==================== mem_access_stage
File: src/rtl/mem_access_pkg.sv
// mem_access_pkg: definitions shared by the memory-access stage.
//   - SIZE_* : access-size encodings carried on the 'size' control field
//   - state_t: request FSM states
//   - byte_enable / extend_load: lane helpers used by mem_lane_align
package mem_access_pkg;

  localparam logic [1:0] SIZE_BYTE = 2'b00;
  localparam logic [1:0] SIZE_HALF = 2'b01;
  localparam logic [1:0] SIZE_WORD = 2'b10;  // 2'b11 behaves the same

  typedef enum logic [1:0] {
    ST_IDLE     = 2'd0,
    ST_WAIT_ACK = 2'd1,
    ST_RESP     = 2'd2
  } state_t;

  // Little-endian byte enables for an access of 'size' at byte offset addr_lo.
  function automatic logic [3:0] byte_enable(input logic [1:0] size,
                                             input logic [1:0] addr_lo);
    logic [3:0] be;
    case (size)
      SIZE_BYTE: be = 4'b0001 << addr_lo;
      SIZE_HALF: be = 4'b0011 << {addr_lo[1], 1'b0};
      SIZE_WORD: be = 4'b1111;
      default:   be = 4'b1111;
    endcase
    return be;
  endfunction

  // Pick the addressed lane out of a read word and widen it to 32 bits.
  function automatic logic [31:0] extend_load(input logic [31:0] rdata,
                                              input logic [1:0]  size,
                                              input logic [1:0]  addr_lo,
                                              input logic        load_unsigned);
    logic [31:0] lane;
    logic [31:0] res;
    lane = rdata >> {addr_lo, 3'b000};
    case (size)
      SIZE_BYTE: res = {{24{~load_unsigned & lane[7]}}, lane[7:0]};
      SIZE_HALF: res = {{16{~load_unsigned & lane[15]}}, lane[15:0]};
      default:   res = rdata;
    endcase
    return res;
  endfunction

endpackage

File: src/rtl/mem_access_stage_align.sv
// mem_lane_align: combinational lane logic for the memory-access stage.
//   in : size, addr_lo (byte offset), store_data, rdata, load_unsigned
//   out: be (byte enables), wdata (lane-replicated store data),
//        load_data (selected and extended read value), misalign
module mem_lane_align
  import mem_access_pkg::*;
(
  input  logic [1:0]  size,
  input  logic [1:0]  addr_lo,
  input  logic [31:0] store_data,
  input  logic [31:0] rdata,
  input  logic        load_unsigned,
  output logic [3:0]  be,
  output logic [31:0] wdata,
  output logic [31:0] load_data,
  output logic        misalign
);

  always_comb begin
    be        = byte_enable(size, addr_lo);
    load_data = extend_load(rdata, size, addr_lo, load_unsigned);
    case (size)
      SIZE_BYTE: begin
        wdata    = {4{store_data[7:0]}};
        misalign = 1'b0;
      end
      SIZE_HALF: begin
        wdata    = {2{store_data[15:0]}};
        misalign = addr_lo[0];
      end
      default: begin
        wdata    = store_data;
        misalign = |addr_lo;
      end
    endcase
  end

endmodule

File: src/rtl/mem_access_stage.sv
// mem_access_stage: memory-access pipeline stage behind the ALU.
//   in : operation (in_valid, alu_result, store_data, mem_read, mem_write,
//        size, load_unsigned, wb_reg_in, reg_write_in), dmem_ack/dmem_rdata
//   out: in_ready, single-outstanding dmem request (req/we/addr/be/wdata),
//        one writeback beat per operation (out_valid, wb_data, wb_reg, wb_en,
//        exc_misalign, exc_bus)
module mem_access_stage
  import mem_access_pkg::*;
#(
  parameter int unsigned TIMEOUT_CYCLES = 255
) (
  input  logic        clk,
  input  logic        reset,
  input  logic        in_valid,
  output logic        in_ready,
  input  logic [31:0] alu_result,
  input  logic [31:0] store_data,
  input  logic        mem_read,
  input  logic        mem_write,
  input  logic [1:0]  size,
  input  logic        load_unsigned,
  input  logic [4:0]  wb_reg_in,
  input  logic        reg_write_in,
  output logic        dmem_req,
  output logic        dmem_we,
  output logic [31:0] dmem_addr,
  output logic [3:0]  dmem_be,
  output logic [31:0] dmem_wdata,
  input  logic        dmem_ack,
  input  logic [31:0] dmem_rdata,
  output logic        out_valid,
  output logic [31:0] wb_data,
  output logic [4:0]  wb_reg,
  output logic        wb_en,
  output logic        exc_misalign,
  output logic        exc_bus
);

  // The counter holds (request cycles - 1), so the last allowed cycle is T-1.
  localparam logic [15:0] TIMEOUT_LAST = 16'(TIMEOUT_CYCLES - 1);

  state_t      state_q, state_d;
  logic [15:0] count_q, count_d;
  logic        in_ready_q, in_ready_d;
  logic        dmem_req_q, dmem_req_d, dmem_we_q, dmem_we_d;
  logic [31:0] dmem_addr_q, dmem_addr_d, dmem_wdata_q, dmem_wdata_d;
  logic [3:0]  dmem_be_q, dmem_be_d;
  logic [1:0]  addr_lo_q, addr_lo_d, size_q, size_d;
  logic        load_unsigned_q, load_unsigned_d, reg_write_q, reg_write_d;
  logic        is_load_q, is_load_d;
  logic [4:0]  wb_reg_q, wb_reg_d;
  logic        out_valid_q, out_valid_d, wb_en_q, wb_en_d;
  logic [31:0] wb_data_q, wb_data_d;
  logic        exc_misalign_q, exc_misalign_d, exc_bus_q, exc_bus_d;

  logic        accept, is_mem;
  logic [1:0]  align_size, align_addr_lo;
  logic        align_unsigned, lane_misalign;
  logic [3:0]  lane_be;
  logic [31:0] lane_wdata, lane_load;

  assign accept = in_valid && in_ready_q;
  assign is_mem = mem_read || mem_write;

  // In IDLE the aligner examines the incoming operation (lanes and alignment);
  // once it is captured, the same logic serves the load-return path.
  assign align_size     = (state_q == ST_IDLE) ? size              : size_q;
  assign align_addr_lo  = (state_q == ST_IDLE) ? alu_result[1:0]   : addr_lo_q;
  assign align_unsigned = (state_q == ST_IDLE) ? load_unsigned     : load_unsigned_q;

  mem_lane_align u_align (
    .size          (align_size),
    .addr_lo       (align_addr_lo),
    .store_data    (store_data),
    .rdata         (dmem_rdata),
    .load_unsigned (align_unsigned),
    .be            (lane_be),
    .wdata         (lane_wdata),
    .load_data     (lane_load),
    .misalign      (lane_misalign)
  );

  always_comb begin
    state_d         = state_q;
    count_d         = count_q;
    in_ready_d      = in_ready_q;
    dmem_req_d      = dmem_req_q;
    dmem_we_d       = dmem_we_q;
    dmem_addr_d     = dmem_addr_q;
    dmem_be_d       = dmem_be_q;
    dmem_wdata_d    = dmem_wdata_q;
    addr_lo_d       = addr_lo_q;
    size_d          = size_q;
    load_unsigned_d = load_unsigned_q;
    reg_write_d     = reg_write_q;
    is_load_d       = is_load_q;
    wb_reg_d        = wb_reg_q;
    out_valid_d     = 1'b0;
    wb_data_d       = wb_data_q;
    wb_en_d         = wb_en_q;
    exc_misalign_d  = exc_misalign_q;
    exc_bus_d       = exc_bus_q;

    case (state_q)
      ST_IDLE: begin
        in_ready_d = 1'b1;
        if (accept) begin
          in_ready_d      = 1'b0;
          addr_lo_d       = alu_result[1:0];
          size_d          = size;
          load_unsigned_d = load_unsigned;
          reg_write_d     = reg_write_in;
          is_load_d       = mem_read;   // read+write together counts as a load
          wb_reg_d        = wb_reg_in;
          count_d         = 16'd0;
          exc_misalign_d  = 1'b0;
          exc_bus_d       = 1'b0;
          if (!is_mem) begin
            state_d     = ST_RESP;
            out_valid_d = 1'b1;
            wb_data_d   = alu_result;
            wb_en_d     = reg_write_in;
          end else if (lane_misalign) begin
            state_d        = ST_RESP;
            out_valid_d    = 1'b1;
            wb_data_d      = 32'd0;
            wb_en_d        = 1'b0;
            exc_misalign_d = 1'b1;
          end else begin
            state_d      = ST_WAIT_ACK;
            dmem_req_d   = 1'b1;
            dmem_we_d    = !mem_read;
            dmem_addr_d  = {alu_result[31:2], 2'b00};
            dmem_be_d    = lane_be;
            dmem_wdata_d = lane_wdata;
          end
        end
      end
      ST_WAIT_ACK: begin
        count_d = count_q + 16'd1;
        // Ack is checked first so it wins over a simultaneous timeout.
        if (dmem_ack) begin
          state_d     = ST_RESP;
          dmem_req_d  = 1'b0;
          out_valid_d = 1'b1;
          wb_data_d   = is_load_q ? lane_load : 32'd0;
          wb_en_d     = is_load_q && reg_write_q;
        end else if (count_q == TIMEOUT_LAST) begin
          state_d     = ST_RESP;
          dmem_req_d  = 1'b0;
          out_valid_d = 1'b1;
          wb_data_d   = 32'd0;
          wb_en_d     = 1'b0;
          exc_bus_d   = 1'b1;
        end
      end
      ST_RESP: begin
        state_d        = ST_IDLE;
        in_ready_d     = 1'b1;
        wb_en_d        = 1'b0;
        exc_misalign_d = 1'b0;
        exc_bus_d      = 1'b0;
      end
      default: begin
        state_d    = ST_IDLE;
        in_ready_d = 1'b1;
        dmem_req_d = 1'b0;
      end
    endcase
  end

  always_ff @(posedge clk or posedge reset) begin
    if (reset) begin
      state_q         <= ST_IDLE;
      count_q         <= 16'd0;
      in_ready_q      <= 1'b0;
      dmem_req_q      <= 1'b0;
      dmem_we_q       <= 1'b0;
      dmem_addr_q     <= 32'd0;
      dmem_be_q       <= 4'd0;
      dmem_wdata_q    <= 32'd0;
      addr_lo_q       <= 2'd0;
      size_q          <= 2'd0;
      load_unsigned_q <= 1'b0;
      reg_write_q     <= 1'b0;
      is_load_q       <= 1'b0;
      wb_reg_q        <= 5'd0;
      out_valid_q     <= 1'b0;
      wb_data_q       <= 32'd0;
      wb_en_q         <= 1'b0;
      exc_misalign_q  <= 1'b0;
      exc_bus_q       <= 1'b0;
    end else begin
      state_q         <= state_d;
      count_q         <= count_d;
      in_ready_q      <= in_ready_d;
      dmem_req_q      <= dmem_req_d;
      dmem_we_q       <= dmem_we_d;
      dmem_addr_q     <= dmem_addr_d;
      dmem_be_q       <= dmem_be_d;
      dmem_wdata_q    <= dmem_wdata_d;
      addr_lo_q       <= addr_lo_d;
      size_q          <= size_d;
      load_unsigned_q <= load_unsigned_d;
      reg_write_q     <= reg_write_d;
      is_load_q       <= is_load_d;
      wb_reg_q        <= wb_reg_d;
      out_valid_q     <= out_valid_d;
      wb_data_q       <= wb_data_d;
      wb_en_q         <= wb_en_d;
      exc_misalign_q  <= exc_misalign_d;
      exc_bus_q       <= exc_bus_d;
    end
  end

  assign in_ready     = in_ready_q;
  assign dmem_req     = dmem_req_q;
  assign dmem_we      = dmem_we_q;
  assign dmem_addr    = dmem_addr_q;
  assign dmem_be      = dmem_be_q;
  assign dmem_wdata   = dmem_wdata_q;
  assign out_valid    = out_valid_q;
  assign wb_data      = wb_data_q;
  assign wb_reg       = wb_reg_q;
  assign wb_en        = wb_en_q;
  assign exc_misalign = exc_misalign_q;
  assign exc_bus      = exc_bus_q;

endmodule

File: config.mk
export PLATFORM = sky130hd
export DESIGN_NAME = mem_access_stage
export DESIGN_NICKNAME = d
export VERILOG_FILES = /design/src/rtl/mem_access_pkg.sv /design/src/rtl/mem_access_stage_align.sv /design/src/rtl/mem_access_stage.sv
export SDC_FILE = /design/constraint.sdc
export NUM_CORES = 1
export LEC_CHECK = 0
export CAP_MARGIN = 20
export CORE_AREA = 2 2 120 122
export CTS_BUF_LIST = sky130_fd_sc_hd__clkbuf_8 sky130_fd_sc_hd__clkbuf_16
export DETAILED_ROUTE_END_ITERATION = 8
export DIE_AREA = 0 0 122 124
export MAX_ROUTING_LAYER = met4
export PLACE_DENSITY = 0.95
export SLEW_MARGIN = 0
export SYNTH_ARGS = -nofsm -noshare
export SYNTH_HDL_FRONTEND = slang
export SYNTH_SLANG_ARGS = --single-unit
File: constraint.sdc
create_clock -name clk -period 10.6 [get_ports clk]
set_input_delay 1.59 -clock clk [delete_from_list [all_inputs] [get_ports clk]]
set_output_delay 1.59 -clock clk [all_outputs]
set_load 0.05 [all_outputs]
mem_access_stage/gates.png
Scale: 3 px per um.
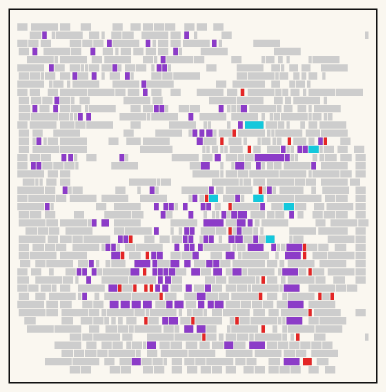
color	family	cells
cyan	non-inverting ao/oa cells	6
purple	aoi and oai cells	153
red	inv cells	34

mem_access_stage/port_trees.png
Scale: 4 px per um.
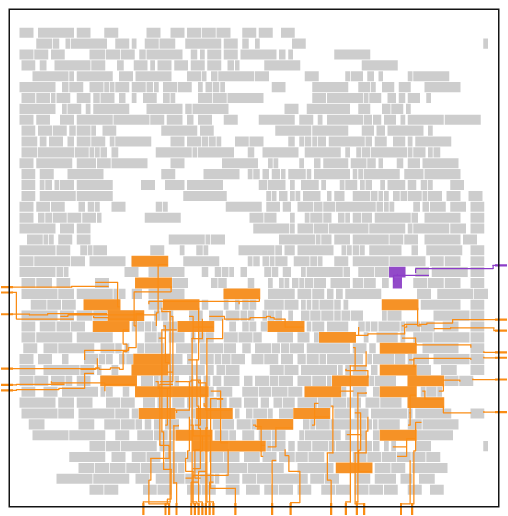
color	port	direction	end cells	buffers	wire
purple	`load_unsigned`	input	2	1	32.8 um
orange	`wb_data`	output	32	32	1380 um
Ports: 223
# port buffers: 220

==> Changelog: implementation <==
## Flow update

- Reg2Reg Launch Point: state_q[0]$_DFFE_PP0P_
- Max-Cap Viols: 0
- Commonest flop: dfrtp_1
- Final routed DRC violation total: 0
- Worst path max stage delay: between 700 and 800 ps
- DR vias: 6048
- Logic share of the area: 32.1%
- Log Warnings: 30
- Detailed Routing Iterations Pass 1: 5
- Crit. End Element: flop
- Worst-path fanout max: 65
- Ys flops: 135
- Cycle use final: around two fifths
- Distinct lib cells: around 50
- RSZ-0062 raised after global routing: false
- Flops: 135
- Status: finished, final reports clean
- Row count: approximately 43
- Cell total after placement: slightly above 1000
## cells by family (layout without fill, tap and decap cells)
group           Yosys count  count (layout)  share of synthesized area [%]
xor+xnor                 14              14                           1.80
flops                   135             135                           49.5
other cells               1               2                         0.0550
compound gates          159             159                           16.0
fa+ha+maj                 6               6                           1.10
simple gates            177             177                           11.8
mux                      94              94                           14.9
buf+inv                  79             293                           4.90
## report_power, final
group | total, mW | leakage [nW] | switching (mW) | internal [mW]
clock | 0.616 | 0.314 | 0.219 | 0.398
combinational | 1.90 | 2.18 | 1.23 | 0.666
sequential | 0.853 | 1.70 | 0.129 | 0.725

==================== intersection_controller
intersection_controller/route_heat.png
Scale: 4 px per um. 19 x 19 tiles, from white (low) to dark blue (high), scaled to the fullest tile. Values are wire area over tile area, all layers added.
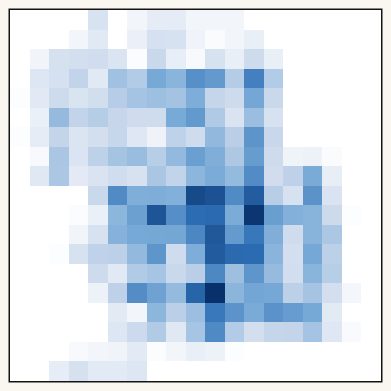
intersection_controller/clock_wires.png
Scale: 4 px per um.
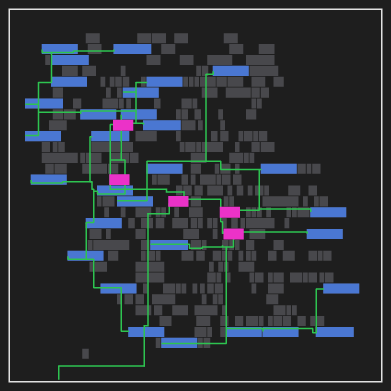
intersection_controller/gates.png
Scale: 4 px per um.
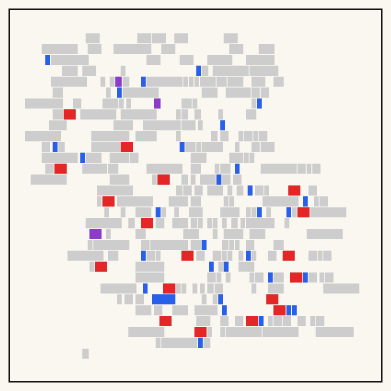
`config.mk`:
```
export PLATFORM = sky130hd
export DESIGN_NAME = intersection_controller
export DESIGN_NICKNAME = d
export VERILOG_FILES = /design/src/rtl/intersection_pkg.sv /design/src/rtl/ms_tick_gen.sv /design/src/rtl/intersection_controller.sv
export SDC_FILE = /design/constraint.sdc
export NUM_CORES = 1
export LEC_CHECK = 0
export ABC_AREA = 1
export ABC_CLOCK_PERIOD_IN_PS = 2100
export CAP_MARGIN = 20
export CELL_PAD_IN_SITES_DETAIL_PLACEMENT = 0
export CELL_PAD_IN_SITES_GLOBAL_PLACEMENT = 1
export CORE_MARGIN = 3
export CORE_UTILIZATION = 25
export DETAILED_ROUTE_END_ITERATION = 12
export GPL_TIMING_DRIVEN = 0
export PLACE_DENSITY = 0.53
export REMOVE_ABC_BUFFERS = 1
export SKIP_CTS_REPAIR_TIMING = 1
export SLEW_MARGIN = 15
export SYNTH_ARGS = -nofsm -noshare
export SYNTH_HDL_FRONTEND = slang
export SYNTH_SLANG_ARGS = --single-unit
```
`constraint.sdc`:
```
create_clock -name CLK -period 2.1 [get_ports CLK]
set_clock_uncertainty 0.15 [all_clocks]
set_input_delay 0.42 -clock CLK [delete_from_list [all_inputs] [get_ports CLK]]
set_output_delay 0.42 -clock CLK [all_outputs]
set_load 0.02 [all_outputs]
```
`src/rtl/intersection_pkg.sv`:
```
// Shared definitions for the intersection controller: state codes, lamp
// vectors per state and counter widths.
package intersection_pkg;

   localparam int unsigned MS_CNT_W = 16;
   localparam int unsigned STATE_W  = 3;

   // Encoding is visible on the debug port and must stay stable.
   typedef enum logic [STATE_W-1:0] {
      CAR_GREEN  = 3'd0,
      CAR_YELLOW = 3'd1,
      CLEAR_IN   = 3'd2,
      WALK       = 3'd3,
      CLEAR_OUT  = 3'd4,
      FLASH      = 3'd5
   } state_t;

   typedef struct packed {
      logic s1_green;
      logic s1_yellow;
      logic s1_red;
      logic s2_green;
      logic s2_red;
   } lamps_t;

   localparam lamps_t LAMPS_CAR_GREEN  = lamps_t'(5'b10001);
   localparam lamps_t LAMPS_CAR_YELLOW = lamps_t'(5'b01001);
   localparam lamps_t LAMPS_ALL_RED    = lamps_t'(5'b00101);
   localparam lamps_t LAMPS_WALK       = lamps_t'(5'b00110);
   // FLASH lit phase; the dark phase clears s1_yellow.
   localparam lamps_t LAMPS_FLASH      = lamps_t'(5'b01001);

   function automatic lamps_t lamps_of(input state_t s);
      lamps_t l;
      case (s)
         CAR_GREEN:  l = LAMPS_CAR_GREEN;
         CAR_YELLOW: l = LAMPS_CAR_YELLOW;
         CLEAR_IN:   l = LAMPS_ALL_RED;
         WALK:       l = LAMPS_WALK;
         CLEAR_OUT:  l = LAMPS_ALL_RED;
         FLASH:      l = LAMPS_FLASH;
         default:    l = LAMPS_ALL_RED;
      endcase
      return l;
   endfunction

endpackage

```
`src/rtl/ms_tick_gen.sv`:
```
// Millisecond prescaler: counts 0..CLK_PER_MS-1 and flags the wrap cycle.
// Ports: CLK, reset (async active-low), clr (sync restart), tick_c (wrap flag).
module ms_tick_gen #(
   parameter int unsigned CLK_PER_MS = 10
) (
   input  logic CLK,
   input  logic reset,
   input  logic clr,
   output logic tick_c
);

   localparam int unsigned PRESC_W = (CLK_PER_MS > 1) ? $clog2(CLK_PER_MS) : 1;
   localparam logic [PRESC_W-1:0] PRESC_MAX = PRESC_W'(CLK_PER_MS - 1);

   logic [PRESC_W-1:0] presc;

   assign tick_c = (presc == PRESC_MAX);

   // Prescaler with restart on clr and wrap at PRESC_MAX.
   always_ff @(posedge CLK or negedge reset) begin
      if (!reset) begin
         presc <= '0;
      end else if (clr || (presc == PRESC_MAX)) begin
         presc <= '0;
      end else begin
         presc <= presc + PRESC_W'(1);
      end
   end

endmodule

```
`src/rtl/intersection_controller.sv`:
```
// Coordinated car (S1) / pedestrian (S2) signal sequencer with latched
// pedestrian requests, timed intervals and a flashing-yellow disabled mode.
// Ports: CLK, reset (async active-low), en (0 = flash mode), ped_req,
//        ped_pending, s1_green/s1_yellow/s1_red, s2_green/s2_red, state (debug).
module intersection_controller
   import intersection_pkg::*;
#(
   parameter int unsigned CLK_PER_MS     = 10,
   parameter int unsigned T_MIN_GREEN_MS = 5000,
   parameter int unsigned T_YELLOW_MS    = 2000,
   parameter int unsigned T_ALL_RED_MS   = 1000,
   parameter int unsigned T_WALK_MS      = 4000,
   parameter int unsigned T_FLASH_MS     = 500
) (
   input  logic               CLK,
   input  logic               reset,
   input  logic               en,
   input  logic               ped_req,
   output logic               ped_pending,
   output logic               s1_green,
   output logic               s1_yellow,
   output logic               s1_red,
   output logic               s2_green,
   output logic               s2_red,
   output logic [STATE_W-1:0] state
);

   // Terminal ms_cnt values; an interval ends on the tick seen at T-1.
   localparam logic [MS_CNT_W-1:0] MIN_GREEN_LAST = MS_CNT_W'(T_MIN_GREEN_MS - 1);
   localparam logic [MS_CNT_W-1:0] YELLOW_LAST    = MS_CNT_W'(T_YELLOW_MS - 1);
   localparam logic [MS_CNT_W-1:0] ALL_RED_LAST   = MS_CNT_W'(T_ALL_RED_MS - 1);
   localparam logic [MS_CNT_W-1:0] WALK_LAST      = MS_CNT_W'(T_WALK_MS - 1);
   localparam logic [MS_CNT_W-1:0] FLASH_LAST     = MS_CNT_W'(T_FLASH_MS - 1);
   localparam logic [MS_CNT_W-1:0] MS_CNT_MAX     = '1;

   state_t              state_q;
   state_t              state_nxt_c;
   logic                tick_c;
   logic                entry_c;
   logic                flash_flip_c;
   logic [MS_CNT_W-1:0] ms_cnt;
   logic [MS_CNT_W-1:0] ms_cnt_nxt_c;
   logic                flash_y;
   logic                flash_y_nxt_c;
   logic                pend_nxt_c;
   lamps_t              lamps_q;
   lamps_t              lamps_nxt_c;

   ms_tick_gen #(
      .CLK_PER_MS (CLK_PER_MS)
   ) u_ms_tick_gen (
      .CLK    (CLK),
      .reset  (reset),
      .clr    (entry_c),
      .tick_c (tick_c)
   );

   // State register.
   always_ff @(posedge CLK or negedge reset) begin
      if (!reset) begin
         state_q <= CLEAR_OUT;
      end else begin
         state_q <= state_nxt_c;
      end
   end

   // Next-state logic; en=0 overrides all timing.
   always_comb begin
      state_nxt_c = state_q;
      if (!en) begin
         state_nxt_c = FLASH;
      end else begin
         case (state_q)
            CLEAR_OUT:  if (tick_c && (ms_cnt == ALL_RED_LAST)) state_nxt_c = CAR_GREEN;
            CAR_GREEN:  if (tick_c && (ms_cnt >= MIN_GREEN_LAST) && ped_pending)
                           state_nxt_c = CAR_YELLOW;
            CAR_YELLOW: if (tick_c && (ms_cnt == YELLOW_LAST))  state_nxt_c = CLEAR_IN;
            CLEAR_IN:   if (tick_c && (ms_cnt == ALL_RED_LAST)) state_nxt_c = WALK;
            WALK:       if (tick_c && (ms_cnt == WALK_LAST))    state_nxt_c = CLEAR_OUT;
            FLASH:      state_nxt_c = CLEAR_OUT;
            default:    state_nxt_c = CLEAR_OUT;
         endcase
      end
   end

   // Output / datapath next values: timer, flash phase, request latch, lamps.
   always_comb begin
      entry_c       = (state_nxt_c != state_q);
      flash_flip_c  = (state_q == FLASH) && tick_c && (ms_cnt == FLASH_LAST);
      ms_cnt_nxt_c  = ms_cnt;
      flash_y_nxt_c = flash_y;
      pend_nxt_c    = ped_pending;
      lamps_nxt_c   = lamps_of(state_nxt_c);

      // Flash mode reuses ms_cnt as its half-period timer.
      if (entry_c || flash_flip_c) begin
         ms_cnt_nxt_c = '0;
      end else if (tick_c && (ms_cnt != MS_CNT_MAX)) begin
         ms_cnt_nxt_c = ms_cnt + MS_CNT_W'(1);
      end

      // Yellow starts lit on every FLASH entry.
      if (entry_c) begin
         flash_y_nxt_c = 1'b1;
      end else if (flash_flip_c) begin
         flash_y_nxt_c = ~flash_y;
      end

      // Entering WALK serves the request; that clear wins over a new set.
      if (entry_c && (state_nxt_c == WALK)) begin
         pend_nxt_c = 1'b0;
      end else if (ped_req && (state_q != CLEAR_IN) && (state_q != WALK)) begin
         pend_nxt_c = 1'b1;
      end

      if (state_nxt_c == FLASH) begin
         lamps_nxt_c.s1_yellow = flash_y_nxt_c;
      end
   end

   // Registered datapath and lamps, decoded from next state.
   always_ff @(posedge CLK or negedge reset) begin
      if (!reset) begin
         ms_cnt      <= '0;
         flash_y     <= 1'b1;
         ped_pending <= 1'b0;
         lamps_q     <= LAMPS_ALL_RED;
      end else begin
         ms_cnt      <= ms_cnt_nxt_c;
         flash_y     <= flash_y_nxt_c;
         ped_pending <= pend_nxt_c;
         lamps_q     <= lamps_nxt_c;
      end
   end

   assign s1_green  = lamps_q.s1_green;
   assign s1_yellow = lamps_q.s1_yellow;
   assign s1_red    = lamps_q.s1_red;
   assign s2_green  = lamps_q.s2_green;
   assign s2_red    = lamps_q.s2_red;
   assign state     = state_q;

endmodule

```
==> Changelog: implementation <==
## Flow update

- Vias per inst: roughly 4.6
- Worst slack at placement: -671 ps
- Final hold viol count: 0
- Crit path required time: ~2100 ps
- Met2 usage: between 10% and 20%
- # nets final: around 300
- Synth top cells by count: nand2_1 (59), nor2_1 (37), dfrtp_1 (26), inv_1 (24), nand4_1 (22)
- Main area contributors: dfrtp_1 (35%), nand2_1 (12%), nor2_1 (7.4%)
- Initial DRC Count: ~140
- Seq/total area: between 20% and 30%
- Seq/Total Area, Yosys: 40.2%
- Final Max Tran Viols: 0
- Sw frac: slightly below 30%
- Die Y: between 90 and 100 um
- Invs w/o clock: 31
- GR Util met3: around 2.2%
- Yosys stat area: around 0.0019 mm^2
- Share of power burned in registers: between 40% and 50%
- Clock transition at path regs: around 80 ps
- Max-Cap Viols: 0
- Grt met1 use: 17.0%
- Setup violators final: 22
- Area delta synth->final: 43.1%
- Switching power: a little over 0.4 mW
- Failing checks: negative setup slack
- Crit. End Element: flop
- Total power: 1.40 mW
- Ys flops: 30
- Log Warnings: 27
- NonClk Buf Share: 14.1%
- Final setup margin: -180 ps
- Status: finished with violations
- Cycle use final: 109%
- Worst-path fanout max: 4
## Picture notes: intersection_controller/route_heat.png
fullest tile	0.47
nearly empty tiles	36%
tiles over half the peak	14%
densest ninth of the die	middle
mean over tiles	0.099
emptiest ninth of the die	top right
WL/cell: 14.4 um
GRT Resource Usage Total: 12.1%

## Picture notes: intersection_controller/clock_wires.png
[green] clock wires | length: 562 um
[magenta] clock-net drivers | count: 5
[blue] flip-flops | count: 30
flops lie	widely spread
Clock group: 0.512 mW
Clk pwr share: 36.7%
Clock Latency Late Sink: 280 ps

## Picture notes: intersection_controller/gates.png
color	family	cells
red	xor and xnor cells	18
blue	inv cells	31
purple	aoi and oai cells	3
most frequent logic cell in the layout: nand2_1
Final Non-Filler Cells: 384
logic share of the area: 44.9%

-- layer usage --
layer	vias up	routed length (um)
met5	-	0
met4	0	72
met3	4	172
met2	27	2730
met1	842	2570
li1	883	-
-- power groups by stage --
| stage | clock network (mW) | logic (mW) | registers (mW) |
|---|---|---|---|
| 3_3_place_gp | 0 | 0.137 | 0.621 |
| 4_1_cts | 0.532 | 0.136 | 0.610 |
| 2_1_floorplan | 0 | 0.0731 | 0.627 |
| 6_report | 0.512 | 0.271 | 0.613 |
| 3_5_place_dp | 0 | 0.135 | 0.621 |
| 5_1_grt | 0.561 | 0.293 | 0.616 |

==================== xoroshiro_lanes_flat
## config.mk

```make
export PLATFORM = sky130hd
export DESIGN_NAME = xoroshiro_lanes_flat
export DESIGN_NICKNAME = d
export VERILOG_FILES = /design/src/rtl/xoroshiro_lanes_pkg.sv /design/src/rtl/xoroshiro_lanes_if.sv /design/src/rtl/xoroshiro_lanes_lane.sv /design/src/rtl/xoroshiro_lanes.sv /design/src/flat_wrapper.sv
export SDC_FILE = /design/constraint.sdc
export NUM_CORES = 2
export LEC_CHECK = 0
export CAP_MARGIN = 25
export CELL_PAD_IN_SITES_DETAIL_PLACEMENT = 2
export CELL_PAD_IN_SITES_GLOBAL_PLACEMENT = 2
export CORE_MARGIN = 10
export CORE_UTILIZATION = 29
export CTS_CLUSTER_SIZE = 12
export DETAILED_ROUTE_END_ITERATION = 10
export GPL_ROUTABILITY_DRIVEN = 0
export GPL_TIMING_DRIVEN = 0
export PLACE_DENSITY = 0.74
export SLEW_MARGIN = 20
export SYNTH_ARGS = -nofsm -noshare
export SYNTH_HDL_FRONTEND = slang
export SYNTH_SLANG_ARGS = --single-unit
```

## constraint.sdc

```tcl
create_clock -name clk -period 3.45 [get_ports clk]
set_clock_uncertainty 0.15 [all_clocks]
set_input_delay 0.5175 -clock clk [delete_from_list [all_inputs] [get_ports clk]]
set_output_delay 0.5175 -clock clk [all_outputs]
set_load 0.05 [all_outputs]
```

## src/rtl/xoroshiro_lanes_pkg.sv

```systemverilog
// Shared definitions for the multi-lane xoroshiro128 generator: lane width,
// scrambler encodings, per-mode rotation amounts, zero-seed guard and FSM states.
package xoroshiro_lanes_pkg;

  localparam int LANE_W        = 64;
  localparam int MODE_PLUS     = 0;
  localparam int MODE_STARSTAR = 1;

  localparam logic [LANE_W-1:0] ZERO_GUARD = 64'h9E3779B97F4A7C15;

  typedef enum logic [1:0] {
    ST_UNSEEDED = 2'd0,
    ST_WARM     = 2'd1,
    ST_RUN      = 2'd2
  } state_e;

  function automatic int rot_a(input int mode);
    return (mode == MODE_STARSTAR) ? 24 : 55;
  endfunction

  function automatic int rot_b(input int mode);
    return (mode == MODE_STARSTAR) ? 16 : 14;
  endfunction

  function automatic int rot_c(input int mode);
    return (mode == MODE_STARSTAR) ? 37 : 36;
  endfunction

  // Callers pass constant amounts in 1..63, so this reduces to wiring.
  function automatic logic [LANE_W-1:0] rotl64(input logic [LANE_W-1:0] x, input int r);
    return (x << r) | (x >> (LANE_W - r));
  endfunction

endpackage

```

## src/rtl/xoroshiro_lanes_if.sv

```systemverilog
// Seed/output handshake bundle between the generator and its consumer.
interface xoroshiro_lanes_if #(
  parameter int NUM_LANES = 4
);
  localparam int W = NUM_LANES * 64;

  logic         seed_load;
  logic [W-1:0] seed0;
  logic [W-1:0] seed1;
  logic         out_valid;
  logic         out_ready;
  logic [W-1:0] out_data;
  logic         busy;

  modport master (
    output seed_load, seed0, seed1, out_ready,
    input  out_valid, out_data, busy
  );

  modport slave (
    input  seed_load, seed0, seed1, out_ready,
    output out_valid, out_data, busy
  );
endinterface

```

## src/rtl/xoroshiro_lanes_lane.sv

```systemverilog
// One independent xoroshiro128 lane: seed load with zero guard, state step,
// and the scrambled result taken from the lane registers only.
module xoroshiro_lanes_lane
  import xoroshiro_lanes_pkg::*;
#(
  parameter int MODE     = MODE_PLUS,
  parameter int LANE_IDX = 0
) (
  input  logic              clk,
  input  logic              rst_n,
  input  logic              load,
  input  logic              step,
  input  logic [LANE_W-1:0] seed0,
  input  logic [LANE_W-1:0] seed1,
  output logic [LANE_W-1:0] result
);

  localparam int ROT_A = rot_a(MODE);
  localparam int ROT_B = rot_b(MODE);
  localparam int ROT_C = rot_c(MODE);

  logic [LANE_W-1:0] s0_q, s0_d;
  logic [LANE_W-1:0] s1_q, s1_d;
  logic [LANE_W-1:0] t;

  always_comb begin
    s0_d = s0_q;
    s1_d = s1_q;
    t    = s0_q ^ s1_q;
    if (load) begin
      // An all-zero state would lock the generator at zero forever.
      if ((seed0 == '0) && (seed1 == '0)) begin
        s0_d = ZERO_GUARD ^ LANE_W'(LANE_IDX);
        s1_d = 64'd1;
      end else begin
        s0_d = seed0;
        s1_d = seed1;
      end
    end else if (step) begin
      s0_d = rotl64(s0_q, ROT_A) ^ t ^ (t << ROT_B);
      s1_d = rotl64(t, ROT_C);
    end
  end

  always_ff @(posedge clk or negedge rst_n) begin
    if (!rst_n) begin
      s0_q <= '0;
      s1_q <= '0;
    end else begin
      s0_q <= s0_d;
      s1_q <= s1_d;
    end
  end

  generate
    if (MODE == MODE_STARSTAR) begin : g_starstar
      logic [LANE_W-1:0] mul5;
      logic [LANE_W-1:0] rot7;
      // x*5 and x*9 as shift-add keeps the scrambler free of real multipliers.
      assign mul5   = (s0_q << 2) + s0_q;
      assign rot7   = rotl64(mul5, 7);
      assign result = (rot7 << 3) + rot7;
    end else begin : g_plus
      assign result = s0_q + s1_q;
    end
  endgenerate

endmodule

```

## src/rtl/xoroshiro_lanes.sv

```systemverilog
// NUM_LANES-wide xoroshiro128 generator: shared seed/warm-up/run FSM driving
// independent lanes, with a valid/ready output that steps only on transfer.
module xoroshiro_lanes
  import xoroshiro_lanes_pkg::*;
#(
  parameter int NUM_LANES = 4,
  parameter int MODE      = MODE_PLUS,
  parameter int WARMUP    = 0
) (
  input  logic              clk,
  input  logic              rst_n,
  xoroshiro_lanes_if.slave  bus
);

  localparam int         W         = NUM_LANES * LANE_W;
  localparam logic [7:0] WARM_LAST = (WARMUP > 0) ? 8'(WARMUP - 1) : 8'd0;

  state_e     state_q, state_d;
  logic [7:0] cnt_q, cnt_d;
  logic       lane_load;
  logic       lane_step;
  logic [W-1:0] lane_result;

  always_comb begin
    state_d   = state_q;
    cnt_d     = cnt_q;
    lane_load = bus.seed_load;
    lane_step = 1'b0;
    // A reload wins over a simultaneous transfer; that transfer is dropped.
    if (bus.seed_load) begin
      cnt_d   = 8'd0;
      state_d = (WARMUP > 0) ? ST_WARM : ST_RUN;
    end else begin
      case (state_q)
        ST_WARM: begin
          lane_step = 1'b1;
          cnt_d     = cnt_q + 8'd1;
          if (cnt_q == WARM_LAST) begin
            state_d = ST_RUN;
          end
        end
        ST_RUN: begin
          lane_step = bus.out_ready;
        end
        default: ;
      endcase
    end
  end

  always_ff @(posedge clk or negedge rst_n) begin
    if (!rst_n) begin
      state_q <= ST_UNSEEDED;
      cnt_q   <= 8'd0;
    end else begin
      state_q <= state_d;
      cnt_q   <= cnt_d;
    end
  end

  generate
    for (genvar i = 0; i < NUM_LANES; i++) begin : g_lane
      xoroshiro_lanes_lane #(
        .MODE     (MODE),
        .LANE_IDX (i)
      ) u_lane (
        .clk    (clk),
        .rst_n  (rst_n),
        .load   (lane_load),
        .step   (lane_step),
        .seed0  (bus.seed0[LANE_W*i +: LANE_W]),
        .seed1  (bus.seed1[LANE_W*i +: LANE_W]),
        .result (lane_result[LANE_W*i +: LANE_W])
      );
    end
  endgenerate

  // Outputs depend on registered state only, so reset clears them at once.
  assign bus.out_valid = (state_q == ST_RUN);
  assign bus.busy      = (state_q == ST_WARM);
  assign bus.out_data  = (state_q == ST_RUN) ? lane_result : '0;

endmodule

```

## src/flat_wrapper.sv

```systemverilog
// flat-port wrapper written by rule: the top's interface ports become plain ports
module xoroshiro_lanes_flat import xoroshiro_lanes_pkg::*;
#(
  parameter int NUM_LANES = 4,
  parameter int MODE      = MODE_PLUS,
  parameter int WARMUP    = 0
)
  (clk, rst_n, bus_seed_load, bus_seed0, bus_seed1, bus_out_ready, bus_out_valid, bus_out_data, bus_busy);
  xoroshiro_lanes_if #(.NUM_LANES(NUM_LANES)) bus_i ();
  input  logic clk;
  input  logic rst_n;
  input wire logic [$bits(bus_i.seed_load)-1:0] bus_seed_load;
  input wire logic [$bits(bus_i.seed0)-1:0] bus_seed0;
  input wire logic [$bits(bus_i.seed1)-1:0] bus_seed1;
  input wire logic [$bits(bus_i.out_ready)-1:0] bus_out_ready;
  output wire logic [$bits(bus_i.out_valid)-1:0] bus_out_valid;
  output wire logic [$bits(bus_i.out_data)-1:0] bus_out_data;
  output wire logic [$bits(bus_i.busy)-1:0] bus_busy;
  assign bus_i.seed_load = bus_seed_load;
  assign bus_i.seed0 = bus_seed0;
  assign bus_i.seed1 = bus_seed1;
  assign bus_i.out_ready = bus_out_ready;
  assign bus_out_valid = bus_i.out_valid;
  assign bus_out_data = bus_i.out_data;
  assign bus_busy = bus_i.busy;
  xoroshiro_lanes #(.NUM_LANES(NUM_LANES), .MODE(MODE), .WARMUP(WARMUP)) u_core (.clk(clk), .rst_n(rst_n), .bus(bus_i));
endmodule
```

xoroshiro_lanes_flat/congestion_map.png
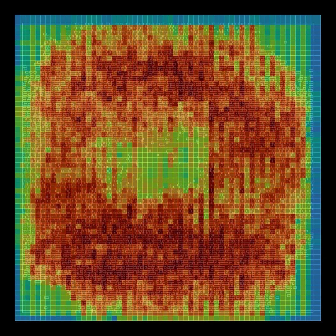
WL/cell: 40.5 um
GR Util met3: 10.0%

==> Changelog: implementation <==
## Flow update

- Comb gate area: roughly 0.037 mm^2
- Share of power burned in registers: roughly 12%
- Ys flops: 513
- Crit. End Element: primary output
- Final setup margin: -1910 ps
- Setup crit end: bus_out_data[187]
- Vias per inst: ~6.3
- Worst-margin pin slew: about 1400 ps
- Setup violators final: 403
- ANT cells: approximately 43
- Synthesized cell area: ~0.045 mm^2
- Final Max Tran Viols: 0
- Gate Count Post-Synth: approximately 5500
- Clock transition at path regs: 70 ps
- Final WL: ~360000 um
- Clk sinks: roughly 510
- Logic share of the area: 52.5%
- Failing checks: negative setup slack
- TNS Setup: -260170 ps
- Invs w/o clock: a little under 80
- Gate power share: 78.7%
- Die Y: between 400 and 500 um
- CTS root buffer: clkbuf_16
- Worst slack at placement: -2100 ps
- R2R depth: 8
- Core ar.: 0.154 mm^2
- Die X: a little over 400 um
- Met2 usage: between 50 and 60%
- Initial DRC Count: ~5900
- Most numerous logic cells after layout: nand2_1 (711), o21ai_0 (568), clkdlybuf4s50_1 (514), dfrtp_1 (435), buf_4 (416)
- Xor/xnor share: 12.6%
- Status: finished with violations
- Syn_area_per_cell: a little over 8 um^2
- Cell accounting for the most synthesized area: dfrtp_1
- Global-route wire length before repair: 471000 um
- Seq power: 10.1 mW
- Layout cells sized above 1: 30.4%
[critical path: stages (launching register included)]
cell and delay [ps]:
dfrtp_1 800, ha_4 370, a21oi_1 330, o21ai_0 410
o31ai_4 490, o22ai_4 160, a31oi_4 340, a31oi_4 200
buf_6 190, a21oi_4 200, mux2i_4 280, buf_6 180
[routing by layer]
metal	vias to the layer above	routed length, um
met5	-	276
met2	3888	158000
met3	1577	36300
li1	22200	-
met1	28500	129000
met4	42	38300

==================== video_timing_pattern_gen_flat
video_timing_pattern_gen_flat/port_trees.png
Scale: 4 px per um.
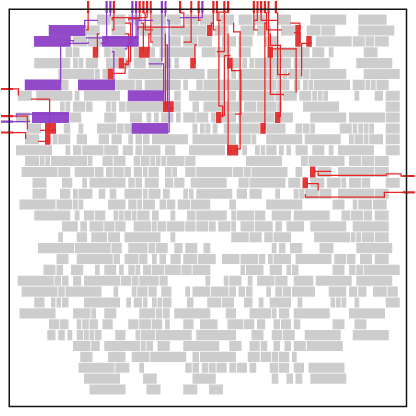
video_timing_pattern_gen_flat/congestion_map.png
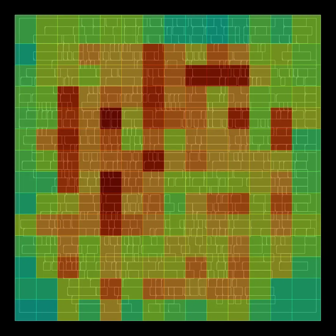
$ cat config.mk
export PLATFORM = sky130hd
export DESIGN_NAME = video_timing_pattern_gen_flat
export DESIGN_NICKNAME = d
export VERILOG_FILES = /design/src/rtl/video_timing_pattern_gen_if.sv /design/src/rtl/video_timing_pattern_gen.sv /design/src/flat_wrapper.sv
export SDC_FILE = /design/constraint.sdc
export NUM_CORES = 1
export LEC_CHECK = 0
export CORE_MARGIN = 1
export CORE_UTILIZATION = 55
export DETAILED_ROUTE_END_ITERATION = 12
export GPL_TIMING_DRIVEN = 1
export PLACE_DENSITY = 0.8
export SYNTH_ARGS = -nofsm -noshare
export SYNTH_HDL_FRONTEND = slang
export SYNTH_SLANG_ARGS = --single-unit
$ cat constraint.sdc
create_clock -name I_rgb_clk -period 3.1 [get_ports I_rgb_clk]
set_input_delay 0.31 -clock I_rgb_clk [delete_from_list [all_inputs] [get_ports I_rgb_clk]]
set_output_delay 0.31 -clock I_rgb_clk [all_outputs]
set_load 0.1 [all_outputs]
$ cat src/rtl/video_timing_pattern_gen_if.sv
// Pixel-domain bundle between the timing/pattern source and its video consumer.
// The master modport is the generator side; the slave modport is the sink/controller side.
interface video_timing_pattern_gen_if #(
    parameter int DW = 8
);
    logic            I_en;
    logic [2:0]      I_mode;
    logic [3*DW-1:0] I_solid_rgb;
    logic            O_vs;
    logic            O_hs;
    logic            O_de;
    logic [DW-1:0]   O_r;
    logic [DW-1:0]   O_g;
    logic [DW-1:0]   O_b;
    logic [15:0]     O_frame_cnt;
    logic            O_busy;

    modport master (
        input  I_en, I_mode, I_solid_rgb,
        output O_vs, O_hs, O_de, O_r, O_g, O_b, O_frame_cnt, O_busy
    );

    modport slave (
        output I_en, I_mode, I_solid_rgb,
        input  O_vs, O_hs, O_de, O_r, O_g, O_b, O_frame_cnt, O_busy
    );
endinterface

$ cat src/rtl/video_timing_pattern_gen.sv
// Parametrised raster timing generator with five test patterns, frame counter and
// frame-aligned start/stop; every output is registered one cycle after its h/v position.
module video_timing_pattern_gen #(
    parameter int H_ACTIVE = 160,
    parameter int H_FP     = 8,
    parameter int H_SYNC   = 16,
    parameter int H_BP     = 16,
    parameter int V_ACTIVE = 120,
    parameter int V_FP     = 2,
    parameter int V_SYNC   = 2,
    parameter int V_BP     = 4,
    parameter int HS_POL   = 1,
    parameter int VS_POL   = 1,
    parameter int DW       = 8
) (
    input  logic                      I_rgb_clk,
    input  logic                      I_rst,
    video_timing_pattern_gen_if.master vid
);

    localparam int H_TOTAL  = H_ACTIVE + H_FP + H_SYNC + H_BP;
    localparam int V_TOTAL  = V_ACTIVE + V_FP + V_SYNC + V_BP;
    localparam int HW       = $clog2(H_TOTAL);
    localparam int VW       = $clog2(V_TOTAL);
    localparam int HS_START = H_ACTIVE + H_FP;
    localparam int HS_END   = HS_START + H_SYNC;
    localparam int VS_START = V_ACTIVE + V_FP;
    localparam int VS_END   = VS_START + V_SYNC;
    localparam int BAR_W    = H_ACTIVE / 8;
    localparam int BOX_SZ   = 16;

    localparam logic [HW-1:0] H_LAST = HW'(H_TOTAL - 1);
    localparam logic [VW-1:0] V_LAST = VW'(V_TOTAL - 1);
    localparam logic          HS_ACT = (HS_POL != 0);
    localparam logic          VS_ACT = (VS_POL != 0);

    // {r,g,b} on/off per bar: white, yellow, cyan, green, magenta, red, blue, black
    localparam logic [2:0] BAR_RGB [8] = '{3'b111, 3'b110, 3'b011, 3'b010,
                                           3'b101, 3'b100, 3'b001, 3'b000};

    generate
        if (H_ACTIVE < 16 || V_ACTIVE < 1 || DW < 1 || DW > 12 ||
            H_FP < 1 || H_SYNC < 1 || H_BP < 1 ||
            V_FP < 1 || V_SYNC < 1 || V_BP < 1) begin : g_bad_params
            $error("video_timing_pattern_gen: illegal raster or colour-depth parameters");
        end
    endgenerate

    typedef enum logic [1:0] {
        ST_IDLE  = 2'd0,
        ST_RUN   = 2'd1,
        ST_DRAIN = 2'd2
    } state_e;

    state_e          state_q, state_d;
    logic [HW-1:0]   h_q, h_d;
    logic [VW-1:0]   v_q, v_d;
    logic [HW-1:0]   box_x_q, box_x_d;
    logic [15:0]     frame_cnt_q, frame_cnt_d;
    logic [2:0]      mode_q, mode_d;
    logic [3*DW-1:0] solid_q, solid_d;
    logic            busy_q, busy_d;
    logic            hs_q, hs_d;
    logic            vs_q, vs_d;
    logic            de_q, de_d;
    logic [3*DW-1:0] rgb_q, rgb_d;

    logic            frame_start;
    logic [2:0]      mode_cur;
    logic [3*DW-1:0] solid_cur;
    logic [31:0]     x_ext, y_ext, box_ext;
    logic            box_wrap;
    logic            in_active, in_hs, in_vs;
    logic [2:0]      bar;
    logic [3*DW-1:0] pix_rgb;

    assign x_ext   = 32'(h_q);
    assign y_ext   = 32'(v_q);
    assign box_ext = 32'(box_x_q);

    // The box advances once per frame and restarts at 0 when it would leave the active area.
    assign box_wrap = (box_ext + 32'(BOX_SZ + 1)) > 32'(H_ACTIVE);

    // Mode and colour are sampled at (0,0); that first pixel already uses the new values.
    assign frame_start = (state_q != ST_IDLE) && (h_q == '0) && (v_q == '0);
    assign mode_cur    = frame_start ? vid.I_mode      : mode_q;
    assign solid_cur   = frame_start ? vid.I_solid_rgb : solid_q;
    assign mode_d      = mode_cur;
    assign solid_d     = solid_cur;

    assign in_active = (x_ext < 32'(H_ACTIVE)) && (y_ext < 32'(V_ACTIVE));
    assign in_hs     = (x_ext >= 32'(HS_START)) && (x_ext < 32'(HS_END));
    assign in_vs     = (y_ext >= 32'(VS_START)) && (y_ext < 32'(VS_END));

    always_comb begin : fsm_counters
        // NOTE: every signal assigned here gets a default first, so no path can infer a latch.
        state_d     = state_q;
        h_d         = h_q;
        v_d         = v_q;
        frame_cnt_d = frame_cnt_q;
        box_x_d     = box_x_q;
        case (state_q)
            ST_IDLE: begin
                if (vid.I_en) begin
                    state_d = ST_RUN;
                    box_x_d = '0;
                end
            end
            ST_RUN, ST_DRAIN: begin
                state_d = vid.I_en ? ST_RUN : ST_DRAIN;
                if (h_q == H_LAST) begin
                    h_d = '0;
                    if (v_q == V_LAST) begin
                        v_d         = '0;
                        frame_cnt_d = frame_cnt_q + 16'd1;
                        box_x_d     = box_wrap ? '0 : box_x_q + HW'(1);
                        if (!vid.I_en) state_d = ST_IDLE;
                    end else begin
                        v_d = v_q + VW'(1);
                    end
                end else begin
                    h_d = h_q + HW'(1);
                end
            end
            default: state_d = ST_IDLE;
        endcase
    end

    always_comb begin : pattern
        bar     = 3'd0;
        pix_rgb = '0;
        for (int k = 1; k < 8; k++) begin
            if (x_ext >= 32'(k * BAR_W)) bar = 3'(k);
        end
        case (mode_cur)
            3'd0: pix_rgb = solid_cur;
            3'd1: pix_rgb = {{DW{BAR_RGB[bar][2]}}, {DW{BAR_RGB[bar][1]}}, {DW{BAR_RGB[bar][0]}}};
            3'd2: pix_rgb = {3{x_ext[DW-1:0]}};
            3'd3: begin
                if ((x_ext[3:0] == 4'd0) || (y_ext[3:0] == 4'd0) ||
                    (x_ext == 32'(H_ACTIVE - 1)) || (y_ext == 32'(V_ACTIVE - 1)))
                    pix_rgb = '1;
            end
            3'd4: begin
                if ((x_ext >= box_ext) && (x_ext < box_ext + 32'(BOX_SZ)) &&
                    (y_ext < 32'(BOX_SZ)))
                    pix_rgb = '1;
            end
            default: pix_rgb = '0;
        endcase
    end

    always_comb begin : video_out
        busy_d = (state_q != ST_IDLE);
        de_d   = 1'b0;
        hs_d   = ~HS_ACT;
        vs_d   = ~VS_ACT;
        rgb_d  = '0;
        if (state_q != ST_IDLE) begin
            de_d = in_active;
            hs_d = in_hs ? HS_ACT : ~HS_ACT;
            vs_d = in_vs ? VS_ACT : ~VS_ACT;
            if (in_active) rgb_d = pix_rgb;
        end
    end

    always_ff @(posedge I_rgb_clk or posedge I_rst) begin
        // NOTE: sequential state uses non-blocking assignments so all registers update together.
        if (I_rst) begin
            state_q     <= ST_IDLE;
            h_q         <= '0;
            v_q         <= '0;
            box_x_q     <= '0;
            frame_cnt_q <= '0;
            mode_q      <= '0;
            solid_q     <= '0;
            busy_q      <= 1'b0;
            hs_q        <= ~HS_ACT;
            vs_q        <= ~VS_ACT;
            de_q        <= 1'b0;
            rgb_q       <= '0;
        end else begin
            state_q     <= state_d;
            h_q         <= h_d;
            v_q         <= v_d;
            box_x_q     <= box_x_d;
            frame_cnt_q <= frame_cnt_d;
            mode_q      <= mode_d;
            solid_q     <= solid_d;
            busy_q      <= busy_d;
            hs_q        <= hs_d;
            vs_q        <= vs_d;
            de_q        <= de_d;
            rgb_q       <= rgb_d;
        end
    end

    assign vid.O_vs        = vs_q;
    assign vid.O_hs        = hs_q;
    assign vid.O_de        = de_q;
    assign vid.O_r         = rgb_q[3*DW-1:2*DW];
    assign vid.O_g         = rgb_q[2*DW-1:DW];
    assign vid.O_b         = rgb_q[DW-1:0];
    assign vid.O_frame_cnt = frame_cnt_q;
    assign vid.O_busy      = busy_q;

endmodule

$ cat src/flat_wrapper.sv
// flat-port wrapper written by rule: the top's interface ports become plain ports
module video_timing_pattern_gen_flat 
#(
    parameter int H_ACTIVE = 160,
    parameter int H_FP     = 8,
    parameter int H_SYNC   = 16,
    parameter int H_BP     = 16,
    parameter int V_ACTIVE = 120,
    parameter int V_FP     = 2,
    parameter int V_SYNC   = 2,
    parameter int V_BP     = 4,
    parameter int HS_POL   = 1,
    parameter int VS_POL   = 1,
    parameter int DW       = 8
)
  (I_rgb_clk, I_rst, vid_I_en, vid_I_mode, vid_I_solid_rgb, vid_O_vs, vid_O_hs, vid_O_de, vid_O_r, vid_O_g, vid_O_b, vid_O_frame_cnt, vid_O_busy);
  video_timing_pattern_gen_if #(.DW(DW)) vid_i ();
  input  logic I_rgb_clk;
  input  logic I_rst;
  input wire logic [$bits(vid_i.I_en)-1:0] vid_I_en;
  input wire logic [$bits(vid_i.I_mode)-1:0] vid_I_mode;
  input wire logic [$bits(vid_i.I_solid_rgb)-1:0] vid_I_solid_rgb;
  output wire logic [$bits(vid_i.O_vs)-1:0] vid_O_vs;
  output wire logic [$bits(vid_i.O_hs)-1:0] vid_O_hs;
  output wire logic [$bits(vid_i.O_de)-1:0] vid_O_de;
  output wire logic [$bits(vid_i.O_r)-1:0] vid_O_r;
  output wire logic [$bits(vid_i.O_g)-1:0] vid_O_g;
  output wire logic [$bits(vid_i.O_b)-1:0] vid_O_b;
  output wire logic [$bits(vid_i.O_frame_cnt)-1:0] vid_O_frame_cnt;
  output wire logic [$bits(vid_i.O_busy)-1:0] vid_O_busy;
  assign vid_i.I_en = vid_I_en;
  assign vid_i.I_mode = vid_I_mode;
  assign vid_i.I_solid_rgb = vid_I_solid_rgb;
  assign vid_O_vs = vid_i.O_vs;
  assign vid_O_hs = vid_i.O_hs;
  assign vid_O_de = vid_i.O_de;
  assign vid_O_r = vid_i.O_r;
  assign vid_O_g = vid_i.O_g;
  assign vid_O_b = vid_i.O_b;
  assign vid_O_frame_cnt = vid_i.O_frame_cnt;
  assign vid_O_busy = vid_i.O_busy;
  video_timing_pattern_gen #(.H_ACTIVE(H_ACTIVE), .H_FP(H_FP), .H_SYNC(H_SYNC), .H_BP(H_BP), .V_ACTIVE(V_ACTIVE), .V_FP(V_FP), .V_SYNC(V_SYNC), .V_BP(V_BP), .HS_POL(HS_POL), .VS_POL(VS_POL), .DW(DW)) u_core (.I_rgb_clk(I_rgb_clk), .I_rst(I_rst), .vid(vid_i));
endmodule
==> Changelog: implementation <==
## Flow update

- Clock buf count: 9
- GRT Max-Usage Layer: met2
- Post-route ant nets: 0
- Comb gate area: 0.00257 mm^2
- Invs w/o clock: 20
- Commonest flop: dfrtp_1
- Filler cells: between 700 and 800
- Main kind of combinational logic by area: simple AND/OR/NAND/NOR gates
- Crit. End Element: flop
- Max power group: combinational logic
- Cell accounting for the most synthesized area: dfrtp_1
- Multiplexer share: under 10%
- Tap cells: ~110
- Initial antenna violation count: 0
- Chip area: between 0.009 and 0.01 mm^2
- Share of power burned in registers: roughly 34%
- Gate Count Post-Synth: roughly 540
- CTS root buffer: clkbuf_8
- Setup crit end: u_core.rgb_q[23]$_DFF_PP0_
- RSZ-0062 raised after global routing: false
- Worst-margin pin slew: 993 ps
- Status: finished, final reports clean
- Detailed Routing Iterations Pass 1: 6
- Most frequent logic cell in the layout: nand2_1
- Reg2Reg Launch Point: u_core.state_q[0]$_DFFE_PP0P_
## Picture notes: video_timing_pattern_gen_flat/port_trees.png
color	port	direction	end cells	buffers	wire
red	`vid_I_solid_rgb`	input	24	24	559 um
purple	`vid_O_r`	output	8	8	160 um
# port buffers: 73
Ports: 74

## Picture notes: video_timing_pattern_gen_flat/congestion_map.png
GRT Resource Usage Total: 26.1%
final core utilization: 68.4%

synthesized netlist by cell type, drive strengths merged, types with 2 or more instances:
cell type	n
dfrtp	96
buf	14
mux2i	4
o22ai	3
xor2	10
nand2b	2
nand4	7
nor2	22
a211oi	3
nor4	4
clkbuf	10
o211ai	2
xnor2	16
nor2b	4
inv	20
and3	9
and2	5
a2111oi	6
a31o	24
o31ai	9
or3	3
a21oi	34
o21ai	32
and4	6
nand2	109
nand3	10
nand4bb	2
a22oi	2
nor4b	4
nand3b	2
nor3b	2
a21o	5
ha	23
mux2	3
nor3	14

==================== exp1_sweeper
exp1_sweeper/gates.png
Scale: 3 px per um.
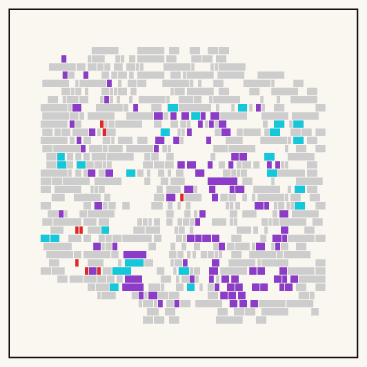
exp1_sweeper/clock_wires.png
Scale: 4 px per um.
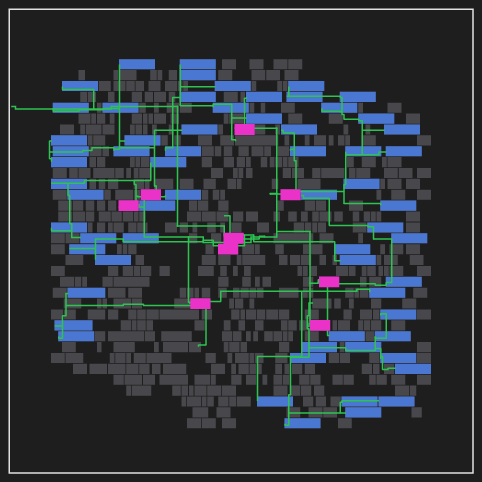
exp1_sweeper/route_heat.png
Scale: 3 px per um. 23 x 23 tiles, from white (low) to dark blue (high), scaled to the fullest tile. Values are wire area over tile area, all layers added.
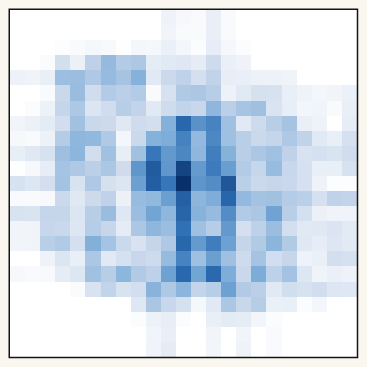
**config.mk**
```make
export PLATFORM = sky130hd
export DESIGN_NAME = exp1_sweeper
export DESIGN_NICKNAME = d
export VERILOG_FILES = /design/src/rtl/exp1_sweeper.sv
export SDC_FILE = /design/constraint.sdc
export NUM_CORES = 1
export LEC_CHECK = 0
export CAP_MARGIN = 0
export CORE_MARGIN = 10
export CORE_UTILIZATION = 45
export CTS_CLUSTER_DIAMETER = 200
export DETAILED_ROUTE_END_ITERATION = 6
export PLACE_DENSITY = 0.8
export SETUP_SLACK_MARGIN = 0.5
export SLEW_MARGIN = 10
export SYNTH_ARGS = -nofsm -noshare
export SYNTH_HDL_FRONTEND = slang
export SYNTH_SLANG_ARGS = --single-unit
```
**constraint.sdc**
```tcl
create_clock -name clk -period 3.55 [get_ports clk]
set_clock_uncertainty 0.2 [all_clocks]
set_input_delay 0.5325 -clock clk [delete_from_list [all_inputs] [get_ports clk]]
set_output_delay 0.5325 -clock clk [all_outputs]
set_load 0.01 [all_outputs]
```
**src/rtl/exp1_sweeper.sv**
```systemverilog
// Truth-table sweeper: drives the 3-bit stimulus {a,b,c} through 000..111 and
// captures the five result bits returned for each vector into a 40-bit table.
module exp1_sweeper #(
   parameter int unsigned HOLD_CYCLES = 100
) (
   input  logic        clk,
   input  logic        resetN,
   input  logic        start,
   input  logic        stepMode,
   input  logic        stepReq,
   input  logic        l1,
   input  logic        l2,
   input  logic        x,
   input  logic        y,
   input  logic        z,
   output logic        a,
   output logic        b,
   output logic        c,
   output logic [2:0]  vecIdx,
   output logic        busy,
   output logic        done,
   output logic [39:0] truthTable
);

   typedef enum logic [1:0] {
      S_IDLE   = 2'd0,
      S_HOLD   = 2'd1,
      S_SAMPLE = 2'd2,
      S_FIN    = 2'd3
   } state_t;

   localparam logic [15:0] HOLD_LOAD = 16'(HOLD_CYCLES - 1);

   state_t      r_state;
   logic [15:0] r_hold_cnt;
   logic [2:0]  r_vec_idx;
   logic        r_busy;
   logic        r_done;
   logic [39:0] r_tt;

   state_t      w_state_nxt;
   logic [15:0] w_hold_nxt;
   logic [2:0]  w_vec_nxt;
   logic [39:0] w_tt_nxt;
   logic [5:0]  w_slot;

   // Bit offset of the current entry: 5 * vecIdx.
   assign w_slot = {1'b0, r_vec_idx, 2'b00} + {3'b000, r_vec_idx};

   always_comb begin
      // NOTE: every signal gets its hold value first so no path can infer a latch.
      w_state_nxt = r_state;
      w_hold_nxt  = r_hold_cnt;
      w_vec_nxt   = r_vec_idx;
      w_tt_nxt    = r_tt;
      unique case (r_state)
         S_IDLE: begin
            if (start) begin
               w_tt_nxt    = '0;
               w_vec_nxt   = '0;
               w_hold_nxt  = HOLD_LOAD;
               w_state_nxt = S_HOLD;
            end
         end
         S_HOLD: begin
            // A manual step request only counts once the hold time has elapsed.
            if (r_hold_cnt != 16'd0) begin
               w_hold_nxt = r_hold_cnt - 16'd1;
            end else if (!stepMode || stepReq) begin
               w_state_nxt = S_SAMPLE;
            end
         end
         S_SAMPLE: begin
            w_tt_nxt[w_slot +: 5] = {l1, l2, x, y, z};
            w_vec_nxt             = r_vec_idx + 3'd1;
            if (r_vec_idx == 3'd7) begin
               w_state_nxt = S_FIN;
            end else begin
               w_hold_nxt  = HOLD_LOAD;
               w_state_nxt = S_HOLD;
            end
         end
         S_FIN: begin
            w_state_nxt = S_IDLE;
         end
         default: begin
            w_state_nxt = S_IDLE;
         end
      endcase
   end

   // NOTE: busy/done are registered from the next state so they change with
   // the state itself and no input reaches them combinationally.
   always_ff @(posedge clk or negedge resetN) begin
      if (!resetN) begin
         r_state    <= S_IDLE;
         r_hold_cnt <= '0;
         r_vec_idx  <= '0;
         r_busy     <= 1'b0;
         r_done     <= 1'b0;
         r_tt       <= '0;
      end else begin
         r_state    <= w_state_nxt;
         r_hold_cnt <= w_hold_nxt;
         r_vec_idx  <= w_vec_nxt;
         r_busy     <= (w_state_nxt == S_HOLD) || (w_state_nxt == S_SAMPLE);
         r_done     <= (w_state_nxt == S_FIN);
         r_tt       <= w_tt_nxt;
      end
   end

   assign {a, b, c}  = r_vec_idx;
   assign vecIdx     = r_vec_idx;
   assign busy       = r_busy;
   assign done       = r_done;
   assign truthTable = r_tt;

endmodule

```
==> Changelog: implementation <==
## Flow update

- Cell total after placement: slightly above 600
- Die Y: approximately 120 um
- Commonest flop: dfrtp_1
- Area delta synth->final: 28.4%
- CTS root buffer: clkbuf_8
- Post-Place Cell Area: ~0.0048 mm^2
- NonClk Buf Share: ~15%
- Highest metal used: met4
- Gate power share: approximately 57%
- Distinct lib cells: around 67
- Final Max Tran Viols: 0
- Largest register FFs: 40
- Largest net degree at the start of global routing: approximately 64
- Post-synth ARST share: 100%
- Slowest cell on the critical path: ha_2
- Cell with the most instances after synthesis: dfrtp_1
- Aoi share: a little over a fifth
- Logic share of the area: 47.5%
- Worst-margin pin slew: around 800 ps
- Setup violators final: 0
- Worst slew slack as a fraction of its limit: between 40% and 50%
- Fin Hold WS: approximately 110 ps
- Htree depth: 3
- Fin crit period: slightly below 3000 ps
- CTS Buf Count: 9
- Worst EP arrival: roughly 3000 ps
- Final setup margin: ~610 ps
- Adder Area Share: 3.96%
- GRT Resource Usage Total: between 15 and 20%
- Comb gate area: ~0.0025 mm^2
- Status: finished, final reports clean
- Switching power: between 1.5 and 2 mW
- Die X: between 100 and 150 um
- Clock buf count: 11
- CTS Hold Bufs: 0
- Clock Latency Late Sink: 360 ps
- CTS max path bufs: 2
- Crit-path leading delay family: AND-OR/OR-AND gates
- Reg2Reg Launch Point: vecIdx[2]$_DFFE_PN0P_
- Filler cells: ~760
- Vias per inst: between 6 and 7
- Cell accounting for the most synthesized area: dfrtp_1
- Mi-comb count: roughly 360
Notes on exp1_sweeper/gates.png above:
color	family	cells
purple	aoi and oai cells	97
cyan	non-inverting ao/oa cells	24
red	inv cells	8

Notes on exp1_sweeper/clock_wires.png above:
[magenta] clock-net drivers | count: 9
[green] clock wires | length: 1040 um
[blue] flip-flops | count: 63
routed clock nets	10

Notes on exp1_sweeper/route_heat.png above:
nearly empty tiles	27%
mean over tiles	0.17
tiles over half the peak	8.1%
DR vias: 4020
WL/cell: 21.0 um
final WL: 13600 um

[worst paths after layout]
| kind | endpoint | slack [ps] | cells after the start |
|---|---|---|---|
| min reg2reg | truthTable[37]$_DFFE_PN0P_ | 320 | 1 |
| min in group clk | truthTable[37]$_DFFE_PN0P_ | 320 | 1 |
| min | truthTable[8]$_DFFE_PN0P_ | 110 | 2 |
| max in group asynchronous | vecIdx[1]$_DFFE_PN0P_ | 2440 | 2 |
| max reg2reg | truthTable[36]$_DFFE_PN0P_ | 610 | 10 |
| max | truthTable[36]$_DFFE_PN0P_ | 610 | 10 |

==================== ahb_ram_arbiter
ahb_ram_arbiter/gates.png
Scale: 3 px per um.
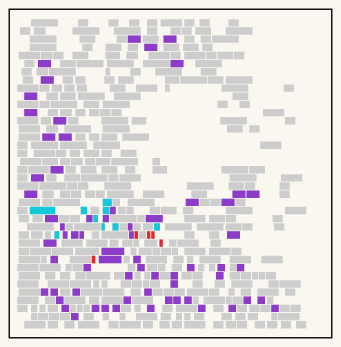
ahb_ram_arbiter/congestion_map.png
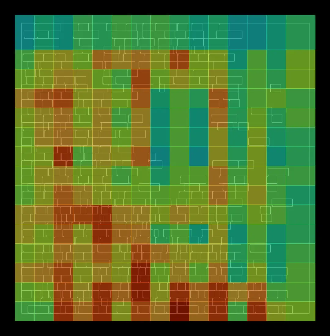
ahb_ram_arbiter/route_heat.png
Scale: 3 px per um. 21 x 22 tiles, from white (low) to dark blue (high), scaled to the fullest tile. Values are wire area over tile area, all layers added.
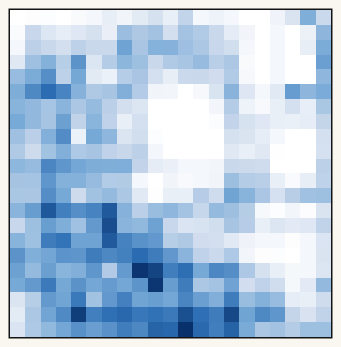
[src/rtl/ahb_ram_arbiter.sv]
// Two-master AHB-Lite arbiter in front of a single-port AHB RAM.
// Master 0 is instruction fetch and master 1 is load/store. A request that
// loses arbitration, or that arrives while the RAM is busy, is parked in a
// hold register. Its master is stalled through HREADYOUTx until the parked
// request is issued. Ties are broken round-robin. A request that is not
// contended is forwarded in the same cycle.
module ahb_ram_arbiter #(
   parameter int AW = 16
) (
   input  logic          HCLK,
   input  logic          HRESET,
   input  logic          HSEL0,
   input  logic [AW-1:0] HADDR0,
   input  logic [1:0]    HTRANS0,
   input  logic [2:0]    HSIZE0,
   input  logic          HWRITE0,
   input  logic [31:0]   HWDATA0,
   input  logic          HREADY0,
   output logic          HREADYOUT0,
   output logic [31:0]   HRDATA0,
   output logic          HRESP0,
   input  logic          HSEL1,
   input  logic [AW-1:0] HADDR1,
   input  logic [1:0]    HTRANS1,
   input  logic [2:0]    HSIZE1,
   input  logic          HWRITE1,
   input  logic [31:0]   HWDATA1,
   input  logic          HREADY1,
   output logic          HREADYOUT1,
   output logic [31:0]   HRDATA1,
   output logic          HRESP1,
   output logic          HSEL_S,
   output logic [AW-1:0] HADDR_S,
   output logic [1:0]    HTRANS_S,
   output logic [2:0]    HSIZE_S,
   output logic          HWRITE_S,
   output logic [31:0]   HWDATA_S,
   output logic          HREADY_S,
   input  logic          HREADYOUT_S,
   input  logic [31:0]   HRDATA_S,
   input  logic          HRESP_S
);

   typedef enum logic [1:0] {
      OWN_NONE = 2'd0,
      OWN_M0   = 2'd1,
      OWN_M1   = 2'd2
   } own_t;

   logic          sel_in    [2];
   logic          rdy_in    [2];
   logic [1:0]    trans_in  [2];
   logic [AW-1:0] addr_in   [2];
   logic [2:0]    size_in   [2];
   logic          write_in  [2];
   logic [AW-1:0] hold_addr [2];
   logic [2:0]    hold_size [2];

   logic [1:0] live;
   logic [1:0] req;
   logic [1:0] gnt;
   logic [1:0] pend;
   logic [1:0] hold_write;
   logic [1:0] own_is;
   logic [1:0] rdy_out;
   logic [1:0] resp_out;

   logic rr_ptr_reg;
   logic rr_ptr_next;
   own_t own_reg;
   own_t own_next;

   assign sel_in[0]   = HSEL0;
   assign sel_in[1]   = HSEL1;
   assign rdy_in[0]   = HREADY0;
   assign rdy_in[1]   = HREADY1;
   assign trans_in[0] = HTRANS0;
   assign trans_in[1] = HTRANS1;
   assign addr_in[0]  = HADDR0;
   assign addr_in[1]  = HADDR1;
   assign size_in[0]  = HSIZE0;
   assign size_in[1]  = HSIZE1;
   assign write_in[0] = HWRITE0;
   assign write_in[1] = HWRITE1;

   assign own_is = {own_reg == OWN_M1, own_reg == OWN_M0};

   generate
      for (genvar gi = 0; gi < 2; gi++) begin : g_master
         logic          pend_reg;
         logic [AW-1:0] haddr_reg;
         logic [2:0]    hsize_reg;
         logic          hwrite_reg;

         assign live[gi] = sel_in[gi] & rdy_in[gi] & trans_in[gi][1];
         assign req[gi]  = pend_reg | live[gi];

         // Park a live request that cannot be issued this cycle; drop it once granted.
         always_ff @(posedge HCLK or posedge HRESET) begin
            if (HRESET) begin
               pend_reg   <= 1'b0;
               haddr_reg  <= '0;
               hsize_reg  <= '0;
               hwrite_reg <= 1'b0;
            end else if (gnt[gi]) begin
               pend_reg <= 1'b0;
            end else if (live[gi]) begin
               pend_reg   <= 1'b1;
               haddr_reg  <= addr_in[gi];
               hsize_reg  <= size_in[gi];
               hwrite_reg <= write_in[gi];
            end
         end

         assign pend[gi]       = pend_reg;
         assign hold_addr[gi]  = haddr_reg;
         assign hold_size[gi]  = hsize_reg;
         assign hold_write[gi] = hwrite_reg;

         // Owner sees the RAM's ready; a parked master is stalled; others are idle-ready.
         assign rdy_out[gi]  = own_is[gi] ? HREADYOUT_S : ~pend_reg;
         assign resp_out[gi] = own_is[gi] & HRESP_S;
      end
   endgenerate

   // Grant only while the RAM can accept an address phase; ties go to rr_ptr.
   always_comb begin
      gnt = 2'b00;
      if (!HRESET && HREADYOUT_S) begin
         if (req == 2'b11) begin
            gnt = rr_ptr_reg ? 2'b10 : 2'b01;
         end else begin
            gnt = req;
         end
      end
   end

   // Round-robin pointer and data-phase owner: next-state logic.
   always_comb begin
      rr_ptr_next = rr_ptr_reg;
      own_next    = own_reg;
      if (gnt[0]) begin
         rr_ptr_next = 1'b1;
      end else if (gnt[1]) begin
         rr_ptr_next = 1'b0;
      end
      if (HREADYOUT_S) begin
         if (gnt[0]) begin
            own_next = OWN_M0;
         end else if (gnt[1]) begin
            own_next = OWN_M1;
         end else begin
            own_next = OWN_NONE;
         end
      end
   end

   // Round-robin pointer and data-phase owner: state registers.
   always_ff @(posedge HCLK or posedge HRESET) begin
      if (HRESET) begin
         rr_ptr_reg <= 1'b0;
         own_reg    <= OWN_NONE;
      end else begin
         rr_ptr_reg <= rr_ptr_next;
         own_reg    <= own_next;
      end
   end

   // Address phase to the RAM. A replayed request is always NONSEQ, because its
   // burst context was broken by the other master.
   always_comb begin
      HSEL_S   = 1'b0;
      HADDR_S  = '0;
      HTRANS_S = 2'b00;
      HSIZE_S  = 3'b000;
      HWRITE_S = 1'b0;
      for (int i = 0; i < 2; i++) begin
         if (gnt[i]) begin
            HSEL_S = 1'b1;
            if (pend[i]) begin
               HADDR_S  = hold_addr[i];
               HTRANS_S = 2'b10;
               HSIZE_S  = hold_size[i];
               HWRITE_S = hold_write[i];
            end else begin
               HADDR_S  = addr_in[i];
               HTRANS_S = trans_in[i];
               HSIZE_S  = size_in[i];
               HWRITE_S = write_in[i];
            end
         end
      end
   end

   // Write data follows the data-phase owner.
   always_comb begin
      HWDATA_S = 32'h0;
      case (own_reg)
         OWN_M0:  HWDATA_S = HWDATA0;
         OWN_M1:  HWDATA_S = HWDATA1;
         default: HWDATA_S = 32'h0;
      endcase
   end

   assign HREADYOUT0 = rdy_out[0];
   assign HREADYOUT1 = rdy_out[1];
   assign HRESP0     = resp_out[0];
   assign HRESP1     = resp_out[1];
   assign HRDATA0    = HRDATA_S;
   assign HRDATA1    = HRDATA_S;
   assign HREADY_S   = HREADYOUT_S;

endmodule

[config.mk]
export PLATFORM = sky130hd
export DESIGN_NAME = ahb_ram_arbiter
export DESIGN_NICKNAME = d
export VERILOG_FILES = /design/src/rtl/ahb_ram_arbiter.sv
export SDC_FILE = /design/constraint.sdc
export NUM_CORES = 1
export LEC_CHECK = 0
export CORE_AREA = 2 2 105 107
export DETAILED_ROUTE_END_ITERATION = 6
export DIE_AREA = 0 0 107 109
export MAX_ROUTING_LAYER = met4
export PLACE_DENSITY = 0.83
export SYNTH_ARGS = -nofsm -noshare
export SYNTH_HDL_FRONTEND = slang
export SYNTH_SLANG_ARGS = --single-unit
export TNS_END_PERCENT = 100
[constraint.sdc]
create_clock -name HCLK -period 2.31 [get_ports HCLK]
set_input_delay 0.231 -clock HCLK [delete_from_list [all_inputs] [get_ports HCLK]]
set_output_delay 0.231 -clock HCLK [all_outputs]
set_load 0.1 [all_outputs]
==> Changelog: implementation <==
## Flow update

- Final setup margin: 115 ps
- CTS max path bufs: 2
- Final Non-Filler Cells: 583
- Status: finished, final reports clean
- Met3 wire length: roughly 1400 um
- Final hold viol count: 0
- Xor/xnor share: 0%
- Area-dominant class: buffers
- Synthesized cell area: 0.00362 mm^2
- Final Max Tran Viols: 0
- Clk pwr share: a little under an eighth
- Die Y: 109 um
- Global-route wire length before repair: 19100 um
- Worst EP arrival: 1960 ps
- TNS Setup: 0 ps
- PD cells: around 760 mW/mm^2
## Picture notes: ahb_ram_arbiter/gates.png
color	family	cells
red	inv cells	5
cyan	nand cells	9
purple	aoi and oai cells	65

## Picture notes: ahb_ram_arbiter/congestion_map.png
GRT Max-Usage Layer: met2
WL/cell: 21.5 um
GRT Resource Usage Total: 22.2%
grt met1 use: 29.4%
GR Util met3: 8.61%

## Picture notes: ahb_ram_arbiter/route_heat.png
nearly empty tiles	11%
mean over tiles	0.18
fullest tile	0.56
tiles over half the peak	24%
densest ninth of the die	bottom middle
DR vias: 2992
final WL: 12500 um

-- layout by cell type, fill, tap and decap left out, types with 3 or more instances in the layout --
cell type	Yosys	routed
clkbuf_8	0	5
clkdlybuf4s50_1	0	115
mux2_4	30	30
inv_1	5	4
a22oi_1	32	32
o22ai_2	19	20
mux2i_1	42	40
nor2_2	0	32
buf_4	65	13
mux2_1	10	10
dfrtp_1	45	45
a31oi_1	3	3
buf_12	0	61
-- critical path, stage by stage --
cell,delay (ps)
clkdlybuf4s50_1,580
a31oi_2,190
a211o_1,330
buf_4,230
o22ai_2,180
buf_12,210

==================== fp16_round_pack_flat
fp16_round_pack_flat/port_trees.png
Scale: 4 px per um.
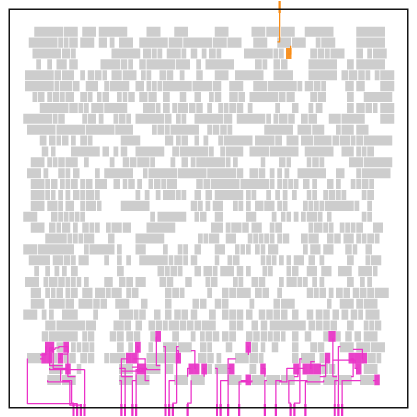
fp16_round_pack_flat/clock_wires.png
Scale: 4 px per um.
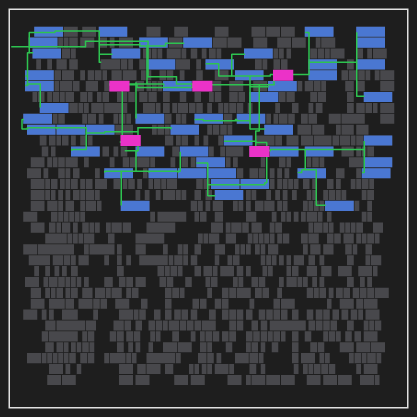
==> config.mk <==
export PLATFORM = sky130hd
export DESIGN_NAME = fp16_round_pack_flat
export DESIGN_NICKNAME = d
export VERILOG_FILES = /design/src/rtl/fp16_pkg.sv /design/src/rtl/fp16_round_pack_if.sv /design/src/rtl/fp16_round_decide.sv /design/src/rtl/fp16_round_pack.sv /design/src/flat_wrapper.sv
export SDC_FILE = /design/constraint.sdc
export NUM_CORES = 1
export LEC_CHECK = 0
export ABC_AREA = 1
export CAP_MARGIN = 30
export CORE_MARGIN = 3
export CORE_UTILIZATION = 50
export CTS_BUF_LIST = sky130_fd_sc_hd__clkbuf_4 sky130_fd_sc_hd__clkbuf_8
export DETAILED_ROUTE_END_ITERATION = 10
export PLACE_DENSITY = 0.73
export SYNTH_ARGS = -nofsm -noshare
export SYNTH_HDL_FRONTEND = slang
export SYNTH_HIERARCHICAL = 1
export SYNTH_SLANG_ARGS = --single-unit
==> constraint.sdc <==
create_clock -name clk -period 4 [get_ports clk]
set_input_delay 0.6 -clock clk [delete_from_list [all_inputs] [get_ports clk]]
set_output_delay 0.6 -clock clk [all_outputs]
set_load 0.02 [all_outputs]
==> src/rtl/fp16_pkg.sv <==
`default_nettype none
// ============================================================================
// Module      : fp16_pkg
// Description : Shared constants, rounding-mode encoding, flag bit positions
//               and the stage-1 pipeline record for the binary16 round/pack
//               back end.
// Revision    : 1.0 - initial release
// ============================================================================
package fp16_pkg;

  localparam int          BIAS    = 15;
  localparam logic [14:0] MAXNORM = 15'h7BFF;
  localparam logic [14:0] INF     = 15'h7C00;
  localparam logic [15:0] QNAN    = 16'h7E00;

  typedef enum logic [1:0] {
    RZ  = 2'b00,
    RNE = 2'b01,
    RM  = 2'b10,
    RP  = 2'b11
  } roundmode_t;

  // Bit positions inside the {NV,OF,UF,NX} flag vector
  localparam int NV = 3;
  localparam int OF = 2;
  localparam int UF = 1;
  localparam int NX = 0;

  // Kept mantissa width (hidden bit + 10 fraction bits) and the width of the
  // pre-decremented exponent carried between stages
  localparam int MANT_W = 11;
  localparam int EXP_W  = 8;

  // Everything stage 2 needs: the rounding decision is already made, only
  // the increment, overflow resolution and packing remain
  typedef struct packed {
    logic              sign;
    roundmode_t        mode;
    logic [MANT_W-1:0] mant;
    logic [EXP_W-1:0]  exp_base;   // Se-1 for normals, 0 for subnormals
    logic              inc;
    logic              inexact;    // G|S before rounding
    logic              tiny;
    logic              nv;
    logic              special;
    logic [15:0]       spec_res;
    logic [3:0]        spec_flags;
  } s1_t;

endpackage
`default_nettype wire

==> src/rtl/fp16_round_pack_if.sv <==
`default_nettype none
// ============================================================================
// Module      : fp16_round_pack_if
// Description : Input beat and output result handshake bundle for the
//               binary16 round/pack back end.
// Revision    : 1.0 - initial release
// ============================================================================
interface fp16_round_pack_if
  import fp16_pkg::*;
#(
  parameter int MW = 24,
  parameter int EW = 8
);

  logic          in_valid;
  logic          in_ready;
  logic          Ss;
  logic [EW-1:0] Se;
  logic [MW-1:0] Sm;
  logic          sticky;
  logic          nan_in;
  logic          inf_in;
  logic          nv_in;
  roundmode_t    roundmode;
  logic          out_valid;
  logic          out_ready;
  logic [15:0]   result;
  logic [3:0]    flags;

  // Producer of beats / consumer of results
  modport master (
    output in_valid, Ss, Se, Sm, sticky, nan_in, inf_in, nv_in, roundmode,
    output out_ready,
    input  in_ready, out_valid, result, flags
  );

  // The round/pack block itself
  modport slave (
    input  in_valid, Ss, Se, Sm, sticky, nan_in, inf_in, nv_in, roundmode,
    input  out_ready,
    output in_ready, out_valid, result, flags
  );

endinterface
`default_nettype wire

==> src/rtl/fp16_round_decide.sv <==
`default_nettype none
// ============================================================================
// Module      : fp16_round_decide
// Description : Combinational L/G/S extraction and round-up decision for a
//               binary16 target, given the aligned significand tail.
// Revision    : 1.0 - initial release
// ============================================================================
module fp16_round_decide
  import fp16_pkg::*;
#(
  parameter int MW = 24
)
(
  input  logic           sign,
  input  roundmode_t     mode,
  input  logic [MW-11:0] tail,        // significand from L down to bit 0
  input  logic           sticky_in,
  output logic           guard,
  output logic           sticky_out,
  output logic           inc
);

  logic lsb;

  // Pick L/G/S out of the tail and decide whether the kept mantissa rounds up
  always_comb begin
    lsb        = tail[MW-11];
    guard      = tail[MW-12];
    sticky_out = (|tail[MW-13:0]) | sticky_in;
    inc        = 1'b0;
    case (mode)
      RZ:      inc = 1'b0;
      RNE:     inc = guard & (sticky_out | lsb);
      RM:      inc = sign & (guard | sticky_out);
      RP:      inc = ~sign & (guard | sticky_out);
      default: inc = 1'b0;
    endcase
  end

endmodule
`default_nettype wire

==> src/rtl/fp16_round_pack.sv <==
`default_nettype none
// ============================================================================
// Module      : fp16_round_pack
// Description : Two-stage valid/ready round-and-pack of an unrounded
//               significand/exponent pair into IEEE-754 binary16 with
//               {NV,OF,UF,NX} flags.
// Revision    : 1.0 - initial release
// ============================================================================
module fp16_round_pack
  import fp16_pkg::*;
#(
  parameter int MW = 24,
  parameter int EW = 8
)
(
  input logic               clk,
  input logic               reset,
  fp16_round_pack_if.slave  bus
);

  localparam int          SAT     = MW + 1;           // shift that clears Sm
  localparam int          SHAMT_W = $clog2(SAT + 1);
  localparam logic [19:0] OVF_AT  = 20'((2 * BIAS + 1) * 1024);

  logic                 tiny;
  logic signed [EW+1:0] amt;
  logic [SHAMT_W-1:0]   shamt;
  logic [2*MW:0]        ext;
  logic [MW-1:0]        sh_sig;
  logic                 shout;
  logic                 guard;
  logic                 sticky_all;
  logic                 inc;
  s1_t                  s1_next;
  s1_t                  s1_q;
  logic                 s1_valid;
  logic                 s2_take;
  logic                 in_ready;
  logic [19:0]          sum;
  logic                 use_inf;
  logic [15:0]          res_next;
  logic [3:0]           flags_next;
  logic                 out_valid_q;
  logic [15:0]          result_q;
  logic [3:0]           flags_q;

  // Denormalizing right shift for Se<=0; saturation stops wrap for huge |Se|
  always_comb begin
    tiny  = bus.Se[EW-1] | (bus.Se == '0);
    amt   = (EW+2)'(1) - $signed({{2{bus.Se[EW-1]}}, bus.Se});
    shamt = '0;
    if (tiny) begin
      if (amt > (EW+2)'(SAT)) shamt = SHAMT_W'(SAT);
      else                    shamt = amt[SHAMT_W-1:0];
    end
    ext    = {bus.Sm, {(MW+1){1'b0}}} >> shamt;
    sh_sig = ext[2*MW:MW+1];
    shout  = |ext[MW:0];
  end

  fp16_round_decide #(.MW(MW)) u_decide (
    .sign       (bus.Ss),
    .mode       (bus.roundmode),
    .tail       (sh_sig[MW-11:0]),
    .sticky_in  (bus.sticky | shout),
    .guard      (guard),
    .sticky_out (sticky_all),
    .inc        (inc)
  );

  // Build the stage-1 record; specials are resolved here with their priority
  always_comb begin
    s1_next            = '0;
    s1_next.sign       = bus.Ss;
    s1_next.mode       = bus.roundmode;
    s1_next.mant       = sh_sig[MW-1:MW-11];
    s1_next.exp_base   = tiny ? '0 : EXP_W'(bus.Se - EW'(1));
    s1_next.inc        = inc;
    s1_next.inexact    = guard | sticky_all;
    s1_next.tiny       = tiny;
    s1_next.nv         = bus.nv_in;
    if (bus.nan_in) begin
      s1_next.special    = 1'b1;
      s1_next.spec_res   = QNAN;
      s1_next.spec_flags = {bus.nv_in, 3'b000};
    end else if (bus.inf_in) begin
      s1_next.special    = 1'b1;
      s1_next.spec_res   = {bus.Ss, INF};
      s1_next.spec_flags = {bus.nv_in, 3'b000};
    end else if (bus.Sm == '0) begin
      s1_next.special    = 1'b1;
      s1_next.spec_res   = {bus.Ss, 15'h0000};
      s1_next.spec_flags = 4'b0000;
    end
  end

  // Increment and pack: the hidden bit carries into the exponent field, so a
  // mantissa carry-out or a subnormal rounding up to 0x400 renormalizes itself
  always_comb begin
    sum = {2'b00, s1_q.exp_base, 10'b0} + {9'b0, s1_q.mant} + {19'b0, s1_q.inc};
    case (s1_q.mode)
      RZ:      use_inf = 1'b0;
      RNE:     use_inf = 1'b1;
      RM:      use_inf = s1_q.sign;
      RP:      use_inf = ~s1_q.sign;
      default: use_inf = 1'b1;
    endcase
    flags_next = '0;
    if (s1_q.special) begin
      res_next   = s1_q.spec_res;
      flags_next = s1_q.spec_flags;
    end else if (sum >= OVF_AT) begin
      res_next       = use_inf ? {s1_q.sign, INF} : {s1_q.sign, MAXNORM};
      flags_next[NV] = s1_q.nv;
      flags_next[OF] = 1'b1;
      flags_next[NX] = 1'b1;
    end else begin
      res_next       = {s1_q.sign, sum[14:0]};
      flags_next[NV] = s1_q.nv;
      flags_next[UF] = s1_q.tiny & s1_q.inexact;
      flags_next[NX] = s1_q.inexact;
    end
  end

  assign s2_take  = ~out_valid_q | bus.out_ready;
  assign in_ready = ~s1_valid | (s1_valid & s2_take);

  // Stage 1 register: loads whenever the slot is free or moving on
  always_ff @(posedge clk) begin
    if (reset) begin
      s1_valid <= 1'b0;
      s1_q     <= '0;
    end else if (in_ready) begin
      s1_valid <= bus.in_valid;
      if (bus.in_valid) s1_q <= s1_next;
    end
  end

  // Output register: holds steady while the consumer stalls
  always_ff @(posedge clk) begin
    if (reset) begin
      out_valid_q <= 1'b0;
      result_q    <= 16'h0000;
      flags_q     <= 4'b0000;
    end else if (s2_take) begin
      out_valid_q <= s1_valid;
      if (s1_valid) begin
        result_q <= res_next;
        flags_q  <= flags_next;
      end
    end
  end

  assign bus.in_ready  = in_ready;
  assign bus.out_valid = out_valid_q;
  assign bus.result    = result_q;
  assign bus.flags     = flags_q;

endmodule
`default_nettype wire

==> src/flat_wrapper.sv <==
// flat-port wrapper written by rule: the top's interface ports become plain ports
module fp16_round_pack_flat import fp16_pkg::*;
#(
  parameter int MW = 24,
  parameter int EW = 8
)
  (clk, reset, bus_in_valid, bus_Ss, bus_Se, bus_Sm, bus_sticky, bus_nan_in, bus_inf_in, bus_nv_in, bus_roundmode, bus_out_ready, bus_in_ready, bus_out_valid, bus_result, bus_flags);
  fp16_round_pack_if #(.MW(MW), .EW(EW)) bus_i ();
  input logic clk;
  input logic reset;
  input wire logic [$bits(bus_i.in_valid)-1:0] bus_in_valid;
  input wire logic [$bits(bus_i.Ss)-1:0] bus_Ss;
  input wire logic [$bits(bus_i.Se)-1:0] bus_Se;
  input wire logic [$bits(bus_i.Sm)-1:0] bus_Sm;
  input wire logic [$bits(bus_i.sticky)-1:0] bus_sticky;
  input wire logic [$bits(bus_i.nan_in)-1:0] bus_nan_in;
  input wire logic [$bits(bus_i.inf_in)-1:0] bus_inf_in;
  input wire logic [$bits(bus_i.nv_in)-1:0] bus_nv_in;
  input wire logic [$bits(bus_i.roundmode)-1:0] bus_roundmode;
  input wire logic [$bits(bus_i.out_ready)-1:0] bus_out_ready;
  output wire logic [$bits(bus_i.in_ready)-1:0] bus_in_ready;
  output wire logic [$bits(bus_i.out_valid)-1:0] bus_out_valid;
  output wire logic [$bits(bus_i.result)-1:0] bus_result;
  output wire logic [$bits(bus_i.flags)-1:0] bus_flags;
  assign bus_i.in_valid = bus_in_valid;
  assign bus_i.Ss = bus_Ss;
  assign bus_i.Se = bus_Se;
  assign bus_i.Sm = bus_Sm;
  assign bus_i.sticky = bus_sticky;
  assign bus_i.nan_in = bus_nan_in;
  assign bus_i.inf_in = bus_inf_in;
  assign bus_i.nv_in = bus_nv_in;
  assign bus_i.roundmode = bus_roundmode;
  assign bus_i.out_ready = bus_out_ready;
  assign bus_in_ready = bus_i.in_ready;
  assign bus_out_valid = bus_i.out_valid;
  assign bus_result = bus_i.result;
  assign bus_flags = bus_i.flags;
  fp16_round_pack #(.MW(MW), .EW(EW)) u_core (.clk(clk), .reset(reset), .bus(bus_i));
endmodule
==> Changelog: implementation <==
## Flow update

- Status: finished, final reports clean
- Crit. End Element: flop
- Final core utilization: ~67%
- Non-CTS buffers: roughly 110
- Internal: roughly 0.95 mW
- Worst EP arrival: between 3000 and 4000 ps
- CTS root buffer: clkbuf_8
- Layout cells sized above 1: a little under an eighth
- Final routed DRC violation total: 0
- Clock buf/inv share: 1.81%
- PD cells: between 200 and 300 mW/mm^2
- Critical Path Most Common Cell: nand2_1
- GRT Resource Usage Total: 24.9%
- Largest register FFs: 31
- Adder Area Share: ~1.7%
- Gate power share: about two fifths
- Row count: 33
- Post-synth EDFFs: 0
- Htree depth: 2
- Cell total after placement: 920
- Most flop-heavy register: u_core/s1_q
- RSZ-0062 raised after global routing: true
- Most numerous logic cells after layout: nand2_1 (201), nand3_1 (152), inv_1 (65), clkdlybuf4s50_1 (64), nor2_1 (56)
- Cycle use final: 92.4%
- Final Non-Filler Cells: between 900 and 1000
- DR vias: about 5200
- Seq/total area: 19.0%
- ANT cells: 0
- Area-dominant class: combinational gates
- Critical path origin: bus_Se[2]
- Worst Hold Depth: 2
- Hold EP: u_core/bus.result[4]$_SDFFE_PP0P_
- CTS max path bufs: 2
- LEAKAGE: 2.51 nW
- Initial DRC Count: ~350
- Fin crit period: about 3700 ps
- Syn_nets: 795
- Comb. pwr: roughly 0.58 mW
- Worst-path fanout max: 21
- Xor/xnor share: 3.02%
- Clk pwr share: around 22%
- Logic share of the area: a little over half
- Warnings, synthesis: 6
- Highest metal used: met4
Notes on fp16_round_pack_flat/port_trees.png above:
color	port	direction	end cells	buffers	wire
magenta	`bus_Sm`	input	30	24	430 um
orange	`bus_out_ready`	input	1	1	10.7 um
Ports: 65
# port buffers: 64

Notes on fp16_round_pack_flat/clock_wires.png above:
[magenta] clock-net drivers | count: 5
[green] clock wires | length: 558 um
[blue] flip-flops | count: 53
routed clock nets	6

-- cell usage after synthesis, types with 5 or more instances --
library cell,instances,area (um^2)
a21oi_1,51,255
a31oi_1,10,62.6
buf_2,10,50.1
buf_4,5,37.5
clkbuf_1,16,60.1
dfxtp_1,53,1060
ha_1,6,75.1
inv_1,66,248
nand2_1,201,754
nand2_2,7,43.8
nand3_1,167,836
nand3_2,5,50.1
nand4_1,21,131
nor2_1,56,210
nor2_2,5,31.3
nor3_1,8,40.0
o21ai_0,20,100
xnor2_1,7,61.3
xor2_1,8,70.1

==================== load_store_unit
load_store_unit/port_trees.png
Scale: 4 px per um.
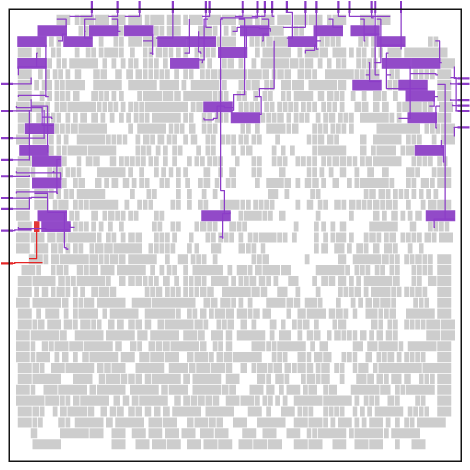
load_store_unit/route_heat.png
Scale: 3 px per um. 23 x 23 tiles, from white (low) to dark blue (high), scaled to the fullest tile. Values are wire area over tile area, all layers added.
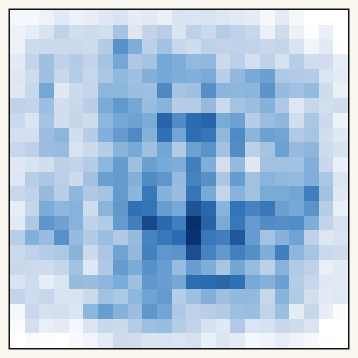
load_store_unit/congestion_map.png
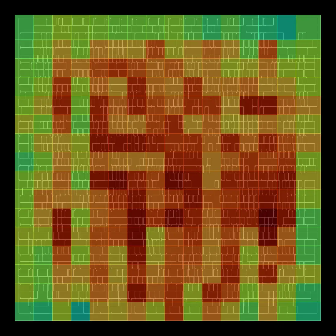
### src/rtl/load_store_unit.sv
// Load/store front end for the word-wide Data_Memory.
// Sub-word stores use read-modify-write; misaligned requests never reach memory.
module load_store_unit #(
  parameter int ADDR_W = 10,
  parameter int DATA_W = 32
) (
  input  logic              clk,
  input  logic              reset,
  input  logic              req_valid,
  output logic              req_ready,
  input  logic              req_write,
  input  logic [1:0]        req_size,
  input  logic              req_unsigned,
  input  logic [ADDR_W-1:0] req_addr,
  input  logic [DATA_W-1:0] req_wdata,
  output logic              resp_valid,
  output logic [DATA_W-1:0] resp_rdata,
  output logic              resp_misaligned,
  output logic [ADDR_W-3:0] MemAddr,
  output logic [DATA_W-1:0] Write_Data,
  output logic              MemRead,
  output logic              MemWrite,
  input  logic [DATA_W-1:0] Read_Data
);

  typedef enum logic [2:0] {
    IDLE, RD, WR, RESP, ERR
  } state_e;

  localparam logic [1:0] SZ_B = 2'b00;
  localparam logic [1:0] SZ_H = 2'b01;
  localparam logic [1:0] SZ_W = 2'b10;

  state_e              state_q, state_d;
  logic                write_q, write_d;
  logic [1:0]          size_q, size_d;
  logic                uns_q, uns_d;
  logic [ADDR_W-1:0]   addr_q, addr_d;
  logic [DATA_W-1:0]   wdata_q, wdata_d;
  logic [DATA_W-1:0]   wr_word_q, wr_word_d;
  logic [DATA_W-1:0]   rdata_q, rdata_d;
  logic                accept;
  logic                misaligned;

  function automatic logic [31:0] extract(
    input logic [31:0] w,
    input logic [1:0]  sz,
    input logic [1:0]  a,
    input logic        uns
  );
    logic [7:0]  b;
    logic [15:0] h;
    b = w[{a, 3'b000} +: 8];
    h = a[1] ? w[31:16] : w[15:0];
    unique case (1'b1)
      (sz == SZ_B): extract = uns ? {24'h0, b} : {{24{b[7]}}, b};
      (sz == SZ_H): extract = uns ? {16'h0, h} : {{16{h[15]}}, h};
      default:      extract = w;
    endcase
  endfunction

  function automatic logic [31:0] merge(
    input logic [31:0] w,
    input logic [31:0] d,
    input logic [1:0]  sz,
    input logic [1:0]  a
  );
    merge = w;
    unique case (1'b1)
      (sz == SZ_B): merge[{a, 3'b000} +: 8] = d[7:0];
      (sz == SZ_H): begin
        if (a[1]) merge[31:16] = d[15:0];
        else      merge[15:0]  = d[15:0];
      end
      default:      merge = d;
    endcase
  endfunction

  assign req_ready = (state_q == IDLE) && !reset;
  assign accept    = req_valid && req_ready;

  always_comb begin
    misaligned = 1'b0;
    unique case (1'b1)
      (req_size == SZ_H): misaligned = req_addr[0];
      (req_size == SZ_W): misaligned = |req_addr[1:0];
      (req_size == SZ_B): misaligned = 1'b0;
      default:            misaligned = 1'b1;
    endcase
  end

  always_comb begin
    state_d   = state_q;
    write_d   = write_q;
    size_d    = size_q;
    uns_d     = uns_q;
    addr_d    = addr_q;
    wdata_d   = wdata_q;
    wr_word_d = wr_word_q;
    rdata_d   = rdata_q;
    unique case (state_q)
      IDLE: begin
        if (accept) begin
          write_d = req_write;
          size_d  = req_size;
          uns_d   = req_unsigned;
          addr_d  = req_addr;
          wdata_d = req_wdata;
          if (misaligned) begin
            state_d = ERR;
          end else if (req_write && req_size == SZ_W) begin
            wr_word_d = req_wdata;
            state_d   = WR;
          end else begin
            state_d = RD;
          end
        end
      end
      RD: begin
        if (write_q) begin
          wr_word_d = merge(Read_Data, wdata_q, size_q, addr_q[1:0]);
          state_d   = WR;
        end else begin
          rdata_d = extract(Read_Data, size_q, addr_q[1:0], uns_q);
          state_d = RESP;
        end
      end
      WR:      state_d = RESP;
      RESP:    state_d = IDLE;
      ERR:     state_d = IDLE;
      default: state_d = IDLE;
    endcase
  end

  always_ff @(posedge clk) begin
    if (reset) begin
      state_q   <= IDLE;
      write_q   <= 1'b0;
      size_q    <= 2'b00;
      uns_q     <= 1'b0;
      addr_q    <= '0;
      wdata_q   <= '0;
      wr_word_q <= '0;
      rdata_q   <= '0;
    end else begin
      state_q   <= state_d;
      write_q   <= write_d;
      size_q    <= size_d;
      uns_q     <= uns_d;
      addr_q    <= addr_d;
      wdata_q   <= wdata_d;
      wr_word_q <= wr_word_d;
      rdata_q   <= rdata_d;
    end
  end

  // Enables are gated by reset so a reset edge can never commit a write.
  assign MemRead         = (state_q == RD) && !reset;
  assign MemWrite        = (state_q == WR) && !reset;
  assign MemAddr         = addr_q[ADDR_W-1:2];
  assign Write_Data      = wr_word_q;
  assign resp_valid      = (state_q == RESP) || (state_q == ERR);
  assign resp_misaligned = (state_q == ERR);
  assign resp_rdata      = rdata_q;

endmodule

### config.mk
export PLATFORM = sky130hd
export DESIGN_NAME = load_store_unit
export DESIGN_NICKNAME = d
export VERILOG_FILES = /design/src/rtl/load_store_unit.sv
export SDC_FILE = /design/constraint.sdc
export NUM_CORES = 1
export LEC_CHECK = 0
export ABC_AREA = 1
export ABC_CLOCK_PERIOD_IN_PS = 3760
export CORE_UTILIZATION = 57
export CTS_BUF_LIST = sky130_fd_sc_hd__clkbuf_4 sky130_fd_sc_hd__clkbuf_8
export CTS_CLUSTER_DIAMETER = 100
export DETAILED_ROUTE_END_ITERATION = 8
export PLACE_DENSITY = 0.89
export SYNTH_ARGS = -nofsm -noshare
export SYNTH_HDL_FRONTEND = slang
export SYNTH_SLANG_ARGS = --single-unit
### constraint.sdc
create_clock -name clk -period 3.76 [get_ports clk]
set_clock_uncertainty 0.2 [all_clocks]
set_input_delay 0.564 -clock clk [delete_from_list [all_inputs] [get_ports clk]]
set_output_delay 0.564 -clock clk [all_outputs]
set_load 0.01 [all_outputs]
==> Changelog: implementation <==
## Flow update

- Status: finished, final reports clean
- Met2 usage: between 60% and 70%
- Switching power: approximately 1.5 mW
- Worst Hold Depth: 2
- Final WL: 23100 um
- Register area: between 0.002 and 0.0025 mm^2
- CTS max path bufs: 2
- Met2 wire length: 10500 um
- Clock buf/inv share: around 5.3%
- Non-CTS buffers: roughly 180
- Final Non-Filler Cells: between 1000 and 1500
- Syn_area_per_cell: ~5.7 um^2
- Setup crit end: MemRead
- Warnings, synthesis: 0
- Critical path startpoint category: flop
- GRT Resource Usage Total: ~38%
- Layout cells sized above 1: around 7%
About load_store_unit/port_trees.png:
color	port	direction	end cells	buffers	wire
red	`req_ready`	output	1	1	16.7 um
purple	`Write_Data`	output	32	32	735 um
Ports: 158
# port buffers: 157

About load_store_unit/route_heat.png:
densest ninth of the die	middle
nearly empty tiles	2.5%
fullest tile	0.89
mean over tiles	0.31
tiles over half the peak	22%

About load_store_unit/congestion_map.png:
grt met1 use: 45.6%
WL/cell: 15.4 um

-- synthesized netlist by cell type (all sizes together) --
cell type	number
nand2	512
nor2	127
inv	117
dfxtp	113
o21ai	84
a21oi	67
nand3	62
buf	52
clkbuf	25
or2	22
nand4	11
o211ai	7
ha	5
a31oi	4
clkinv	4
nor3	2
a21boi	1
o22ai	1
-- logic make-up after synthesis --
family                   after synthesis  synth area share [%]
adder cells (fa/ha/maj)                5                 0.897
AND/OR/NAND/NOR                      736                  42.4
flip-flops                           113                  32.4
buffers and inverters                198                  12.1
AND-OR/OR-AND                        164                  12.2

==================== idex_hazard_ctrl
## src/rtl/idex_hazard_ctrl.sv

```systemverilog
// Hazard/sequencing controller around ID_EX: load-use bubble, branch flush, memory-wait freeze with watchdog trap.
// Optional performance counters are enabled by defining HAZ_PERF_CNT_EN.
module idex_hazard_ctrl #(
    parameter int unsigned FLUSH_CYCLES = 1,
    parameter int unsigned MEM_TIMEOUT  = 255,
    parameter int unsigned CNT_W        = 16
) (
    input  logic             clk,
    input  logic             rst_n,
    input  logic [4:0]       id_rs,
    input  logic [4:0]       id_rt,
    input  logic             id_uses_rt,
    input  logic             idex_memread,
    input  logic [4:0]       idex_rt,
    input  logic             branch_taken,
    input  logic             dmem_req,
    input  logic             dmem_ready,
    output logic             pc_write,
    output logic             ifid_write,
    output logic             ifid_flush,
    output logic             idex_bubble,
    output logic             exmem_flush,
    output logic             pipe_hold,
    output logic             mem_timeout,
    output logic [1:0]       state_o
`ifdef HAZ_PERF_CNT_EN
    ,
    output logic [CNT_W-1:0] stall_cnt,
    output logic [CNT_W-1:0] flush_cnt,
    output logic [CNT_W-1:0] wait_cnt
`endif
);

    typedef enum logic [1:0] {
        ST_RUN      = 2'd0,
        ST_FLUSH    = 2'd1,
        ST_MEM_WAIT = 2'd2,
        ST_ERR      = 2'd3
    } state_e;

    localparam logic [2:0] FLUSH_RELOAD = 3'(FLUSH_CYCLES - 1);
    localparam logic [7:0] TIMEOUT_VAL  = 8'(MEM_TIMEOUT);

    state_e     state_q, state_d;
    logic [2:0] fcnt_q, fcnt_d;
    logic [7:0] wcnt_q, wcnt_d;
    logic       timeout_q, timeout_d;
    logic       load_use;
    logic       load_stall;

    assign load_use = idex_memread && (idex_rt != 5'd0) &&
                      ((idex_rt == id_rs) || (id_uses_rt && (idex_rt == id_rt)));

    always_comb begin
        state_d     = state_q;
        fcnt_d      = fcnt_q;
        wcnt_d      = wcnt_q;
        timeout_d   = timeout_q;
        load_stall  = 1'b0;
        pc_write    = 1'b1;
        ifid_write  = 1'b1;
        ifid_flush  = 1'b0;
        idex_bubble = 1'b0;
        exmem_flush = 1'b0;
        pipe_hold   = 1'b0;

        unique case (state_q)
            ST_RUN: begin
                if (branch_taken) begin
                    ifid_flush  = 1'b1;
                    idex_bubble = 1'b1;
                    exmem_flush = 1'b1;
                    if (FLUSH_CYCLES > 1) begin
                        state_d = ST_FLUSH;
                        fcnt_d  = FLUSH_RELOAD;
                    end
                end else if (dmem_req && !dmem_ready) begin
                    pipe_hold  = 1'b1;
                    pc_write   = 1'b0;
                    ifid_write = 1'b0;
                    state_d    = ST_MEM_WAIT;
                    wcnt_d     = 8'd1;
                end else if (load_use) begin
                    pc_write    = 1'b0;
                    ifid_write  = 1'b0;
                    idex_bubble = 1'b1;
                    load_stall  = 1'b1;
                end
            end
            ST_FLUSH: begin
                ifid_flush  = 1'b1;
                idex_bubble = 1'b1;
                if (branch_taken) begin
                    fcnt_d = FLUSH_RELOAD;
                end else if (fcnt_q <= 3'd1) begin
                    fcnt_d  = 3'd0;
                    state_d = ST_RUN;
                end else begin
                    fcnt_d = fcnt_q - 3'd1;
                end
            end
            ST_MEM_WAIT: begin
                // Counter already holds 1 for the cycle the stall was raised in RUN.
                if (dmem_ready) begin
                    state_d = ST_RUN;
                    wcnt_d  = 8'd0;
                end else begin
                    pipe_hold  = 1'b1;
                    pc_write   = 1'b0;
                    ifid_write = 1'b0;
                    if (wcnt_q == TIMEOUT_VAL) begin
                        timeout_d = 1'b1;
                        state_d   = ST_ERR;
                    end else begin
                        wcnt_d = wcnt_q + 8'd1;
                    end
                end
            end
            ST_ERR: begin
                pc_write    = 1'b0;
                ifid_write  = 1'b0;
                pipe_hold   = 1'b1;
                idex_bubble = 1'b1;
            end
            default: state_d = ST_RUN;
        endcase

        if (!rst_n) begin
            state_d     = ST_RUN;
            fcnt_d      = 3'd0;
            wcnt_d      = 8'd0;
            timeout_d   = 1'b0;
            load_stall  = 1'b0;
            pc_write    = 1'b0;
            ifid_write  = 1'b0;
            ifid_flush  = 1'b1;
            idex_bubble = 1'b1;
            exmem_flush = 1'b1;
            pipe_hold   = 1'b0;
        end
    end

    always_ff @(posedge clk) begin
        state_q   <= state_d;
        fcnt_q    <= fcnt_d;
        wcnt_q    <= wcnt_d;
        timeout_q <= timeout_d;
    end

    assign state_o     = state_q;
    assign mem_timeout = timeout_q;

`ifdef HAZ_PERF_CNT_EN
    logic [CNT_W-1:0] stall_cnt_q, stall_cnt_d;
    logic [CNT_W-1:0] flush_cnt_q, flush_cnt_d;
    logic [CNT_W-1:0] wait_cnt_q,  wait_cnt_d;

    always_comb begin
        stall_cnt_d = stall_cnt_q;
        flush_cnt_d = flush_cnt_q;
        wait_cnt_d  = wait_cnt_q;
        if (!rst_n) begin
            stall_cnt_d = '0;
            flush_cnt_d = '0;
            wait_cnt_d  = '0;
        end else begin
            if (load_stall && (stall_cnt_q != '1))
                stall_cnt_d = stall_cnt_q + 1'b1;
            if (ifid_flush && (flush_cnt_q != '1))
                flush_cnt_d = flush_cnt_q + 1'b1;
            if ((state_q == ST_MEM_WAIT) && (wait_cnt_q != '1))
                wait_cnt_d = wait_cnt_q + 1'b1;
        end
    end

    always_ff @(posedge clk) begin
        stall_cnt_q <= stall_cnt_d;
        flush_cnt_q <= flush_cnt_d;
        wait_cnt_q  <= wait_cnt_d;
    end

    assign stall_cnt = stall_cnt_q;
    assign flush_cnt = flush_cnt_q;
    assign wait_cnt  = wait_cnt_q;
`endif

endmodule

```

## config.mk

```make
export PLATFORM = sky130hd
export DESIGN_NAME = idex_hazard_ctrl
export DESIGN_NICKNAME = d
export VERILOG_FILES = /design/src/rtl/idex_hazard_ctrl.sv
export SDC_FILE = /design/constraint.sdc
export NUM_CORES = 1
export LEC_CHECK = 0
export CORE_MARGIN = 8
export CORE_UTILIZATION = 30
export DETAILED_ROUTE_END_ITERATION = 8
export GPL_ROUTABILITY_DRIVEN = 0
export GPL_TIMING_DRIVEN = 0
export SETUP_SLACK_MARGIN = 0.1
export SYNTH_ARGS = -nofsm -noshare
export SYNTH_HDL_FRONTEND = slang
export SYNTH_SLANG_ARGS = --single-unit
```

## constraint.sdc

```tcl
create_clock -name clk -period 2.3 [get_ports clk]
set_clock_uncertainty 0.1 [all_clocks]
set_input_delay 0.46 -clock clk [delete_from_list [all_inputs] [get_ports clk]]
set_output_delay 0.46 -clock clk [all_outputs]
set_load 0.005 [all_outputs]
```

idex_hazard_ctrl/gates.png
Scale: 4 px per um.
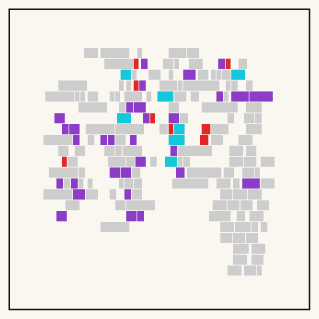
color	family	cells
red	inv cells	8
cyan	non-inverting ao/oa cells	7
purple	aoi and oai cells	31
most frequent logic cell in the layout: clkdlybuf4s50_1
Final Non-Filler Cells: 214
logic share of the area: 51.1%

idex_hazard_ctrl/route_heat.png
Scale: 4 px per um. 15 x 15 tiles, from white (low) to dark blue (high), scaled to the fullest tile. Values are wire area over tile area, all layers added.
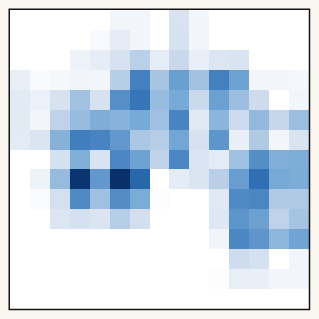
nearly empty tiles	40%
mean over tiles	0.089
tiles over half the peak	15%
DR vias: 1102
GRT Resource Usage Total: 10.9%
final WL: 3080 um

-- worst max-delay path: stages --
cell	delay, ps
buf_8	100
or4_4	550
o21ai_4	180
nor2_2	50
a211oi_2	200
buf_4	140
buf_6	80
-- report_power, final --
part	switching [mW]	leakage [nW]	total [mW]	internal, mW
combinational	0.0615	0.389	0.141	0.0794
clock	0.0858	0.0210	0.182	0.0964
sequential	0.00438	0.115	0.247	0.243
-- registers in the layout, indices dropped and copies added (netlist names) --
name	flops
mem_timeout	1
fcnt_q	3
wcnt_q	8
state_o	2
==> Changelog: implementation <==
## Flow update

- Register area: 288 um^2
- Invs w/o clock: 8
- Post-cts resize count: roughly 57
- Seq/Total Area, Yosys: 27.2%
- Wl on met1: between 1000 and 1500 um
- Syn_area_per_cell: slightly below 8 um^2
- Final routed DRC violation total: 0
- Pre-Place Util: 31.2%
- Grt met1 use: roughly an eighth
- Xor/xnor share: about 8.5%
- Htree depth: 1
- Core ar.: 0.00331 mm^2
- # nets final: roughly 200
- Top cell area share: between 20% and 30%
- Synth top cells by count: dfxtp_1 (14), a21oi_1 (12), nand2_1 (12), nor2_1 (10), xnor2_1 (10)
- Warnings, synthesis: 0
- Worst slack at placement: -923 ps
- CTS max path bufs: 2
- Log Warnings: 31
- WS Path Type: in -> out
- Global-route wire length before repair: about 4800 um
- LEAKAGE: between 0.5 and 0.6 nW
- Status: finished with violations
- Clock buf/inv share: around 2.4%
- Post-synth ARST share: 0%
- Final hold viol count: 0
- Flop2flop setup slack: 270 ps
- Yosys stat area: a little over 0.001 mm^2
- Vias in the first global route: approximately 1000
- Vias per inst: just over 5
- Gate Count Post-Synth: about 130
- Ys flops: 14
- Final setup margin: -21.7 ps
- Met3 wire length: 252 um
- # port buffers: 29
- Failing checks: negative setup slack
- Met2 wire length: roughly 1500 um
- NonClk Buf Share: between 20% and 30%
- Setup violators final: 2

==================== simm_dram_ctrl
simm_dram_ctrl/route_heat.png
Scale: 2 px per um. 25 x 34 tiles, from white (low) to dark blue (high), scaled to the fullest tile. Values are wire area over tile area, all layers added.
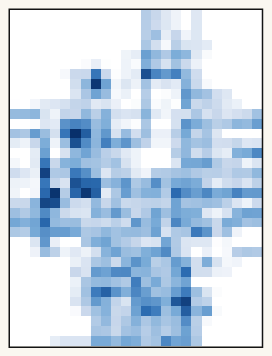
simm_dram_ctrl/congestion_map.png
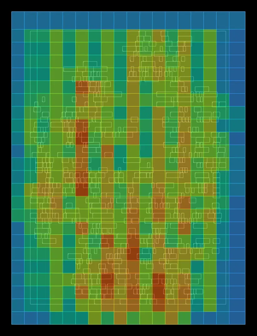
--- src/rtl/simm_dram_ctrl.sv ---
// SIMM DRAM controller: turns single-word valid/ready requests into RAS/CAS
// row/column sequences and interleaves periodic CAS-before-RAS refresh.
module simm_dram_ctrl #(
    parameter int MA_W         = 9,
    parameter int BANK_BITS    = 3,
    parameter int DATA_W       = 16,
    parameter int T_RCD        = 2,
    parameter int T_CAS        = 2,
    parameter int T_RP         = 2,
    parameter int T_RAS        = 3,
    parameter int REF_INTERVAL = 64
) (
    input  logic                          clk,
    input  logic                          rst,
    input  logic                          req_valid,
    output logic                          req_ready,
    input  logic                          req_we,
    input  logic [BANK_BITS+2*MA_W-1:0]   req_addr,
    input  logic [DATA_W-1:0]             req_wdata,
    output logic                          rsp_valid,
    output logic [DATA_W-1:0]             rsp_rdata,
    output logic [(2**BANK_BITS)-1:0]     ras_n,
    output logic                          cas_n,
    output logic                          we_n,
    output logic [MA_W-1:0]               ma,
    output logic [DATA_W-1:0]             dq_out,
    output logic                          dq_oe,
    input  logic [DATA_W-1:0]             dq_in
);
    localparam int NBANK = 2**BANK_BITS;
    localparam int AW    = BANK_BITS + 2*MA_W;
    localparam int TM1   = (T_RCD > T_CAS) ? T_RCD : T_CAS;
    localparam int TM2   = (T_RP > T_RAS) ? T_RP : T_RAS;
    localparam int TMAX  = (TM1 > TM2) ? TM1 : TM2;
    localparam int CNT_W = (TMAX > 1) ? $clog2(TMAX) : 1;
    localparam int TMR_W = $clog2(REF_INTERVAL);

    typedef enum logic [2:0] {IDLE, ROW, COL, PRE, REF_CAS, REF_RAS} state_t;

    state_t              state;
    logic [CNT_W-1:0]    cnt;
    logic [TMR_W-1:0]    timer;
    logic                ref_pending;
    logic                expire;
    logic [MA_W-1:0]     col_q;
    logic                we_q;
    logic [DATA_W-1:0]   wdata_q;

    assign expire = (timer == '0);

    always_ff @(posedge clk) begin
        if (rst) begin
            state       <= IDLE;
            cnt         <= '0;
            timer       <= TMR_W'(REF_INTERVAL-1);
            ref_pending <= 1'b0;
            col_q       <= '0;
            we_q        <= 1'b0;
            wdata_q     <= '0;
            req_ready   <= 1'b1;
            rsp_valid   <= 1'b0;
            rsp_rdata   <= '0;
            ras_n       <= '1;
            cas_n       <= 1'b1;
            we_n        <= 1'b1;
            ma          <= '0;
            dq_out      <= '0;
            dq_oe       <= 1'b0;
        end else begin
            timer     <= expire ? TMR_W'(REF_INTERVAL-1) : timer - 1'b1;
            rsp_valid <= 1'b0;
            if (expire) ref_pending <= 1'b1;
            case (state)
                IDLE: begin
                    if (ref_pending) begin
                        // a fresh expiry on this same edge stays pending
                        state       <= REF_CAS;
                        ref_pending <= expire;
                        cas_n       <= 1'b0;
                        ras_n       <= '1;
                        we_n        <= 1'b1;
                        req_ready   <= 1'b0;
                    end else if (req_valid && req_ready) begin
                        state     <= ROW;
                        cnt       <= CNT_W'(T_RCD-1);
                        ras_n     <= ~(NBANK'(1) << req_addr[AW-1:2*MA_W]);
                        ma        <= req_addr[2*MA_W-1:MA_W];
                        col_q     <= req_addr[MA_W-1:0];
                        we_q      <= req_we;
                        wdata_q   <= req_wdata;
                        we_n      <= !req_we;
                        cas_n     <= 1'b1;
                        req_ready <= 1'b0;
                    end else begin
                        req_ready <= !expire;
                    end
                end
                ROW: begin
                    if (cnt == '0) begin
                        state <= COL;
                        cnt   <= CNT_W'(T_CAS-1);
                        cas_n <= 1'b0;
                        ma    <= col_q;
                        dq_oe <= we_q;
                        if (we_q) dq_out <= wdata_q;
                    end else begin
                        cnt <= cnt - 1'b1;
                    end
                end
                COL: begin
                    if (cnt == '0) begin
                        state     <= PRE;
                        cnt       <= CNT_W'(T_RP-1);
                        ras_n     <= '1;
                        cas_n     <= 1'b1;
                        we_n      <= 1'b1;
                        dq_oe     <= 1'b0;
                        rsp_valid <= 1'b1;
                        if (!we_q) rsp_rdata <= dq_in;
                    end else begin
                        cnt <= cnt - 1'b1;
                    end
                end
                PRE: begin
                    if (cnt == '0) begin
                        state     <= IDLE;
                        req_ready <= !(ref_pending || expire);
                    end else begin
                        cnt <= cnt - 1'b1;
                    end
                end
                REF_CAS: begin
                    state <= REF_RAS;
                    cnt   <= CNT_W'(T_RAS-1);
                    ras_n <= '0;
                end
                REF_RAS: begin
                    if (cnt == '0) begin
                        state <= PRE;
                        cnt   <= CNT_W'(T_RP-1);
                        ras_n <= '1;
                        cas_n <= 1'b1;
                    end else begin
                        cnt <= cnt - 1'b1;
                    end
                end
                default: state <= IDLE;
            endcase
        end
    end
endmodule

--- config.mk ---
export PLATFORM = sky130hd
export DESIGN_NAME = simm_dram_ctrl
export DESIGN_NICKNAME = d
export VERILOG_FILES = /design/src/rtl/simm_dram_ctrl.sv
export SDC_FILE = /design/constraint.sdc
export NUM_CORES = 1
export LEC_CHECK = 0
export CORE_ASPECT_RATIO = 1.4
export CORE_MARGIN = 10
export CORE_UTILIZATION = 24
export DETAILED_ROUTE_END_ITERATION = 6
export GPL_ROUTABILITY_DRIVEN = 0
export PLACE_DENSITY = 0.48
export SETUP_SLACK_MARGIN = 0.15
export SYNTH_ARGS = -nofsm -noshare
export SYNTH_HDL_FRONTEND = slang
export SYNTH_SLANG_ARGS = --single-unit
--- constraint.sdc ---
create_clock -name clk -period 2.65 [get_ports clk]
set_input_delay 0.265 -clock clk [delete_from_list [all_inputs] [get_ports clk]]
set_output_delay 0.265 -clock clk [all_outputs]
set_load 0.05 [all_outputs]
==> Changelog: implementation <==
## Flow update

- Status: finished, final reports clean
- Final routed DRC violation total: 0
- Clock buf count: 10
- Setup crit end: rsp_rdata[13]$_SDFFE_PP0P_
- Clock buf/inv share: a little over 6%
- Syn_area_per_cell: between 8 and 9 um^2
- # nets final: ~620
- Fin Hold WS: a little over 400 ps
- Row count: 54
- CTS root buffer: clkbuf_16
- Worst EP arrival: 2390 ps
- Most numerous logic cells after layout: nand2_1 (131), clkdlybuf4s50_1 (109), dfxtp_1 (92), a21oi_1 (69), nor2_1 (28)
- Worst Hold Depth: 1
- Worst path max stage delay: 520 ps
- PD cells: around 800 mW/mm^2
- Main area contributors: dfxtp_1 (49%), nand2_1 (13%), a21oi_1 (9.2%)
- Final hold viol count: 0
- # port buffers: between 100 and 150
- Clock Latency Late Sink: between 300 and 400 ps
- NonClk Buf Share: a little over a fifth
- Crit path buffers/inverters: 1
- Hold EP: timer[0]$_SDFF_PP1_
- Layout cells sized above 1: under 10%
- Worst slew slack as a fraction of its limit: between 30% and 40%
- Chip area: ~0.021 mm^2
- CTS max path bufs: 2
- Post-cts resize count: 0
- Multiplexer share: under 10%
- Fmax: between 0.4 and 0.5 GHz
- Xor/xnor share: less than 1%
- Final instance area: 0.00534 mm^2
- Non-CTS buffers: around 120
- Vias in the first global route: about 3500
- Register area: ~0.0018 mm^2
- Post-synth ARST share: 0%
- Gate Count Post-Synth: roughly 460
- Post-CTS Repair Setup Buffers: 0
- Main kind of combinational logic by area: simple AND/OR/NAND/NOR gates
- Largest net degree at the start of global routing: just under 50
- Final Non-Filler Cells: around 760
- Cell accounting for the most synthesized area: dfxtp_1
- Final Skew: roughly 6.7 ps
- Synth top cells by count: nand2_1 (131), dfxtp_1 (92), a21oi_1 (69), nor2_1 (28), clkbuf_1 (15)
- Comb gate area: roughly 0.0017 mm^2
About simm_dram_ctrl/route_heat.png:
nearly empty tiles	33%
tiles over half the peak	14%
fullest tile	0.36
mean over tiles	0.085
densest ninth of the die	bottom middle

About simm_dram_ctrl/congestion_map.png:
final core utilization: 34.5%
GR Util met3: 2.89%
met2 usage: 19.7%
grt met1 use: 11.7%
WL/cell: 15.3 um

## per-layer routing
| metal | share of wire (%) | track usage (%) | up-vias |
|---|---|---|---|
| met5 | 0 | 0 | - |
| met4 | 1.1 | 3.42 | 0 |
| met3 | 5.1 | 2.89 | 6 |
| met2 | 52 | 19.7 | 84 |
| met1 | 41 | 11.7 | 1583 |
| li1 | - | - | 1728 |
## report_power, final
group	internal (mW)	switching (mW)	leakage (nW)	total, mW
clock network	0.861	0.555	0.160	1.42
registers	1.54	0.0889	0.750	1.63
logic	0.479	0.819	0.975	1.30

==================== fifo_uart_tx
**config.mk**
```make
export PLATFORM = sky130hd
export DESIGN_NAME = fifo_uart_tx
export DESIGN_NICKNAME = d
export VERILOG_FILES = /design/src/rtl/fifo_uart_tx.sv
export SDC_FILE = /design/constraint.sdc
export NUM_CORES = 1
export LEC_CHECK = 0
export ABC_AREA = 1
export ABC_CLOCK_PERIOD_IN_PS = 1600
export CORE_MARGIN = 10
export CORE_UTILIZATION = 28
export CTS_CLUSTER_SIZE = 24
export DETAILED_ROUTE_END_ITERATION = 6
export SKIP_CTS_REPAIR_TIMING = 1
export SYNTH_ARGS = -nofsm -noshare
export SYNTH_HDL_FRONTEND = slang
export SYNTH_SLANG_ARGS = --single-unit
```
**constraint.sdc**
```tcl
create_clock -name clk -period 1.6 [get_ports clk]
set_input_delay 0.16 -clock clk [delete_from_list [all_inputs] [get_ports clk]]
set_output_delay 0.16 -clock clk [all_outputs]
set_load 0.02 [all_outputs]
```
**src/rtl/fifo_uart_tx.sv**
```systemverilog
`default_nettype none
// ============================================================================
// Module   : fifo_uart_tx
// Purpose  : Drains a synchronous FIFO one word at a time and transmits each
//            word as an 8N1-style serial frame on o_txd (start, LSB first, stop).
// Options  : FIFO_UART_TX_PARITY_EN inserts an even-parity bit before the stop bit.
// Revision : 1.0 - initial release
// ============================================================================
module fifo_uart_tx #(
    parameter int WIDTH    = 8,
    parameter int BAUD_DIV = 434
) (
    input  logic             clk,
    input  logic             rst_n,
    input  logic             i_empty,
    input  logic [WIDTH-1:0] i_q,
    output logic             o_rd,
    output logic             o_txd,
    output logic             o_busy,
    output logic             o_tx_done
);

    localparam int c_CNT_W = $clog2(BAUD_DIV);
    localparam int c_BIT_W = (WIDTH > 1) ? $clog2(WIDTH) : 1;
    localparam logic [c_CNT_W-1:0] c_BAUD_LAST = c_CNT_W'(BAUD_DIV - 1);
    localparam logic [c_BIT_W-1:0] c_BIT_LAST  = c_BIT_W'(WIDTH - 1);

`ifdef FIFO_UART_TX_PARITY_EN
    typedef enum logic [2:0] {
        S_IDLE   = 3'd0,
        S_RD     = 3'd1,
        S_LATCH  = 3'd2,
        S_START  = 3'd3,
        S_DATA   = 3'd4,
        S_STOP   = 3'd5,
        S_PARITY = 3'd6
    } state_t;
`else
    typedef enum logic [2:0] {
        S_IDLE   = 3'd0,
        S_RD     = 3'd1,
        S_LATCH  = 3'd2,
        S_START  = 3'd3,
        S_DATA   = 3'd4,
        S_STOP   = 3'd5
    } state_t;
`endif

    state_t             r_state;
    logic [c_CNT_W-1:0] r_baud;
    logic [c_BIT_W-1:0] r_bit;
    logic [WIDTH-1:0]   r_shift;
`ifdef FIFO_UART_TX_PARITY_EN
    logic               r_parity;
`endif

    logic             w_baud_last;
    logic [WIDTH-1:0] w_shift_nxt;

    assign w_baud_last = (r_baud == c_BAUD_LAST);
    assign w_shift_nxt = r_shift >> 1;

    // The baud counter is cleared on every state change so each bit is
    // timed from its own start and no drift accumulates across the frame.
    always_ff @(posedge clk or negedge rst_n) begin
        if (!rst_n) begin
            r_state   <= S_IDLE;
            r_baud    <= '0;
            r_bit     <= '0;
            r_shift   <= '0;
`ifdef FIFO_UART_TX_PARITY_EN
            r_parity  <= 1'b0;
`endif
            o_txd     <= 1'b1;
            o_rd      <= 1'b0;
            o_busy    <= 1'b0;
            o_tx_done <= 1'b0;
        end else begin
            o_rd      <= 1'b0;
            o_tx_done <= 1'b0;
            r_baud    <= r_baud + 1'b1;
            case (r_state)
                S_IDLE: begin
                    r_baud <= '0;
                    o_txd  <= 1'b1;
                    if (!i_empty) begin
                        r_state <= S_RD;
                        o_rd    <= 1'b1;
                        o_busy  <= 1'b1;
                    end
                end
                S_RD: begin
                    r_baud  <= '0;
                    r_state <= S_LATCH;
                end
                // FIFO data becomes valid the cycle after the read strobe.
                S_LATCH: begin
                    r_baud   <= '0;
                    r_shift  <= i_q;
`ifdef FIFO_UART_TX_PARITY_EN
                    r_parity <= ^i_q;
`endif
                    o_txd    <= 1'b0;
                    r_state  <= S_START;
                end
                S_START: begin
                    if (w_baud_last) begin
                        r_baud  <= '0;
                        r_bit   <= '0;
                        o_txd   <= r_shift[0];
                        r_state <= S_DATA;
                    end
                end
                S_DATA: begin
                    if (w_baud_last) begin
                        r_baud <= '0;
                        if (r_bit == c_BIT_LAST) begin
`ifdef FIFO_UART_TX_PARITY_EN
                            o_txd   <= r_parity;
                            r_state <= S_PARITY;
`else
                            o_txd   <= 1'b1;
                            r_state <= S_STOP;
`endif
                        end else begin
                            r_bit   <= r_bit + 1'b1;
                            r_shift <= w_shift_nxt;
                            o_txd   <= w_shift_nxt[0];
                        end
                    end
                end
`ifdef FIFO_UART_TX_PARITY_EN
                S_PARITY: begin
                    if (w_baud_last) begin
                        r_baud  <= '0;
                        o_txd   <= 1'b1;
                        r_state <= S_STOP;
                    end
                end
`endif
                S_STOP: begin
                    if (w_baud_last) begin
                        r_baud    <= '0;
                        o_tx_done <= 1'b1;
                        o_busy    <= 1'b0;
                        r_state   <= S_IDLE;
                    end
                end
                default: begin
                    r_baud  <= '0;
                    o_txd   <= 1'b1;
                    o_busy  <= 1'b0;
                    r_state <= S_IDLE;
                end
            endcase
        end
    end

endmodule
`default_nettype wire

```
fifo_uart_tx/clock_wires.png
Scale: 4 px per um.
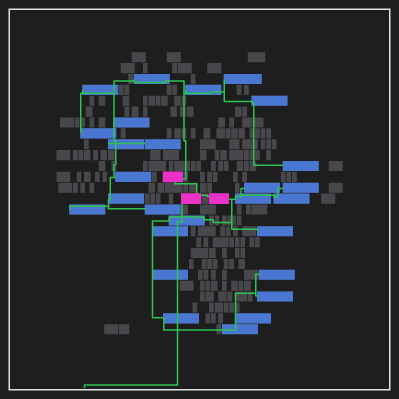
[blue] flip-flops | count: 27
[green] clock wires | length: 391 um
[magenta] clock-net drivers | count: 3
routed clock nets	4

fifo_uart_tx/route_heat.png
Scale: 4 px per um. 19 x 19 tiles, from white (low) to dark blue (high), scaled to the fullest tile. Values are wire area over tile area, all layers added.
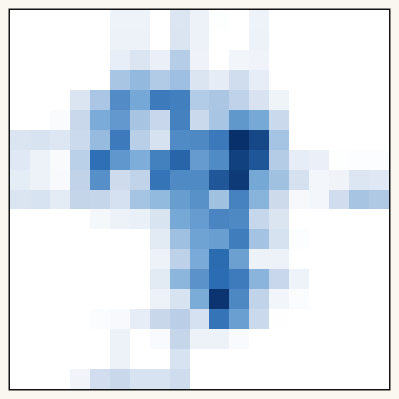
mean over tiles	0.055
fullest tile	0.34
nearly empty tiles	51%
tiles over half the peak	13%

==> Changelog: implementation <==
## Flow update

- Setup violators final: 0
- Worst slew slack as a fraction of its limit: 76.0%
- CTS root buffer: clkbuf_8
- Share of power burned in registers: between 30% and 40%
- Detailed Routing Iterations Pass 1: 4
- Worst-margin pin slew: approximately 360 ps
- Clock buf/inv share: 2.46%
- Cycle use final: between 90 and 100%
- Vias in the first global route: 1246
- CTS tree: built
- Seq/total area: a little under two fifths
- # nets final: between 200 and 250
- ANT cells: 0
- LEAKAGE: around 0.97 nW
- Max power group: combinational logic
- GRT Resource Usage Total: 7.49%
- Final instance area: around 0.0018 mm^2
- Clk pwr share: 14.6%
- Flop2flop setup slack: 130 ps
- Die X: around 95 um
- Critical path origin: r_bit[0]$_DFFE_PN0P_
- Status: finished, final reports clean
- Post-Place Cell Area: approximately 0.0018 mm^2
- Logic share of the area: 41.8%
- Most numerous logic cells after layout: nand2_1 (75), nand3_1 (32), dfrtp_1 (26), inv_1 (20), nor2_1 (20)
- Slowest cell on the critical path: dfrtp_1
- Highest metal used: met4
- Crit path buffers/inverters: 2
- Log Warnings: 27
- Pre-Place Util: 28.6%
- Met2 usage: between 10 and 15%
- Reg2Reg Launch Point: r_bit[0]$_DFFE_PN0P_
- Global route overflow: 0
- Flops: 27
- Crit-path leading delay family: flip-flops
[kinds of logic after synthesis]
logic type | Yosys count
AOI/OAI and AO/OA | 5
xor gates and xnor gates | 1
adders and majority gates | 4
buffers and inverters | 28
DFF | 27
and+or+nand+nor | 145
[sequential cells by signal (all words and copies together), names as in the netlist]
signal / count
r_bit: 3
o_tx_done: 1
o_txd: 1
r_shift: 8
r_state: 3
o_rd: 1
r_baud: 9
o_busy: 1


==> screenshots <==
Clock distribution.
(a)
Scale: 4 px per um.
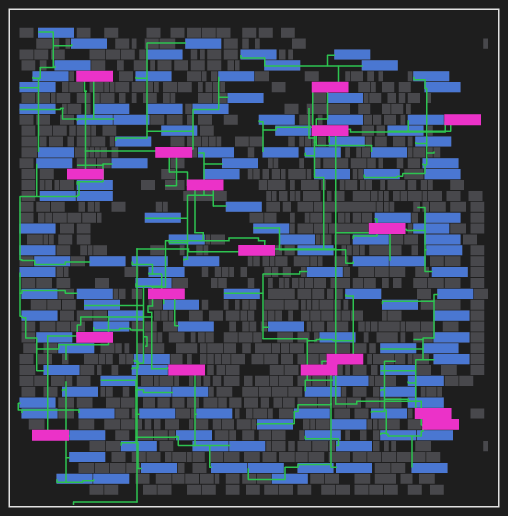
(b)
Scale: 3 px per um.
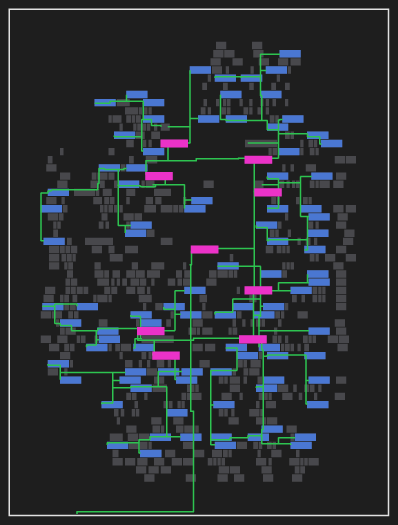
(c)
Scale: 6 px per um.
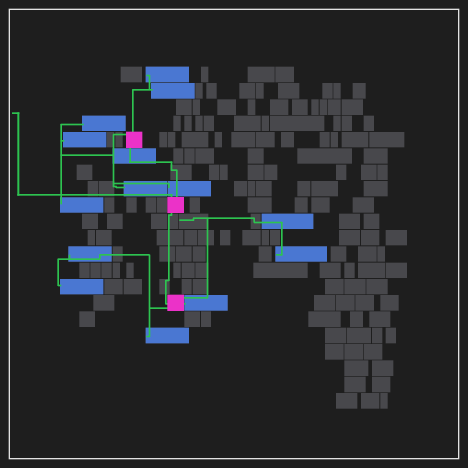
(d)
Scale: 4 px per um.
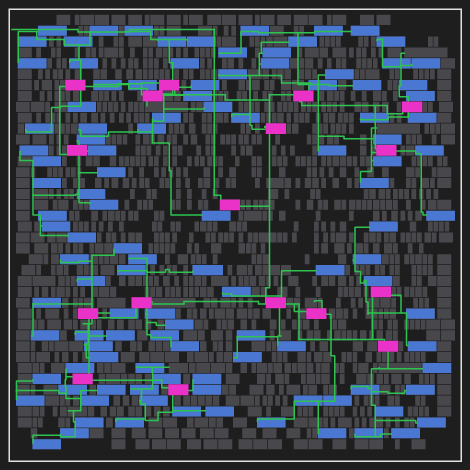
(e)
Scale: 4 px per um.
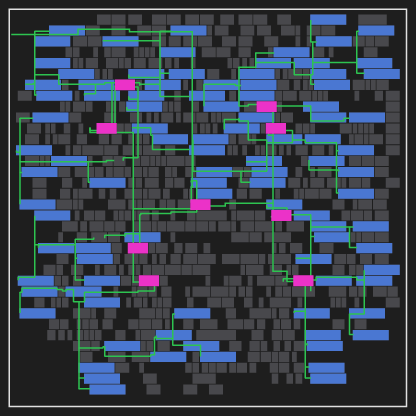
(f)
Scale: 1 px per um.
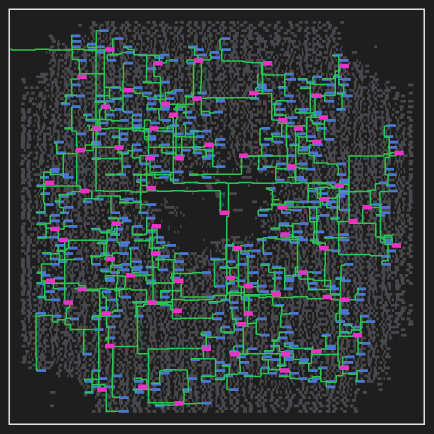
xoroshiro_lanes_flat: (f)
mem_access_stage: (a)
simm_dram_ctrl: (b)
idex_hazard_ctrl: (c)
video_timing_pattern_gen_flat: (e)
load_store_unit: (d)


==> layout pictures side by side <==
Gate-type map.
picture 1
Scale: 4 px per um.
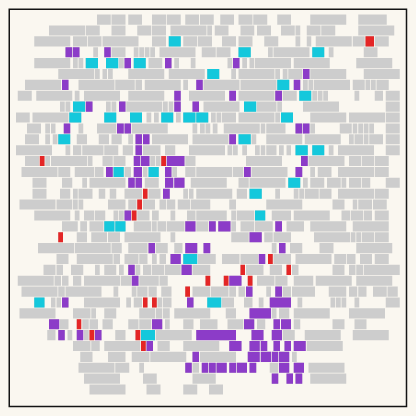
picture 2
Scale: 4 px per um.
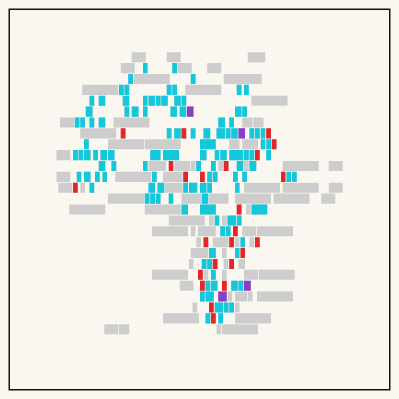
picture 3
Scale: 2 px per um.
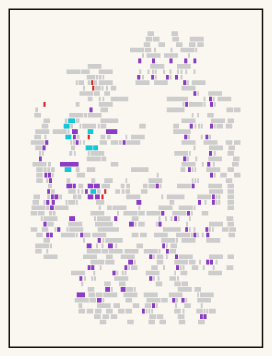
picture 4
Scale: 3 px per um.
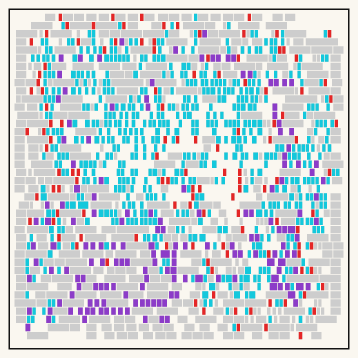
picture 5
Scale: 4 px per um.
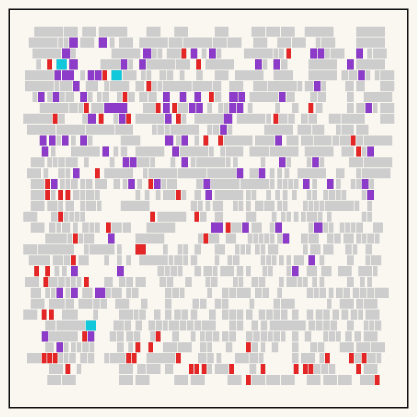
The one with the largest die is picture 3.
The one with the fewest cells is picture 2.
picture 2: fifo_uart_tx
picture 5: fp16_round_pack_flat
picture 4: load_store_unit
picture 1: video_timing_pattern_gen_flat
picture 3: simm_dram_ctrl

Key to picture 1:
color	family	cells
red	inv cells	20
cyan	non-inverting ao/oa cells	33
purple	aoi and oai cells	97

No activity file was given, so power comes from the tool's default toggle rates.
